# design 1

Design 1, congestion heat map:
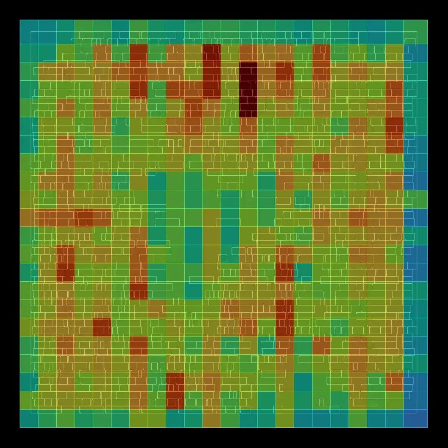

==> src/rtl/memory_bus_arbiter_pkg.sv <==
`default_nettype none
// ============================================================================
// Module  : memory_bus_arbiter_pkg
// Brief   : Shared types and the store lane-steering helper for the arbiter.
// Revision: 1.0 - initial release
// ============================================================================
package memory_bus_arbiter_pkg;

  typedef enum logic [1:0] {
    BYTE = 2'b00,
    HALF = 2'b01,
    WORD = 2'b10,
    RSVD = 2'b11
  } store_width_t;

  typedef enum logic [1:0] {
    IDLE       = 2'b00,
    LOAD_WAIT  = 2'b01,
    STORE_WAIT = 2'b10
  } arb_state_t;

  typedef struct packed {
    logic [3:0]  byte_en;
    logic [31:0] wdata;
    logic        misaligned;
  } store_lanes_t;

  // Reserved width is reported as misaligned so callers need a single error test.
  function automatic store_lanes_t store_lanes(input logic [1:0]  addr,
                                               input store_width_t width,
                                               input logic [31:0] data);
    store_lanes_t r;
    r.byte_en    = 4'b0000;
    r.wdata      = 32'h0;
    r.misaligned = 1'b0;
    case (width)
      BYTE: begin
        r.byte_en = 4'b0001 << addr;
        r.wdata   = {4{data[7:0]}};
      end
      HALF: begin
        r.byte_en    = 4'b0011 << {addr[1], 1'b0};
        r.wdata      = {2{data[15:0]}};
        r.misaligned = addr[0];
      end
      WORD: begin
        r.byte_en    = 4'b1111;
        r.wdata      = data;
        r.misaligned = |addr;
      end
      default: r.misaligned = 1'b1;
    endcase
    return r;
  endfunction

endpackage
`default_nettype wire

==> src/rtl/memory_bus_arbiter_if.sv <==
`default_nettype none
// ============================================================================
// Module  : memory_bus_arbiter_if
// Brief   : Load/store channels and external memory bus seen by the arbiter.
// Revision: 1.0 - initial release
// ============================================================================
interface memory_bus_arbiter_if;
  import memory_bus_arbiter_pkg::*;

  logic         flush_i;
  logic         ld_request_i;
  logic [31:0]  ld_address_i;
  logic         ld_ready_o;
  logic [31:0]  ld_data_o;
  logic         ld_valid_o;
  logic         ld_error_o;
  logic         st_request_i;
  logic [31:0]  st_address_i;
  logic [31:0]  st_data_i;
  store_width_t st_width_i;
  logic         st_ready_o;
  logic         st_done_o;
  logic         st_error_o;
  logic         bus_request_o;
  logic         bus_write_o;
  logic [31:0]  bus_address_o;
  logic [31:0]  bus_wdata_o;
  logic [3:0]   bus_byte_en_o;
  logic         bus_ack_i;
  logic [31:0]  bus_rdata_i;
  logic         bus_error_i;

  modport master (
    input  flush_i, ld_request_i, ld_address_i,
    input  st_request_i, st_address_i, st_data_i, st_width_i,
    input  bus_ack_i, bus_rdata_i, bus_error_i,
    output ld_ready_o, ld_data_o, ld_valid_o, ld_error_o,
    output st_ready_o, st_done_o, st_error_o,
    output bus_request_o, bus_write_o, bus_address_o, bus_wdata_o, bus_byte_en_o
  );

  modport slave (
    output flush_i, ld_request_i, ld_address_i,
    output st_request_i, st_address_i, st_data_i, st_width_i,
    output bus_ack_i, bus_rdata_i, bus_error_i,
    input  ld_ready_o, ld_data_o, ld_valid_o, ld_error_o,
    input  st_ready_o, st_done_o, st_error_o,
    input  bus_request_o, bus_write_o, bus_address_o, bus_wdata_o, bus_byte_en_o
  );

endinterface
`default_nettype wire

==> src/rtl/memory_bus_arbiter.sv <==
`default_nettype none
// ============================================================================
// Module  : memory_bus_arbiter
// Brief   : Load-priority arbiter merging load/store channels onto one bus.
// Revision: 1.0 - initial release
// ============================================================================
module memory_bus_arbiter #(
  parameter int unsigned TIMEOUT_CYCLES = 255,
  parameter int unsigned STARVE_LIMIT   = 4
) (
  input  logic                 clk_i,
  input  logic                 rst_i,
  memory_bus_arbiter_if.master bus_if
);
  import memory_bus_arbiter_pkg::*;

  localparam int unsigned WAIT_W   = (TIMEOUT_CYCLES > 1) ? $clog2(TIMEOUT_CYCLES) : 1;
  localparam int unsigned STARVE_W = $clog2(STARVE_LIMIT + 1);
  localparam logic [WAIT_W-1:0]   WAIT_LAST  = WAIT_W'(TIMEOUT_CYCLES - 1);
  localparam logic [STARVE_W-1:0] STARVE_MAX = STARVE_W'(STARVE_LIMIT);

  arb_state_t          state_q;
  logic                ld_pend_q, st_pend_q, st_owe_q, discard_q;
  logic [31:0]         ld_addr_q, st_addr_q, st_wdata_q;
  logic [3:0]          st_be_q;
  logic [STARVE_W-1:0] starve_q;
  logic [WAIT_W-1:0]   wait_q;
  logic                bus_req_q, bus_we_q;
  logic [31:0]         bus_addr_q, bus_wdata_q;
  logic [3:0]          bus_be_q;
  logic                ld_cmpl_q, ld_cmpl_err_q, st_cmpl_q, st_cmpl_err_q;
  logic [31:0]         ld_cmpl_data_q, ld_data_q;
  logic                ld_valid_q, ld_error_q, st_done_q, st_error_q;

  store_lanes_t st_lanes;
  logic         ld_accept, st_accept, st_good, st_bad, ld_live;
  logic         grant_ld, grant_st, bus_done, timeout, finish, fin_err;

  assign st_lanes  = store_lanes(bus_if.st_address_i[1:0], bus_if.st_width_i, bus_if.st_data_i);
  assign ld_accept = bus_if.ld_request_i & ~ld_pend_q & ~bus_if.flush_i;
  assign st_accept = bus_if.st_request_i & ~st_pend_q & ~st_owe_q;
  assign st_good   = st_accept & ~st_lanes.misaligned;
  assign st_bad    = st_accept &  st_lanes.misaligned;
  assign ld_live   = ld_pend_q & ~bus_if.flush_i;

  assign grant_ld  = (state_q == IDLE) & ld_live & ~(st_pend_q & (starve_q == STARVE_MAX));
  assign grant_st  = (state_q == IDLE) & st_pend_q & ~grant_ld;

  // bus_req_q is only ever high in a WAIT state, so it qualifies ack and timeout.
  assign bus_done  = bus_req_q & bus_if.bus_ack_i;
  assign timeout   = bus_req_q & ~bus_if.bus_ack_i & (wait_q == WAIT_LAST);
  assign finish    = bus_done | timeout;
  assign fin_err   = timeout | bus_if.bus_error_i;

  always_ff @(posedge clk_i or posedge rst_i) begin
    if (rst_i) begin
      state_q        <= IDLE;
      ld_pend_q      <= 1'b0;
      st_pend_q      <= 1'b0;
      st_owe_q       <= 1'b0;
      discard_q      <= 1'b0;
      ld_addr_q      <= 32'h0;
      st_addr_q      <= 32'h0;
      st_wdata_q     <= 32'h0;
      st_be_q        <= 4'h0;
      starve_q       <= '0;
      wait_q         <= '0;
      bus_req_q      <= 1'b0;
      bus_we_q       <= 1'b0;
      bus_addr_q     <= 32'h0;
      bus_wdata_q    <= 32'h0;
      bus_be_q       <= 4'h0;
      ld_cmpl_q      <= 1'b0;
      ld_cmpl_err_q  <= 1'b0;
      ld_cmpl_data_q <= 32'h0;
      st_cmpl_q      <= 1'b0;
      st_cmpl_err_q  <= 1'b0;
      ld_data_q      <= 32'h0;
      ld_valid_q     <= 1'b0;
      ld_error_q     <= 1'b0;
      st_done_q      <= 1'b0;
      st_error_q     <= 1'b0;
    end else begin
      ld_cmpl_q  <= 1'b0;
      st_cmpl_q  <= 1'b0;
      ld_valid_q <= 1'b0;
      ld_error_q <= 1'b0;
      st_done_q  <= 1'b0;
      st_error_q <= 1'b0;

      if (ld_accept) begin
        ld_pend_q <= 1'b1;
        ld_addr_q <= bus_if.ld_address_i;
      end else if (bus_if.flush_i || grant_ld) begin
        ld_pend_q <= 1'b0;
      end

      if (st_good) begin
        st_pend_q  <= 1'b1;
        st_addr_q  <= bus_if.st_address_i;
        st_be_q    <= st_lanes.byte_en;
        st_wdata_q <= st_lanes.wdata;
      end else if (grant_st) begin
        st_pend_q <= 1'b0;
      end

      if (ld_cmpl_q) begin
        ld_valid_q <= 1'b1;
        ld_error_q <= ld_cmpl_err_q;
        ld_data_q  <= ld_cmpl_data_q;
      end

      // A rejected store colliding with a bus store completion is reported one
      // cycle later; the owed report keeps the store slot busy meanwhile.
      if (st_cmpl_q) begin
        st_done_q  <= 1'b1;
        st_error_q <= st_cmpl_err_q;
        st_owe_q   <= st_bad;
      end else if (st_bad || st_owe_q) begin
        st_done_q  <= 1'b1;
        st_error_q <= 1'b1;
        st_owe_q   <= 1'b0;
      end

      case (state_q)
        IDLE: begin
          wait_q <= '0;
          if (grant_ld) begin
            state_q     <= LOAD_WAIT;
            bus_req_q   <= 1'b1;
            bus_we_q    <= 1'b0;
            bus_addr_q  <= {ld_addr_q[31:2], 2'b00};
            bus_wdata_q <= 32'h0;
            bus_be_q    <= 4'b1111;
            if (st_pend_q && (starve_q != STARVE_MAX)) begin
              starve_q <= starve_q + 1'b1;
            end
          end else if (grant_st) begin
            state_q     <= STORE_WAIT;
            bus_req_q   <= 1'b1;
            bus_we_q    <= 1'b1;
            bus_addr_q  <= {st_addr_q[31:2], 2'b00};
            bus_wdata_q <= st_wdata_q;
            bus_be_q    <= st_be_q;
            starve_q    <= '0;
          end
        end
        LOAD_WAIT: begin
          if (bus_if.flush_i) begin
            discard_q <= 1'b1;
          end
          if (finish) begin
            state_q   <= IDLE;
            bus_req_q <= 1'b0;
            discard_q <= 1'b0;
            if (!(discard_q || bus_if.flush_i)) begin
              ld_cmpl_q     <= 1'b1;
              ld_cmpl_err_q <= fin_err;
              if (bus_done) begin
                ld_cmpl_data_q <= bus_if.bus_rdata_i;
              end
            end
          end else begin
            wait_q <= wait_q + 1'b1;
          end
        end
        STORE_WAIT: begin
          if (finish) begin
            state_q       <= IDLE;
            bus_req_q     <= 1'b0;
            st_cmpl_q     <= 1'b1;
            st_cmpl_err_q <= fin_err;
          end else begin
            wait_q <= wait_q + 1'b1;
          end
        end
        default: begin
          state_q   <= IDLE;
          bus_req_q <= 1'b0;
        end
      endcase
    end
  end

  assign bus_if.ld_ready_o    = ~ld_pend_q;
  assign bus_if.st_ready_o    = ~(st_pend_q | st_owe_q);
  assign bus_if.ld_data_o     = ld_data_q;
  assign bus_if.ld_valid_o    = ld_valid_q;
  assign bus_if.ld_error_o    = ld_error_q;
  assign bus_if.st_done_o     = st_done_q;
  assign bus_if.st_error_o    = st_error_q;
  assign bus_if.bus_request_o = bus_req_q;
  assign bus_if.bus_write_o   = bus_we_q;
  assign bus_if.bus_address_o = bus_addr_q;
  assign bus_if.bus_wdata_o   = bus_wdata_q;
  assign bus_if.bus_byte_en_o = bus_be_q;

  a_ld_req_ready: assert property (@(posedge clk_i) disable iff (rst_i)
                                   bus_if.ld_request_i |-> !ld_pend_q);
  a_st_req_ready: assert property (@(posedge clk_i) disable iff (rst_i)
                                   bus_if.st_request_i |-> !(st_pend_q || st_owe_q));

endmodule
`default_nettype wire
==> src/flat_wrapper.sv <==
// flat-port wrapper written by rule: the top's interface ports become plain ports
module memory_bus_arbiter_flat import memory_bus_arbiter_pkg::*;
#(
  parameter int unsigned TIMEOUT_CYCLES = 255,
  parameter int unsigned STARVE_LIMIT   = 4
)
  (clk_i, rst_i, bus_if_flush_i, bus_if_ld_request_i, bus_if_ld_address_i, bus_if_st_request_i, bus_if_st_address_i, bus_if_st_data_i, bus_if_st_width_i, bus_if_bus_ack_i, bus_if_bus_rdata_i, bus_if_bus_error_i, bus_if_ld_ready_o, bus_if_ld_data_o, bus_if_ld_valid_o, bus_if_ld_error_o, bus_if_st_ready_o, bus_if_st_done_o, bus_if_st_error_o, bus_if_bus_request_o, bus_if_bus_write_o, bus_if_bus_address_o, bus_if_bus_wdata_o, bus_if_bus_byte_en_o);
  memory_bus_arbiter_if bus_if_i ();
  input  logic clk_i;
  input  logic rst_i;
  input wire logic [$bits(bus_if_i.flush_i)-1:0] bus_if_flush_i;
  input wire logic [$bits(bus_if_i.ld_request_i)-1:0] bus_if_ld_request_i;
  input wire logic [$bits(bus_if_i.ld_address_i)-1:0] bus_if_ld_address_i;
  input wire logic [$bits(bus_if_i.st_request_i)-1:0] bus_if_st_request_i;
  input wire logic [$bits(bus_if_i.st_address_i)-1:0] bus_if_st_address_i;
  input wire logic [$bits(bus_if_i.st_data_i)-1:0] bus_if_st_data_i;
  input wire logic [$bits(bus_if_i.st_width_i)-1:0] bus_if_st_width_i;
  input wire logic [$bits(bus_if_i.bus_ack_i)-1:0] bus_if_bus_ack_i;
  input wire logic [$bits(bus_if_i.bus_rdata_i)-1:0] bus_if_bus_rdata_i;
  input wire logic [$bits(bus_if_i.bus_error_i)-1:0] bus_if_bus_error_i;
  output wire logic [$bits(bus_if_i.ld_ready_o)-1:0] bus_if_ld_ready_o;
  output wire logic [$bits(bus_if_i.ld_data_o)-1:0] bus_if_ld_data_o;
  output wire logic [$bits(bus_if_i.ld_valid_o)-1:0] bus_if_ld_valid_o;
  output wire logic [$bits(bus_if_i.ld_error_o)-1:0] bus_if_ld_error_o;
  output wire logic [$bits(bus_if_i.st_ready_o)-1:0] bus_if_st_ready_o;
  output wire logic [$bits(bus_if_i.st_done_o)-1:0] bus_if_st_done_o;
  output wire logic [$bits(bus_if_i.st_error_o)-1:0] bus_if_st_error_o;
  output wire logic [$bits(bus_if_i.bus_request_o)-1:0] bus_if_bus_request_o;
  output wire logic [$bits(bus_if_i.bus_write_o)-1:0] bus_if_bus_write_o;
  output wire logic [$bits(bus_if_i.bus_address_o)-1:0] bus_if_bus_address_o;
  output wire logic [$bits(bus_if_i.bus_wdata_o)-1:0] bus_if_bus_wdata_o;
  output wire logic [$bits(bus_if_i.bus_byte_en_o)-1:0] bus_if_bus_byte_en_o;
  assign bus_if_i.flush_i = bus_if_flush_i;
  assign bus_if_i.ld_request_i = bus_if_ld_request_i;
  assign bus_if_i.ld_address_i = bus_if_ld_address_i;
  assign bus_if_i.st_request_i = bus_if_st_request_i;
  assign bus_if_i.st_address_i = bus_if_st_address_i;
  assign bus_if_i.st_data_i = bus_if_st_data_i;
  assign bus_if_i.st_width_i = bus_if_st_width_i;
  assign bus_if_i.bus_ack_i = bus_if_bus_ack_i;
  assign bus_if_i.bus_rdata_i = bus_if_bus_rdata_i;
  assign bus_if_i.bus_error_i = bus_if_bus_error_i;
  assign bus_if_ld_ready_o = bus_if_i.ld_ready_o;
  assign bus_if_ld_data_o = bus_if_i.ld_data_o;
  assign bus_if_ld_valid_o = bus_if_i.ld_valid_o;
  assign bus_if_ld_error_o = bus_if_i.ld_error_o;
  assign bus_if_st_ready_o = bus_if_i.st_ready_o;
  assign bus_if_st_done_o = bus_if_i.st_done_o;
  assign bus_if_st_error_o = bus_if_i.st_error_o;
  assign bus_if_bus_request_o = bus_if_i.bus_request_o;
  assign bus_if_bus_write_o = bus_if_i.bus_write_o;
  assign bus_if_bus_address_o = bus_if_i.bus_address_o;
  assign bus_if_bus_wdata_o = bus_if_i.bus_wdata_o;
  assign bus_if_bus_byte_en_o = bus_if_i.bus_byte_en_o;
  memory_bus_arbiter #(.TIMEOUT_CYCLES(TIMEOUT_CYCLES), .STARVE_LIMIT(STARVE_LIMIT)) u_core (.clk_i(clk_i), .rst_i(rst_i), .bus_if(bus_if_i));
endmodule
==> config.mk <==
export PLATFORM = sky130hd
export DESIGN_NAME = memory_bus_arbiter_flat
export DESIGN_NICKNAME = d
export VERILOG_FILES = /design/src/rtl/memory_bus_arbiter_pkg.sv /design/src/rtl/memory_bus_arbiter_if.sv /design/src/rtl/memory_bus_arbiter.sv /design/src/flat_wrapper.sv
export SDC_FILE = /design/constraint.sdc
export NUM_CORES = 1
export LEC_CHECK = 0
export CAP_MARGIN = 20
export CORE_MARGIN = 4
export CORE_UTILIZATION = 50
export DETAILED_ROUTE_END_ITERATION = 8
export PLACE_DENSITY = 0.77
export SYNTH_ARGS = -nofsm -noshare
export SYNTH_HDL_FRONTEND = slang
export SYNTH_SLANG_ARGS = --single-unit
==> constraint.sdc <==
create_clock -name clk_i -period 11.6 [get_ports clk_i]
set_input_delay 3.48 -clock clk_i [delete_from_list [all_inputs] [get_ports clk_i]]
set_output_delay 3.48 -clock clk_i [all_outputs]
set_load 0.05 [all_outputs]
# design 2

$ cat config.mk
export PLATFORM = sky130hd
export DESIGN_NAME = pipe_stage_reg
export DESIGN_NICKNAME = d
export VERILOG_FILES = /design/src/rtl/pipe_pkg.sv /design/src/rtl/pipe_entry.sv /design/src/rtl/pipe_stage_reg.sv
export SDC_FILE = /design/constraint.sdc
export NUM_CORES = 1
export LEC_CHECK = 0
export ABC_AREA = 1
export CAP_MARGIN = 20
export CORE_MARGIN = 2
export CORE_UTILIZATION = 50
export CTS_CLUSTER_DIAMETER = 30
export DETAILED_ROUTE_END_ITERATION = 10
export GPL_TIMING_DRIVEN = 0
export PLACE_DENSITY_LB_ADDON = 0.15
export SLEW_MARGIN = 20
export SYNTH_ARGS = -nofsm -noshare
export SYNTH_HDL_FRONTEND = slang
export SYNTH_SLANG_ARGS = --single-unit
export TNS_END_PERCENT = 50
$ cat constraint.sdc
create_clock -name clk -period 2 [get_ports clk]
set_input_delay 0.3 -clock clk [delete_from_list [all_inputs] [get_ports clk]]
set_output_delay 0.3 -clock clk [all_outputs]
set_load 0.02 [all_outputs]
$ cat src/rtl/pipe_pkg.sv
// Shared types and per-stage field layouts for the inter-stage pipeline registers.
package pipe_pkg;

  typedef enum logic [1:0] {
    ST_EMPTY = 2'd0,
    ST_FULL  = 2'd1,
    ST_SKID  = 2'd2
  } pipe_state_e;

  // IF/ID: ctrl = {predicted_taken, valid_fetch, fault, spare}, data = {instr, pc}
  localparam int IF_ID_CTRL_W     = 4;
  localparam int IF_ID_DATA_W     = 64;
  localparam int IF_ID_PC_LSB     = 0;
  localparam int IF_ID_INSTR_LSB  = 32;

  // ID/EX: ctrl = {branch, mem_read, mem_write, reg_write, mem_to_reg, alu_src, alu_op[1:0]}
  localparam int ID_EX_CTRL_W     = 8;
  localparam int ID_EX_DATA_W     = 133;
  localparam int ID_EX_RS1_LSB    = 0;
  localparam int ID_EX_RS2_LSB    = 32;
  localparam int ID_EX_IMM_LSB    = 64;
  localparam int ID_EX_PC_LSB     = 96;
  localparam int ID_EX_RD_LSB     = 128;

  // EX/MEM: ctrl = {branch, mem_read, mem_write, reg_write, mem_to_reg}
  localparam int EX_MEM_CTRL_W    = 5;
  localparam int EX_MEM_DATA_W    = 69;
  localparam int EX_MEM_ALU_LSB   = 0;
  localparam int EX_MEM_STORE_LSB = 32;
  localparam int EX_MEM_RD_LSB    = 64;

  // MEM/WB: ctrl = {reg_write, mem_to_reg}
  localparam int MEM_WB_CTRL_W    = 2;
  localparam int MEM_WB_DATA_W    = 69;
  localparam int MEM_WB_ALU_LSB   = 0;
  localparam int MEM_WB_LOAD_LSB  = 32;
  localparam int MEM_WB_RD_LSB    = 64;

endpackage

$ cat src/rtl/pipe_entry.sv
// One enable-loaded pipeline entry; clear drops valid/ctrl but keeps the payload.
module pipe_entry
  import pipe_pkg::*;
#(
  parameter int CTRL_W = 8,
  parameter int DATA_W = 64
) (
  input  logic              clk,
  input  logic              rst_n,
  input  logic              i_clr_n,
  input  logic              i_load,
  input  logic              i_valid,
  input  logic [CTRL_W-1:0] i_ctrl,
  input  logic [DATA_W-1:0] i_data,
  output logic              o_valid,
  output logic [CTRL_W-1:0] o_ctrl,
  output logic [DATA_W-1:0] o_data
);

  logic              r_valid;
  logic [CTRL_W-1:0] r_ctrl;
  logic [DATA_W-1:0] r_data;

  always_ff @(posedge clk) begin
    if (!rst_n) begin
      r_valid <= 1'b0;
      r_ctrl  <= '0;
      r_data  <= '0;
    end else if (!i_clr_n) begin
      r_valid <= 1'b0;
      r_ctrl  <= '0;
    end else if (i_load) begin
      r_valid <= i_valid;
      r_ctrl  <= i_ctrl;
      r_data  <= i_data;
    end
  end

  assign o_valid = r_valid;
  assign o_ctrl  = r_ctrl;
  assign o_data  = r_data;

endmodule

$ cat src/rtl/pipe_stage_reg.sv
// Valid/ready pipeline stage register with optional skid entry, flush and
// a saturating count of cycles the downstream stalled a valid output.
module pipe_stage_reg
  import pipe_pkg::*;
#(
  parameter int CTRL_W = 8,
  parameter int DATA_W = 64,
  parameter int SKID   = 1,
  parameter int CNT_W  = 16
) (
  input  logic              clk,
  input  logic              rst_n,
  input  logic              flush,
  input  logic              in_valid,
  output logic              in_ready,
  input  logic [CTRL_W-1:0] in_ctrl,
  input  logic [DATA_W-1:0] in_data,
  output logic              out_valid,
  input  logic              out_ready,
  output logic [CTRL_W-1:0] out_ctrl,
  output logic [DATA_W-1:0] out_data,
  output logic [CNT_W-1:0]  stall_cnt
);

  pipe_state_e       r_state;
  pipe_state_e       w_state_nxt;
  logic              w_accept, w_fire;
  logic              w_main_load, w_main_clr_n, w_main_from_skid;
  logic              w_skid_load, w_skid_clr_n;
  logic              w_main_valid, w_skid_valid;
  logic [CTRL_W-1:0] w_main_ctrl, w_skid_ctrl;
  logic [DATA_W-1:0] w_main_data, w_skid_data;
  logic              w_main_valid_d;
  logic [CTRL_W-1:0] w_main_ctrl_d;
  logic [DATA_W-1:0] w_main_data_d;
  logic [CNT_W-1:0]  r_stall_cnt;

  assign w_accept = in_valid & in_ready;
  assign w_fire   = w_main_valid & out_ready;

  always_comb begin
    w_state_nxt      = r_state;
    w_main_load      = 1'b0;
    w_main_clr_n     = 1'b1;
    w_main_from_skid = 1'b0;
    w_skid_load      = 1'b0;
    w_skid_clr_n     = 1'b1;
    case (r_state)
      ST_EMPTY: begin
        if (w_accept) begin
          w_state_nxt = ST_FULL;
          w_main_load = 1'b1;
        end
      end
      ST_FULL: begin
        if (w_accept && w_fire) begin
          w_main_load = 1'b1;
        end else if (w_fire) begin
          w_state_nxt  = ST_EMPTY;
          w_main_clr_n = 1'b0;
        end else if (w_accept && SKID != 0) begin
          w_state_nxt = ST_SKID;
          w_skid_load = 1'b1;
        end
      end
      ST_SKID: begin
        if (w_fire) begin
          w_state_nxt      = ST_FULL;
          w_main_load      = 1'b1;
          w_main_from_skid = 1'b1;
          w_skid_clr_n     = 1'b0;
        end
      end
      default: w_state_nxt = ST_EMPTY;
    endcase
    // Flush overrides everything; clear beats load inside each entry.
    if (flush) begin
      w_state_nxt  = ST_EMPTY;
      w_main_clr_n = 1'b0;
      w_skid_clr_n = 1'b0;
    end
  end

  always_ff @(posedge clk) begin
    if (!rst_n) r_state <= ST_EMPTY;
    else        r_state <= w_state_nxt;
  end

  assign w_main_valid_d = w_main_from_skid ? w_skid_valid : 1'b1;
  assign w_main_ctrl_d  = w_main_from_skid ? w_skid_ctrl  : in_ctrl;
  assign w_main_data_d  = w_main_from_skid ? w_skid_data  : in_data;

  pipe_entry #(.CTRL_W(CTRL_W), .DATA_W(DATA_W)) u_main (
    .clk     (clk),
    .rst_n   (rst_n),
    .i_clr_n (w_main_clr_n),
    .i_load  (w_main_load),
    .i_valid (w_main_valid_d),
    .i_ctrl  (w_main_ctrl_d),
    .i_data  (w_main_data_d),
    .o_valid (w_main_valid),
    .o_ctrl  (w_main_ctrl),
    .o_data  (w_main_data)
  );

  generate
    if (SKID != 0) begin : g_skid
      logic r_in_ready;

      pipe_entry #(.CTRL_W(CTRL_W), .DATA_W(DATA_W)) u_skid (
        .clk     (clk),
        .rst_n   (rst_n),
        .i_clr_n (w_skid_clr_n),
        .i_load  (w_skid_load),
        .i_valid (1'b1),
        .i_ctrl  (in_ctrl),
        .i_data  (in_data),
        .o_valid (w_skid_valid),
        .o_ctrl  (w_skid_ctrl),
        .o_data  (w_skid_data)
      );

      // Registered ready: upstream timing never sees out_ready.
      always_ff @(posedge clk) begin
        if (!rst_n) r_in_ready <= 1'b0;
        else        r_in_ready <= (w_state_nxt != ST_SKID);
      end
      assign in_ready = r_in_ready;
    end else begin : g_noskid
      assign w_skid_valid = 1'b0;
      assign w_skid_ctrl  = '0;
      assign w_skid_data  = '0;
      assign in_ready     = ~w_main_valid | out_ready;
    end
  endgenerate

  always_ff @(posedge clk) begin
    if (!rst_n)
      r_stall_cnt <= '0;
    else if (w_main_valid && !out_ready && r_stall_cnt != {CNT_W{1'b1}})
      r_stall_cnt <= r_stall_cnt + {{(CNT_W-1){1'b0}}, 1'b1};
  end

  assign out_valid = w_main_valid;
  assign out_ctrl  = w_main_ctrl;
  assign out_data  = w_main_data;
  assign stall_cnt = r_stall_cnt;

endmodule

Design 1, the metal 4 layer:
The bar under the picture is 50 um long.
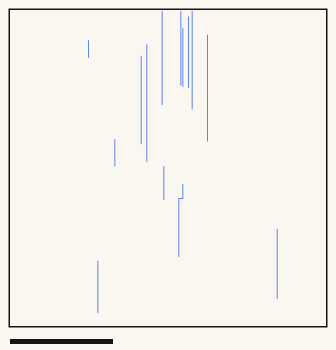
The longest straight run is 57.1 um. The layer holds 2.0% of the routed length. 9 nets have wire on it. The layer carries 478 um of wire. The wires run mostly vertical.

Notes on 'congestion heat map' of design 1 above:
met3 Usage GRT: 0.0557
grt peak-use layer: met2
M1 GR Usage: 0.264

==> reports/metrics.cfg, design 1 <==
[run_status]
status = completed

[finish]
comb_cells = 445
inv_count = 25

[logic_synthesis]
async_reset_ff_frac = 1.00
synth_chip_area_um2 = 10700
logic_family = multiplexers

[critical_path]
crit_required_ns = 12.01
reg2regPathDepth = 4
endpoint_kind = register

[place]
dp_slack_ns = 4.90
dpl_cell_area_um2 = 13200
portBuffers = 240

[clock_network]
clock_path_buffers = 3
holdBufCountCts = 0
cts_setup_buffers = 0

[global_routing]
track_usage = 0.200

[detailed_routing]
route.detailed.drc = 0
met2WireLength_mm = 11.5
wirelength_mm = 24.1

[sta]
fin_crit_ns = 6.14

[pwr]
p_clk_frac = 0.226

Design 2, congestion heat map:
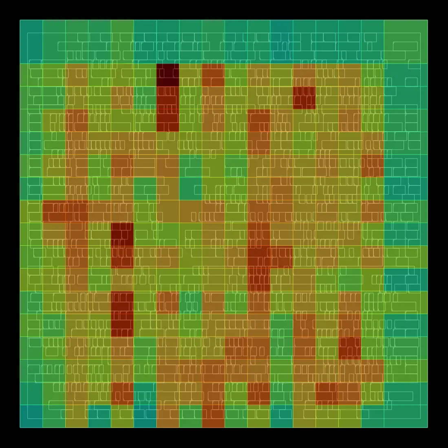
M1 GR Usage: 0.333
Final Util: 0.692

==> reports/metrics.cfg, design 2 <==
[run_status]
status = completed

[finish]
flops = 165

[place]
post-place-cells = 1382

[sta]
fin_setup_tns_ns = 0

[detailed_routing]
wl_met1_mm = 8.75
dr.max_layer_used = met4
vias_per_cell = 5.06

[global_routing]
grt.busiest_layer = met2

[pwr]
power.total_mw = 7.42
pwr-share-seq = 0.455

[logic_synthesis]
topCellsByArea = dfxtp_1, nand2_1, a21oi_1, nand3_1, buf_2

[clock_network]
clock_path_buffers = 2
path_clk_slew_ns = 0.06

[critical_path]
cp_num_cells = 1
worstPathMaxFanout = 7


# design 3

File: src/rtl/mult_pkg.sv
// Purpose : shared width constant and operand/product types for the mantissa multiplier.
// Latency : n/a (declarations only).
// Backpressure : n/a.
// Contents: MULT_N (default operand width), operand_t, product_t.
package mult_pkg;

  localparam int MULT_N = 16;

  typedef logic [MULT_N-1:0]   operand_t;
  typedef logic [2*MULT_N-1:0] product_t;

endpackage : mult_pkg

File: src/rtl/mult_pp_row.sv
// Purpose : one array-multiplier row: gates multiplicand a by one multiplier bit and
//           ripple-adds it onto the running N-bit accumulator from the row above.
// Latency : combinational. Backpressure : none.
// Ports   : a [N-1:0] multiplicand, b_bit multiplier bit for this row,
//           acc_in [N-1:0] running sum (already shifted right by one row),
//           sum [N:0] row result; sum[0] is a final product bit, sum[N] is the carry-out.
module mult_pp_row
  import mult_pkg::*;
#(
  parameter int N = MULT_N
) (
  input  logic [N-1:0] a,
  input  logic         b_bit,
  input  logic [N-1:0] acc_in,
  output logic [N:0]   sum
);

  logic [N-1:0] pp;

  assign pp = a & {N{b_bit}};

  // Full-adder chain; the carry is a loop-local variable so the ripple is
  // expressed as ordered procedural steps rather than a self-referencing vector.
  always_comb begin
    logic c;
    c   = 1'b0;
    sum = '0;
    for (int k = 0; k < N; k++) begin
      sum[k] = pp[k] ^ acc_in[k] ^ c;
      c      = (pp[k] & acc_in[k]) | (pp[k] & c) | (acc_in[k] & c);
    end
    // Carry-out becomes the row's MSB.
    sum[N] = c;
  end

endmodule : mult_pp_row

File: src/rtl/mult_16bits.sv
// Purpose : unsigned N x N array multiplier, full 2N-bit product, plus a registered copy.
// Latency : OUT combinational (0 cycles); OUT_REG 1 cycle. Backpressure : none, no enable/handshake.
// Ports   : clock, reset_n (async active-low), A/B [N-1:0] operands,
//           OUT [2N-1:0] = A*B, OUT_REG [2N-1:0] = OUT delayed one clock, cleared by reset.
// Config  : define MULT16_CHECK_EN to add a simulation-only self-check of OUT and OUT_REG.
module mult_16bits
  import mult_pkg::*;
#(
  parameter int N = MULT_N
) (
  input  logic             clock,
  input  logic             reset_n,
  input  logic [N-1:0]     A,
  input  logic [N-1:0]     B,
  output logic [2*N-1:0]   OUT,
  output logic [2*N-1:0]   OUT_REG
);

  logic [N-1:0]   pp0;
  logic [N-1:0]   acc0;
  logic [2*N-1:0] prod;

  // Row 0 needs no adder: its LSB is product bit 0 and the rest seeds the chain.
  assign pp0     = A & {N{B[0]}};
  assign prod[0] = pp0[0];
  assign acc0    = {1'b0, pp0[N-1:1]};

  // Rows 1..N-1. Each row retires one product bit (sum[0]) and passes its
  // upper N bits down as the next accumulator; the last row's upper bits are
  // the top half of the product.
  for (genvar i = 1; i < N; i++) begin : g_row
    logic [N-1:0] acc_in;
    logic [N:0]   sum;

    if (i == 1) begin : g_first
      assign acc_in = acc0;
    end else begin : g_next
      assign acc_in = g_row[i-1].sum[N:1];
    end

    mult_pp_row #(.N(N)) u_row (
      .a      (A),
      .b_bit  (B[i]),
      .acc_in (acc_in),
      .sum    (sum)
    );

    assign prod[i] = sum[0];

    if (i == N-1) begin : g_last
      assign prod[2*N-1:N] = sum[N:1];
    end
  end

  assign OUT = prod;

  always_ff @(posedge clock or negedge reset_n) begin
    if (!reset_n) begin
      OUT_REG <= '0;
    end else begin
      OUT_REG <= prod;
    end
  end

`ifdef MULT16_CHECK_EN
  // Reference product; simulation only, never synthesised.
  logic [2*N-1:0] chk_exp;
  assign chk_exp = {{N{1'b0}}, A} * {{N{1'b0}}, B};

  chk_out : assert property (@(posedge clock) OUT == chk_exp)
    else $error("mult_16bits: A=%h B=%h OUT=%h expected=%h", A, B, OUT, chk_exp);

  // Sampled values: OUT_REG seen at this edge was loaded at the previous edge.
  chk_out_reg : assert property (@(posedge clock)
      (reset_n && $past(reset_n)) |-> (OUT_REG == $past(chk_exp)))
    else $error("mult_16bits: OUT_REG=%h expected=%h", OUT_REG, $past(chk_exp));
`endif

endmodule : mult_16bits

File: config.mk
export PLATFORM = sky130hd
export DESIGN_NAME = mult_16bits
export DESIGN_NICKNAME = d
export VERILOG_FILES = /design/src/rtl/mult_pkg.sv /design/src/rtl/mult_pp_row.sv /design/src/rtl/mult_16bits.sv
export SDC_FILE = /design/constraint.sdc
export NUM_CORES = 1
export LEC_CHECK = 0
export ABC_CLOCK_PERIOD_IN_PS = 40300
export CORE_MARGIN = 5
export CORE_UTILIZATION = 45
export DETAILED_ROUTE_END_ITERATION = 8
export GPL_TIMING_DRIVEN = 1
export PLACE_DENSITY = 0.74
export SLEW_MARGIN = 20
export SYNTH_ARGS = -nofsm -noshare
export SYNTH_HDL_FRONTEND = slang
export SYNTH_SLANG_ARGS = --single-unit
File: constraint.sdc
create_clock -name clock -period 40.3 [get_ports clock]
set_clock_uncertainty 0.2 [all_clocks]
set_input_delay 8.06 -clock clock [delete_from_list [all_inputs] [get_ports clock]]
set_output_delay 8.06 -clock clock [all_outputs]
set_load 0.01 [all_outputs]
# design 4

===== src/rtl/pn_pkg.sv =====
// Shared definitions for the multi-channel PN generator: order codes,
// LFSR tap table, channel FSM encoding and order-to-length lookup.
package pn_pkg;

    typedef enum logic [2:0] {
        ORD_PN3  = 3'd0,
        ORD_PN5  = 3'd1,
        ORD_PN7  = 3'd2,
        ORD_PN9  = 3'd3,
        ORD_PN11 = 3'd4,
        ORD_PN15 = 3'd5,
        ORD_PN23 = 3'd6,
        ORD_RSVD = 3'd7
    } pn_order_e;

    typedef enum logic [1:0] {
        ST_IDLE = 2'd0,
        ST_LOAD = 2'd1,
        ST_RUN  = 2'd2
    } pn_fsm_e;

    // Register length n for an order code; reserved maps to the shortest
    // polynomial so a stray code can never index past the state.
    function automatic logic [4:0] pn_len(input logic [2:0] ord);
        case (pn_order_e'(ord))
            ORD_PN3:  pn_len = 5'd3;
            ORD_PN5:  pn_len = 5'd5;
            ORD_PN7:  pn_len = 5'd7;
            ORD_PN9:  pn_len = 5'd9;
            ORD_PN11: pn_len = 5'd11;
            ORD_PN15: pn_len = 5'd15;
            ORD_PN23: pn_len = 5'd23;
            default:  pn_len = 5'd3;
        endcase
    endfunction

    // Second feedback tap m for an order code (first tap is always n).
    function automatic logic [4:0] pn_tap(input logic [2:0] ord);
        case (pn_order_e'(ord))
            ORD_PN3:  pn_tap = 5'd2;
            ORD_PN5:  pn_tap = 5'd3;
            ORD_PN7:  pn_tap = 5'd6;
            ORD_PN9:  pn_tap = 5'd5;
            ORD_PN11: pn_tap = 5'd9;
            ORD_PN15: pn_tap = 5'd14;
            ORD_PN23: pn_tap = 5'd18;
            default:  pn_tap = 5'd2;
        endcase
    endfunction

endpackage


===== src/rtl/pn_lfsr_ch.sv =====
// One PN channel: IDLE/LOAD/RUN control, phase accumulator that paces the
// chip rate, and a Fibonacci LFSR whose length is selected at LOAD time.
module pn_lfsr_ch
    import pn_pkg::*;
#(
    parameter int RATE_W    = 32,
    parameter int MAX_ORDER = 23
) (
    input  logic                 clk,
    input  logic                 rst_n,
    input  logic                 i_en,
    input  logic                 i_sync,
    input  logic [2:0]           i_order,
    input  logic [MAX_ORDER-1:0] i_seed,
    input  logic [RATE_W-1:0]    i_rate,
    output logic                 o_pn,
    output logic [MAX_ORDER-1:0] o_state,
    output logic                 o_valid
);

    localparam int IDX_W = (MAX_ORDER > 1) ? $clog2(MAX_ORDER) : 1;

    pn_fsm_e                r_fsm;
    logic                   r_en_d;
    logic [2:0]             r_order;
    logic [RATE_W-1:0]      r_rate;
    logic [RATE_W-1:0]      r_acc;
    logic [MAX_ORDER-1:0]   r_state;
    logic                   r_pn;
    logic                   r_valid;

    logic [RATE_W:0]        w_sum;
    logic [IDX_W-1:0]       w_run_hi;
    logic [IDX_W-1:0]       w_run_tp;
    logic                   w_fb;
    logic [MAX_ORDER-1:0]   w_next;
    logic [IDX_W-1:0]       w_ld_hi;
    logic [MAX_ORDER-1:0]   w_ld_mask;
    logic [MAX_ORDER-1:0]   w_ld_masked;
    logic [MAX_ORDER-1:0]   w_ld_state;

    // Low-len ones mask; the shift wraps to zero at len == MAX_ORDER so the
    // subtraction still yields all ones.
    function automatic logic [MAX_ORDER-1:0] len_mask(input logic [4:0] len);
        len_mask = (MAX_ORDER'(1) << len) - MAX_ORDER'(1);
    endfunction

    // Next-chip and seed-load datapath for the active and the shadow order.
    always_comb begin
        w_sum       = {1'b0, r_acc} + {1'b0, r_rate};
        w_run_hi    = IDX_W'(pn_len(r_order) - 5'd1);
        w_run_tp    = IDX_W'(pn_tap(r_order) - 5'd1);
        w_fb        = r_state[w_run_hi] ^ r_state[w_run_tp];
        w_next      = {r_state[MAX_ORDER-2:0], w_fb} & len_mask(pn_len(r_order));
        w_ld_hi     = IDX_W'(pn_len(i_order) - 5'd1);
        w_ld_mask   = len_mask(pn_len(i_order));
        w_ld_masked = i_seed & w_ld_mask;
        if (w_ld_masked == {MAX_ORDER{1'b0}}) begin
            w_ld_state = w_ld_mask;
        end else begin
            w_ld_state = w_ld_masked;
        end
    end

    // Channel FSM; r_en_d resets high so a channel needs a genuine ch_en
    // rise (or sync_rst) after reset before it produces chips.
    always_ff @(posedge clk or negedge rst_n) begin
        if (!rst_n) begin
            r_fsm   <= ST_IDLE;
            r_en_d  <= 1'b1;
            r_order <= 3'd0;
            r_rate  <= {RATE_W{1'b0}};
            r_acc   <= {RATE_W{1'b0}};
            r_state <= {MAX_ORDER{1'b0}};
            r_pn    <= 1'b0;
            r_valid <= 1'b0;
        end else begin
            r_en_d  <= i_en;
            r_valid <= 1'b0;
            if (!i_en) begin
                r_fsm <= ST_IDLE;
            end else begin
                case (r_fsm)
                    ST_IDLE: begin
                        if (!r_en_d || i_sync) begin
                            r_fsm <= ST_LOAD;
                        end else begin
                            r_fsm <= ST_IDLE;
                        end
                    end
                    ST_LOAD: begin
                        r_order <= i_order;
                        r_rate  <= i_rate;
                        r_acc   <= {RATE_W{1'b0}};
                        r_state <= w_ld_state;
                        r_pn    <= w_ld_state[w_ld_hi];
                        r_fsm   <= ST_RUN;
                    end
                    ST_RUN: begin
                        if (i_sync) begin
                            r_fsm <= ST_LOAD;
                        end else begin
                            r_acc <= w_sum[RATE_W-1:0];
                            if (w_sum[RATE_W]) begin
                                r_state <= w_next;
                                r_pn    <= w_next[w_run_hi];
                                r_valid <= 1'b1;
                            end
                        end
                    end
                    default: r_fsm <= ST_IDLE;
                endcase
            end
        end
    end

    assign o_pn    = r_pn;
    assign o_state = r_state;
    assign o_valid = r_valid;

endmodule


===== src/rtl/pn_gen_multi.sv =====
// Multi-channel PN sequence generator: config handshake and decode, per-channel
// shadow registers and the sticky error flag, plus one pn_lfsr_ch per channel.
module pn_gen_multi
    import pn_pkg::*;
#(
    parameter int CH_NUM    = 2,
    parameter int RATE_W    = 32,
    parameter int MAX_ORDER = 23
) (
    input  logic                                       clk,
    input  logic                                       rst_n,
    input  logic                                       cfg_valid,
    output logic                                       cfg_ready,
    input  logic [((CH_NUM > 1) ? $clog2(CH_NUM) : 1)-1:0] cfg_ch,
    input  logic [2:0]                                 cfg_order,
    input  logic [MAX_ORDER-1:0]                       cfg_seed,
    input  logic [RATE_W-1:0]                          cfg_rate,
    input  logic [CH_NUM-1:0]                          ch_en,
    input  logic                                       sync_rst,
    output logic [CH_NUM-1:0]                          pn_out,
    output logic [CH_NUM*MAX_ORDER-1:0]                pn_state,
    output logic [CH_NUM-1:0]                          data_valid,
    output logic                                       cfg_err
);

    localparam int CH_W = (CH_NUM > 1) ? $clog2(CH_NUM) : 1;

    logic                 r_cfg_ready;
    logic                 r_cfg_err;
    logic [2:0]           r_sh_order [CH_NUM];
    logic [MAX_ORDER-1:0] r_sh_seed  [CH_NUM];
    logic [RATE_W-1:0]    r_sh_rate  [CH_NUM];

    logic                 w_accept;
    logic                 w_legal;

    assign w_accept = cfg_valid && r_cfg_ready;
    assign w_legal  = (cfg_order != ORD_RSVD) &&
                      ({1'b0, cfg_ch} < (CH_W+1)'(CH_NUM));

    // Handshake: ready drops for exactly the clk after any accept; the
    // error flag latches on an accepted illegal write until reset.
    always_ff @(posedge clk or negedge rst_n) begin
        if (!rst_n) begin
            r_cfg_ready <= 1'b1;
            r_cfg_err   <= 1'b0;
        end else begin
            r_cfg_ready <= !w_accept;
            if (w_accept && !w_legal) begin
                r_cfg_err <= 1'b1;
            end
        end
    end

    // Shadow registers: only legal accepted writes touch the addressed channel.
    always_ff @(posedge clk or negedge rst_n) begin
        if (!rst_n) begin
            for (int c = 0; c < CH_NUM; c++) begin
                r_sh_order[c] <= ORD_PN3;
                r_sh_seed[c]  <= MAX_ORDER'(1);
                r_sh_rate[c]  <= {RATE_W{1'b0}};
            end
        end else begin
            for (int c = 0; c < CH_NUM; c++) begin
                if (w_accept && w_legal && (cfg_ch == CH_W'(c))) begin
                    r_sh_order[c] <= cfg_order;
                    r_sh_seed[c]  <= cfg_seed;
                    r_sh_rate[c]  <= cfg_rate;
                end
            end
        end
    end

    assign cfg_ready = r_cfg_ready;
    assign cfg_err   = r_cfg_err;

    for (genvar g = 0; g < CH_NUM; g++) begin : g_ch
        pn_lfsr_ch #(
            .RATE_W    (RATE_W),
            .MAX_ORDER (MAX_ORDER)
        ) u_ch (
            .clk     (clk),
            .rst_n   (rst_n),
            .i_en    (ch_en[g]),
            .i_sync  (sync_rst),
            .i_order (r_sh_order[g]),
            .i_seed  (r_sh_seed[g]),
            .i_rate  (r_sh_rate[g]),
            .o_pn    (pn_out[g]),
            .o_state (pn_state[g*MAX_ORDER +: MAX_ORDER]),
            .o_valid (data_valid[g])
        );
    end

endmodule


===== config.mk =====
export PLATFORM = sky130hd
export DESIGN_NAME = pn_gen_multi
export DESIGN_NICKNAME = d
export VERILOG_FILES = /design/src/rtl/pn_pkg.sv /design/src/rtl/pn_lfsr_ch.sv /design/src/rtl/pn_gen_multi.sv
export SDC_FILE = /design/constraint.sdc
export NUM_CORES = 1
export LEC_CHECK = 0
export CAP_MARGIN = 25
export CORE_MARGIN = 4
export CORE_UTILIZATION = 50
export DETAILED_ROUTE_END_ITERATION = 12
export PLACE_DENSITY = 0.67
export SYNTH_ARGS = -nofsm -noshare
export SYNTH_HDL_FRONTEND = slang
export SYNTH_SLANG_ARGS = --single-unit
export TNS_END_PERCENT = 100

===== constraint.sdc =====
create_clock -name clk -period 4.25 [get_ports clk]
set_input_delay 0.425 -clock clk [delete_from_list [all_inputs] [get_ports clk]]
set_output_delay 0.425 -clock clk [all_outputs]
set_load 0.01 [all_outputs]

# design 5

**config.mk**
```make
export PLATFORM = sky130hd
export DESIGN_NAME = sc_upd_sched
export DESIGN_NICKNAME = d
export VERILOG_FILES = /design/src/rtl/config_pkg.sv /design/src/rtl/sc_pkg.sv /design/src/rtl/sc_upd_compact.sv /design/src/rtl/sc_upd_sched.sv
export SDC_FILE = /design/constraint.sdc
export NUM_CORES = 1
export LEC_CHECK = 0
export ABC_CLOCK_PERIOD_IN_PS = 11550
export CAP_MARGIN = 10
export CORE_MARGIN = 8
export CORE_UTILIZATION = 41
export DETAILED_ROUTE_END_ITERATION = 10
export GPL_TIMING_DRIVEN = 0
export HOLD_SLACK_MARGIN = 0.06
export PLACE_DENSITY = 0.57
export RECOVER_POWER = 25
export SETUP_SLACK_MARGIN = 0.4
export SLEW_MARGIN = 20
export SYNTH_ARGS = -nofsm -noshare
export SYNTH_HDL_FRONTEND = slang
export SYNTH_HIERARCHICAL = 1
export SYNTH_SLANG_ARGS = --single-unit
```
**constraint.sdc**
```tcl
create_clock -name clk_i -period 11.55 [get_ports clk_i]
set_input_delay 1.7325 -clock clk_i [delete_from_list [all_inputs] [get_ports clk_i]]
set_output_delay 1.7325 -clock clk_i [all_outputs]
set_load 0.05 [all_outputs]
```
**src/rtl/config_pkg.sv**
```systemverilog
// Global predictor configuration shared by the sibling branch-predictor blocks.
package config_pkg;

  typedef struct packed {
    logic [31:0] ghr_bits;
    logic [31:0] commit_width;
  } cfg_t;

  localparam cfg_t TestCfg = '{ghr_bits: 32'd8, commit_width: 32'd4};

  function automatic cfg_t build_config(input cfg_t base);
    cfg_t c;
    c = base;
    if (c.ghr_bits == 32'd0) c.ghr_bits = 32'd8;
    if (c.commit_width == 32'd0) c.commit_width = 32'd4;
    return c;
  endfunction

endpackage

```
**src/rtl/sc_pkg.sv**
```systemverilog
// Types shared between the statistical-corrector table and its update scheduler.
package sc_pkg;

  localparam int SC_GHR_BITS   = 8;
  localparam int SC_DROP_CNT_W = 16;

  typedef struct packed {
    logic [31:0]            pc;
    logic [SC_GHR_BITS-1:0] ghr;
    logic                   taken;
  } sc_upd_t;

endpackage

```
**src/rtl/sc_upd_compact.sv**
```systemverilog
// Prefix popcount over the commit lanes: slot offset of each valid lane plus total count.
module sc_upd_compact #(
  parameter int COMMIT_WIDTH = 4,
  parameter int OFF_W        = $clog2(COMMIT_WIDTH + 1)
) (
  input  logic [COMMIT_WIDTH-1:0]            i_valid,
  output logic [COMMIT_WIDTH-1:0][OFF_W-1:0] o_off,
  output logic [OFF_W-1:0]                   o_n_enq
);

  logic [OFF_W-1:0] w_acc;

  always_comb begin
    w_acc = '0;
    o_off = '0;
    for (int i = 0; i < COMMIT_WIDTH; i++) begin
      o_off[i] = w_acc;
      w_acc    = w_acc + OFF_W'(i_valid[i]);
    end
    o_n_enq = w_acc;
  end

endmodule

```
**src/rtl/sc_upd_sched.sv**
```systemverilog
// In-order commit-to-sc_l update scheduler: compacting circular FIFO, one drain per cycle.
// Optional drop counter output enabled by defining SC_UPD_PERF_EN.
module sc_upd_sched
  import sc_pkg::*;
#(
  parameter config_pkg::cfg_t Cfg = config_pkg::build_config(config_pkg::TestCfg),
  parameter int COMMIT_WIDTH = 4,
  parameter int GHR_BITS     = int'(Cfg.ghr_bits),
  parameter int DEPTH        = 8
) (
  input  logic                                clk_i,
  input  logic                                rst_i,
  input  logic [COMMIT_WIDTH-1:0]             commit_valid_i,
  input  logic [COMMIT_WIDTH-1:0][31:0]       commit_pc_i,
  input  logic [COMMIT_WIDTH-1:0][GHR_BITS-1:0] commit_ghr_i,
  input  logic [COMMIT_WIDTH-1:0]             commit_taken_i,
  output logic                                commit_ready_o,
  input  logic                                hold_i,
  output logic                                update_valid_o,
  output logic [31:0]                         update_pc_o,
  output logic [GHR_BITS-1:0]                 update_ghr_o,
  output logic                                update_taken_o
`ifdef SC_UPD_PERF_EN
  ,
  output logic [SC_DROP_CNT_W-1:0]            drop_cnt_o
`endif
);

  localparam int PTR_W = $clog2(DEPTH);
  localparam int CNT_W = $clog2(DEPTH + 1);
  localparam int OFF_W = $clog2(COMMIT_WIDTH + 1);

  sc_upd_t                           r_mem [DEPTH];
  logic    [PTR_W-1:0]               r_wr_ptr;
  logic    [PTR_W-1:0]               r_rd_ptr;
  logic    [CNT_W-1:0]               r_count;

  logic    [COMMIT_WIDTH-1:0][OFF_W-1:0] w_off;
  logic    [OFF_W-1:0]               w_n_enq;
  logic    [CNT_W-1:0]               w_n_acc;
  logic                              w_deq;
  sc_upd_t                           w_entry [COMMIT_WIDTH];

  sc_upd_compact #(
    .COMMIT_WIDTH(COMMIT_WIDTH),
    .OFF_W       (OFF_W)
  ) u_compact (
    .i_valid (commit_valid_i),
    .o_off   (w_off),
    .o_n_enq (w_n_enq)
  );

  // Ready depends only on registered occupancy so commit sees no combinational path from hold.
  assign commit_ready_o = (r_count <= CNT_W'(DEPTH - COMMIT_WIDTH));
  assign w_deq          = (r_count != '0) && !hold_i;
  assign w_n_acc        = commit_ready_o ? CNT_W'(w_n_enq) : '0;

  always_comb begin
    for (int i = 0; i < COMMIT_WIDTH; i++) begin
      w_entry[i] = '{pc: commit_pc_i[i], ghr: commit_ghr_i[i], taken: commit_taken_i[i]};
    end
  end

  // Storage carries no reset; only occupancy decides which slots are meaningful.
  always_ff @(posedge clk_i) begin
    if (commit_ready_o) begin
      for (int i = 0; i < COMMIT_WIDTH; i++) begin
        if (commit_valid_i[i]) r_mem[r_wr_ptr + PTR_W'(w_off[i])] <= w_entry[i];
      end
    end
  end

  always_ff @(posedge clk_i or posedge rst_i) begin
    if (rst_i) begin
      r_wr_ptr       <= '0;
      r_rd_ptr       <= '0;
      r_count        <= '0;
      update_valid_o <= 1'b0;
      update_pc_o    <= '0;
      update_ghr_o   <= '0;
      update_taken_o <= 1'b0;
    end else begin
      r_wr_ptr <= r_wr_ptr + PTR_W'(w_n_acc);
      r_count  <= r_count + w_n_acc - CNT_W'(w_deq);
      if (w_deq) begin
        update_valid_o <= 1'b1;
        update_pc_o    <= r_mem[r_rd_ptr].pc;
        update_ghr_o   <= r_mem[r_rd_ptr].ghr;
        update_taken_o <= r_mem[r_rd_ptr].taken;
        r_rd_ptr       <= r_rd_ptr + PTR_W'(1);
      end else begin
        update_valid_o <= 1'b0;
      end
    end
  end

`ifdef SC_UPD_PERF_EN
  localparam int DROP_SUM_W = SC_DROP_CNT_W + 1;

  logic [SC_DROP_CNT_W-1:0] r_drop_cnt;

  function automatic logic [SC_DROP_CNT_W-1:0] sat_add(input logic [SC_DROP_CNT_W-1:0] a,
                                                       input logic [OFF_W-1:0] b);
    logic [DROP_SUM_W-1:0] s;
    s = {1'b0, a} + DROP_SUM_W'(b);
    return s[SC_DROP_CNT_W] ? '1 : s[SC_DROP_CNT_W-1:0];
  endfunction

  always_ff @(posedge clk_i or posedge rst_i) begin
    if (rst_i) r_drop_cnt <= '0;
    else if (!commit_ready_o) r_drop_cnt <= sat_add(r_drop_cnt, w_n_enq);
  end

  assign drop_cnt_o = r_drop_cnt;
`endif

endmodule
```
# design 6

**src/rtl/nibble_serial_addsub.sv**
```systemverilog
`default_nettype none
// +--------------------------------------------------------------------------+
// | nibble_serial_addsub                                                     |
// | Adds or subtracts a NIBBLES*4-bit pair one nibble per clock, carry       |
// | chained LSB first. NIBBLE_SERIAL_ADDSUB_OVF_EN compiles in signed ovf.   |
// | Revision: 1.0                                                            |
// +--------------------------------------------------------------------------+
module nibble_serial_addsub #(
  parameter int NIBBLES = 4
) (
  input  logic                 clk,
  input  logic                 rst,
  input  logic                 start,
  input  logic                 k,
  input  logic [4*NIBBLES-1:0] a,
  input  logic [4*NIBBLES-1:0] b,
  output logic                 busy,
  output logic                 done,
  output logic [4*NIBBLES-1:0] result,
  output logic                 cout,
  output logic                 ovf
);

  localparam int              IDXW     = (NIBBLES > 1) ? $clog2(NIBBLES) : 1;
  localparam logic [IDXW-1:0] LAST_IDX = IDXW'(NIBBLES - 1);

  localparam logic [1:0] ST_IDLE = 2'd0;
  localparam logic [1:0] ST_RUN  = 2'd1;
  localparam logic [1:0] ST_DONE = 2'd2;

  logic [1:0]           r_state;
  logic [1:0]           w_next_state;
  logic [4*NIBBLES-1:0] r_op_a;
  logic [4*NIBBLES-1:0] r_op_b;
  logic                 r_op_k;
  logic                 r_carry;
  logic [IDXW-1:0]      r_idx;
  logic [4*NIBBLES-1:0] r_result;
  logic                 r_cout;
  logic [3:0]           w_a_nib;
  logic [3:0]           w_b_nib;
  logic [3:0]           w_b_eff;
  logic [4:0]           w_sum;
  logic                 w_last;

  always_ff @(posedge clk or posedge rst) begin
    if (rst) begin
      r_state <= ST_IDLE;
    end else begin
      r_state <= w_next_state;
    end
  end

  always_comb begin
    w_next_state = r_state;
    case (r_state)
      ST_IDLE: if (start) w_next_state = ST_RUN;
      ST_RUN:  if (w_last) w_next_state = ST_DONE;
      ST_DONE: w_next_state = ST_IDLE;
      default: w_next_state = ST_IDLE;
    endcase
  end

  always_comb begin
    busy = (r_state == ST_RUN);
    done = (r_state == ST_DONE);
  end

  // Select the active nibble with constant slices so every width stays exact.
  always_comb begin
    w_a_nib = 4'd0;
    w_b_nib = 4'd0;
    for (int i = 0; i < NIBBLES; i++) begin
      if (r_idx == IDXW'(i)) begin
        w_a_nib = r_op_a[4*i +: 4];
        w_b_nib = r_op_b[4*i +: 4];
      end
    end
  end

  assign w_b_eff = w_b_nib ^ {4{r_op_k}};
  assign w_sum   = {1'b0, w_a_nib} + {1'b0, w_b_eff} + {4'd0, r_carry};
  assign w_last  = (r_idx == LAST_IDX);

  always_ff @(posedge clk or posedge rst) begin
    if (rst) begin
      r_op_a   <= '0;
      r_op_b   <= '0;
      r_op_k   <= 1'b0;
      r_carry  <= 1'b0;
      r_idx    <= '0;
      r_result <= '0;
      r_cout   <= 1'b0;
    end else if (r_state == ST_IDLE && start) begin
      r_op_a  <= a;
      r_op_b  <= b;
      r_op_k  <= k;
      r_carry <= k;
      r_idx   <= '0;
    end else if (r_state == ST_RUN) begin
      for (int i = 0; i < NIBBLES; i++) begin
        if (r_idx == IDXW'(i)) r_result[4*i +: 4] <= w_sum[3:0];
      end
      r_carry <= w_sum[4];
      if (w_last) begin
        r_cout <= w_sum[4];
        r_idx  <= '0;
      end else begin
        r_idx  <= r_idx + 1'b1;
      end
    end
  end

  assign result = r_result;
  assign cout   = r_cout;

`ifdef NIBBLE_SERIAL_ADDSUB_OVF_EN
  logic r_ovf;
  logic w_ovf;

  // Same-sign effective operands whose sum flips sign.
  assign w_ovf = (w_a_nib[3] == w_b_eff[3]) && (w_sum[3] != w_a_nib[3]);

  always_ff @(posedge clk or posedge rst) begin
    if (rst) begin
      r_ovf <= 1'b0;
    end else if (r_state == ST_RUN && w_last) begin
      r_ovf <= w_ovf;
    end
  end

  assign ovf = r_ovf;
`else
  assign ovf = 1'b0;
`endif

endmodule
`default_nettype wire

```
**config.mk**
```make
export PLATFORM = sky130hd
export DESIGN_NAME = nibble_serial_addsub
export DESIGN_NICKNAME = d
export VERILOG_FILES = /design/src/rtl/nibble_serial_addsub.sv
export SDC_FILE = /design/constraint.sdc
export NUM_CORES = 1
export LEC_CHECK = 0
export ABC_AREA = 1
export CAP_MARGIN = 20
export CORE_MARGIN = 2
export CORE_UTILIZATION = 30
export DETAILED_ROUTE_END_ITERATION = 8
export GPL_TIMING_DRIVEN = 0
export HOLD_SLACK_MARGIN = 0.05
export PLACE_DENSITY = 0.49
export SYNTH_ARGS = -nofsm -noshare
export SYNTH_HDL_FRONTEND = slang
export SYNTH_SLANG_ARGS = --single-unit
```
**constraint.sdc**
```tcl
create_clock -name clk -period 3.1 [get_ports clk]
set_clock_uncertainty 0.15 [all_clocks]
set_input_delay 0.465 -clock clk [delete_from_list [all_inputs] [get_ports clk]]
set_output_delay 0.465 -clock clk [all_outputs]
set_load 0.005 [all_outputs]
```
Design 6, I/O pins on the die edge:
The bar under the picture is 20 um long. Pins as bars across the die edge, other pins in gray.
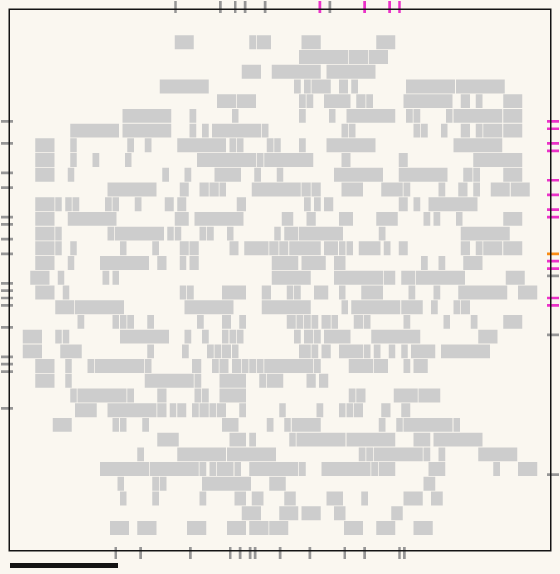
Key: orange = `done` [pins 1, direction output, edge east]; magenta = `result` [pins 16, direction output, edge 12 east, 4 north]

==> reports/metrics.cfg, design 6 <==
[detailed_routing]
routed-wl-met3_um = 241
route.detailed.drc = 0

[place]
hpwl_mm = 4.96

[logic_synthesis]
xor_area_frac = 0.00318
top_area_cell = dfrtp_1
netlist_area_um2 = 2750
ys_seq_share = 0.500
ys_sh_mux = 0

[sta]
slew_viol_final = 0

[critical_path]
cp-start-kind = register
worstPathMaxFanout = 10
path_cells = inv_1 -> ha_1 -> buf_4 -> inv_4 -> o21ai_0 -> o21ai_1 -> o21ai_1 -> fa_1 -> fa_2 -> xnor2_2 -> buf_4 -> nand2_1 -> nand2_1
cp_num_cells = 13

[run_status]
status = completed

[finish]
clk_share = 0.0326
seq_area_frac = 0.382
final_nets = 442

[clock_network]
clock_sinks = 55

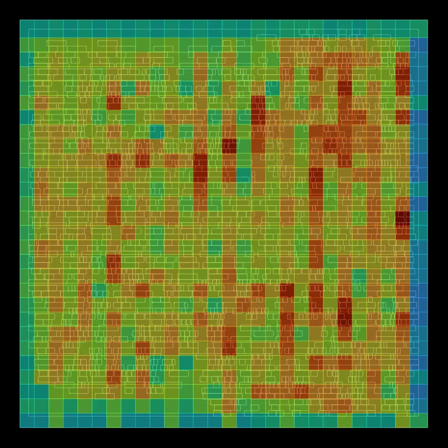
Design 4: congestion heat map
met3 Usage GRT: 0.0428
grt peak-use layer: met2
DR WL/cell: 20.2 um
Final Util: 0.595
met2 Use GR: 0.388

==> reports/metrics.cfg, design 4 <==
[sta]
max-slew-margin-rel = 0.365
slew_viol_final = 0
rsz0062_at_grt = false
worst_slew_pin_slew_ns = 0.945

[die]
fp-utilization = 0.506
chipArea_um2 = 37900

[hold_path]
worstHoldStart = ch_en[0]

[logic_synthesis]
simple_gate_share = 0.102
ys_sh_mux = 0.171
aoi_share = 0.167
top_area_cell = dfrtp_1

[place]
gp_congestion = 0.906

[finish]
flop_area_um2 = 7710
comb_cells = 1197
top_regs = g_ch.u_ch.r_acc x64, g_ch.u_ch.r_rate x64, r_sh_rate x64

[global_routing]
grt_pass1_vias = 13300
grt_pass1_wl_mm = 72.5

[critical_path]
endpoint_kind = register
worstPathMaxFanout = 11
cp-start-kind = register

[run_status]
status = completed

[clock_network]
holdBufCountCts = 1

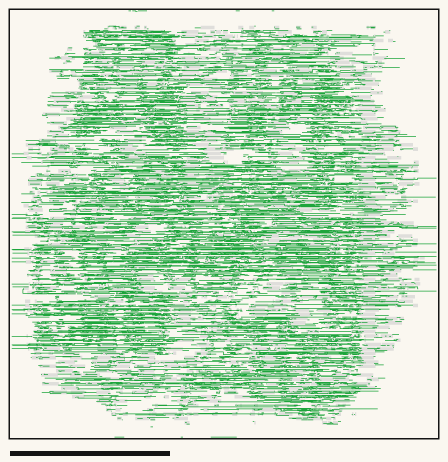
Design 5: signal wires on met1
The bar under the picture is 100 um long. Cells faint in the background.
The layer holds 36% of the routed length. The layer carries 43.9 mm of wire.

==> reports/metrics.cfg, design 5 <==
[run_status]
status = complete, but fails checks
violations = max-capacitance violations, max-slew violations

[detailed_routing]
dr_total_vias = 24900
wl_per_cell_um = 33.8

[die]
tap_cells = 846

[sta]
max-slew-margin-rel = -0.563
slew_viol_final = 45
max_freq_mhz = 140
holdWs_ns = 0.519
fin_crit_sh = 0.619

[critical_path]
reg2regPathDepth = 12

[logic_synthesis]
synth.most_common_cell = nor2_1
synth_cells = 2527
aoi_share = 0.251

[flow_run]
maxCapViolCount = 3

[global_routing]
grt_pass1_vias = 24400

[clock_network]
path_clk_slew_ns = 0.06

[finish]
fillCellCount = 5892
postLayoutCellArea_um2 = 29700
signal_buffers = 532

Design 3, the metal 2 layer:
The bar under the picture is 50 um long. Cells faint in the background.
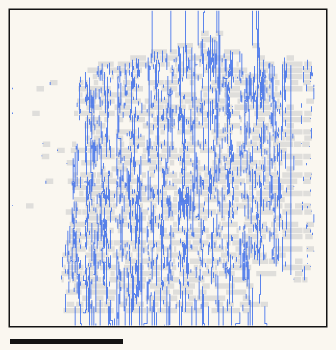
The layer holds 58% of the routed length. The wires run mostly vertical. The longest straight run is 92.5 um.

Design 3, I/O pins on the die edge:
The bar under the picture is 50 um long. Pins as bars across the die edge, other pins in gray.
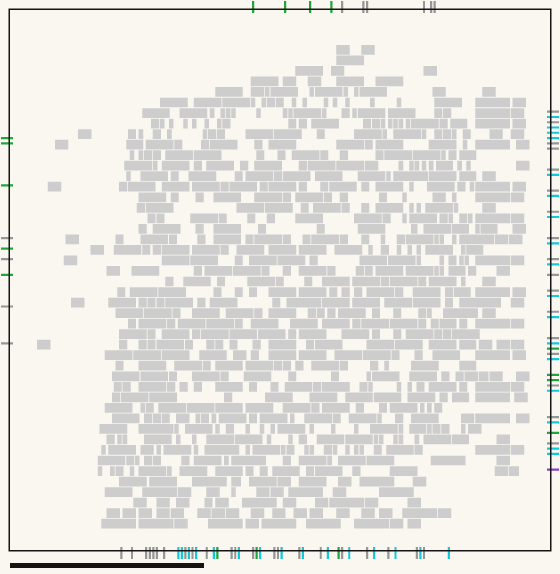
Key: cyan = `OUT_REG` [pins 32, direction output, edge 17 east, 15 south]; green = `A` [pins 16, direction input, edge 5 west, 4 east, 4 north, 3 south]; purple = `reset_n` [pins 1, direction input, edge east]
All pins by edge: 40 south, 39 east, 10 north, 9 west.

==> reports/metrics.cfg, design 3 <==
[die]
ios = 98
tap_cells = 220
die_h_um = 139

[detailed_routing]
dr.max_layer_used = met4
met2WireLength_mm = 6.65

[finish]
clock_buffers = 6
lay_top_cells = fa_1, and2_1, clkdlybuf4s50_1, inv_1, nand2_1
top_regs = OUT_REG x32
regMostFlops = OUT_REG
antenna_cells = 0
largest_reg_flops = 32

[run_status]
status = completed

[logic_synthesis]
synth_top_area_share = 0.594
yosys_warnings = 0
syn_area_per_cell_um2 = 11.8
topCellsByArea = fa_1, and2_1, dfrtp_1, inv_1, ha_1
ys_cells = 641

[global_routing]
grt_use_met1 = 0.165
grt_pass1_wl_mm = 22.7

[critical_path]
cpMaxStageDelayCell = clkdlybuf4s50_1
cp_num_cells = 55
crit_required_ns = 32.04

[sta]
worst_slew_pin_slew_ns = 0.563

[place]
dp_slack_ns = 1.42


==> gallery <==
Signal wires on met3.
image #1
The bar under the picture is 20 um long. Cells faint in the background.
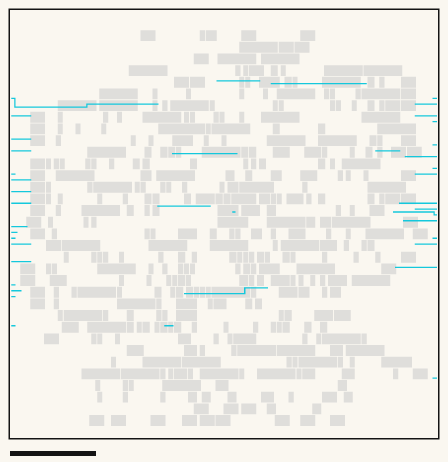
image #2
The bar under the picture is 50 um long. Cells faint in the background.
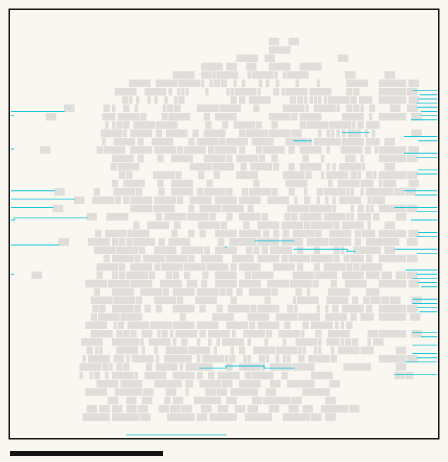
image #3
The bar under the picture is 100 um long. Cells faint in the background.
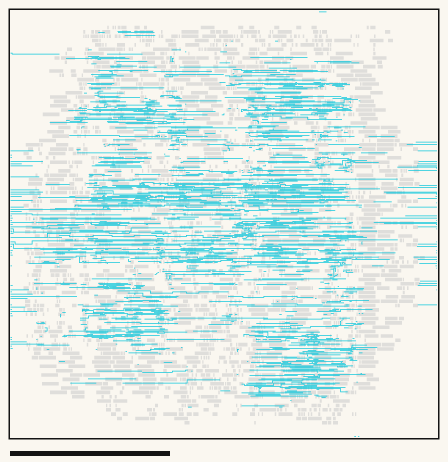
image #4
The bar under the picture is 50 um long. Cells faint in the background.
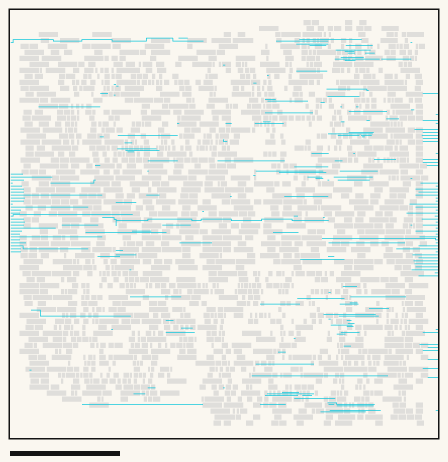
The one with the largest die is image #3.
| from | picture |
|---|---|
| design 6 | image #1 |
| design 4 | image #4 |
| design 3 | image #2 |
| design 5 | image #3 |

Key to image #3:
The layer carries 16300 um of wire. The wires run mostly horizontal.



==> gallery <==
The metal 2 layer.
picture 1
The bar under the picture is 100 um long. Cells faint in the background.
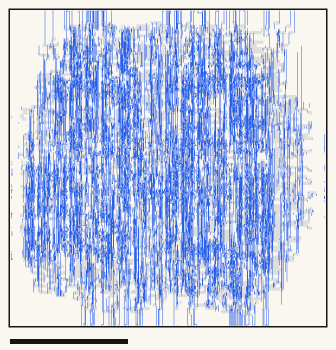
picture 2
The bar under the picture is 50 um long. Cells faint in the background.
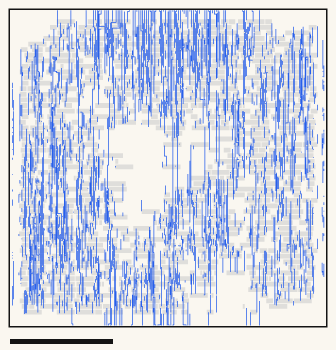
picture 3
The bar under the picture is 50 um long. Cells faint in the background.
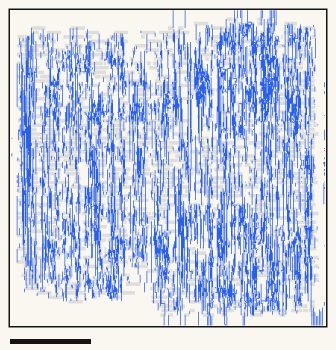
picture 4
The bar under the picture is 20 um long. Cells faint in the background.
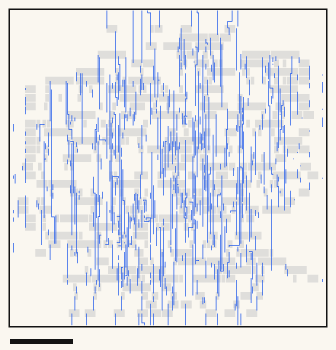
picture 5
The bar under the picture is 20 um long. Cells faint in the background.
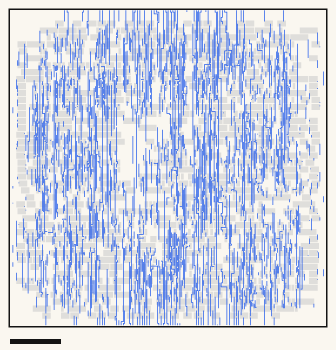
Of these, largest die: picture 1
Of these, smallest die: picture 4
design 5 -> picture 1
design 2 -> picture 5
design 4 -> picture 3
design 1 -> picture 2
design 6 -> picture 4


==> layout pictures side by side <==
The metal 4 layer.
panel A
The bar under the picture is 50 um long.
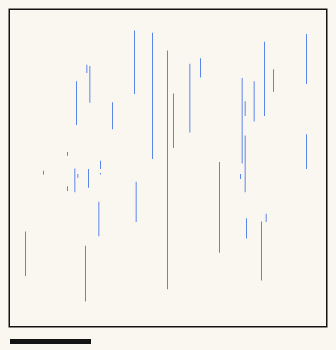
panel B
The bar under the picture is 20 um long.
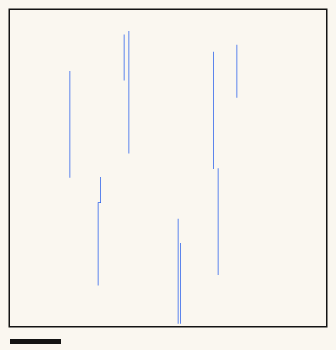
panel C
The bar under the picture is 100 um long.
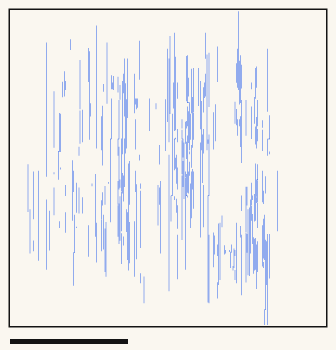
- largest die: panel C
- design 4 = panel A
- design 5 = panel C
- design 2 = panel B

Power figures rest on the tool's default switching activity, not on a simulated workload.
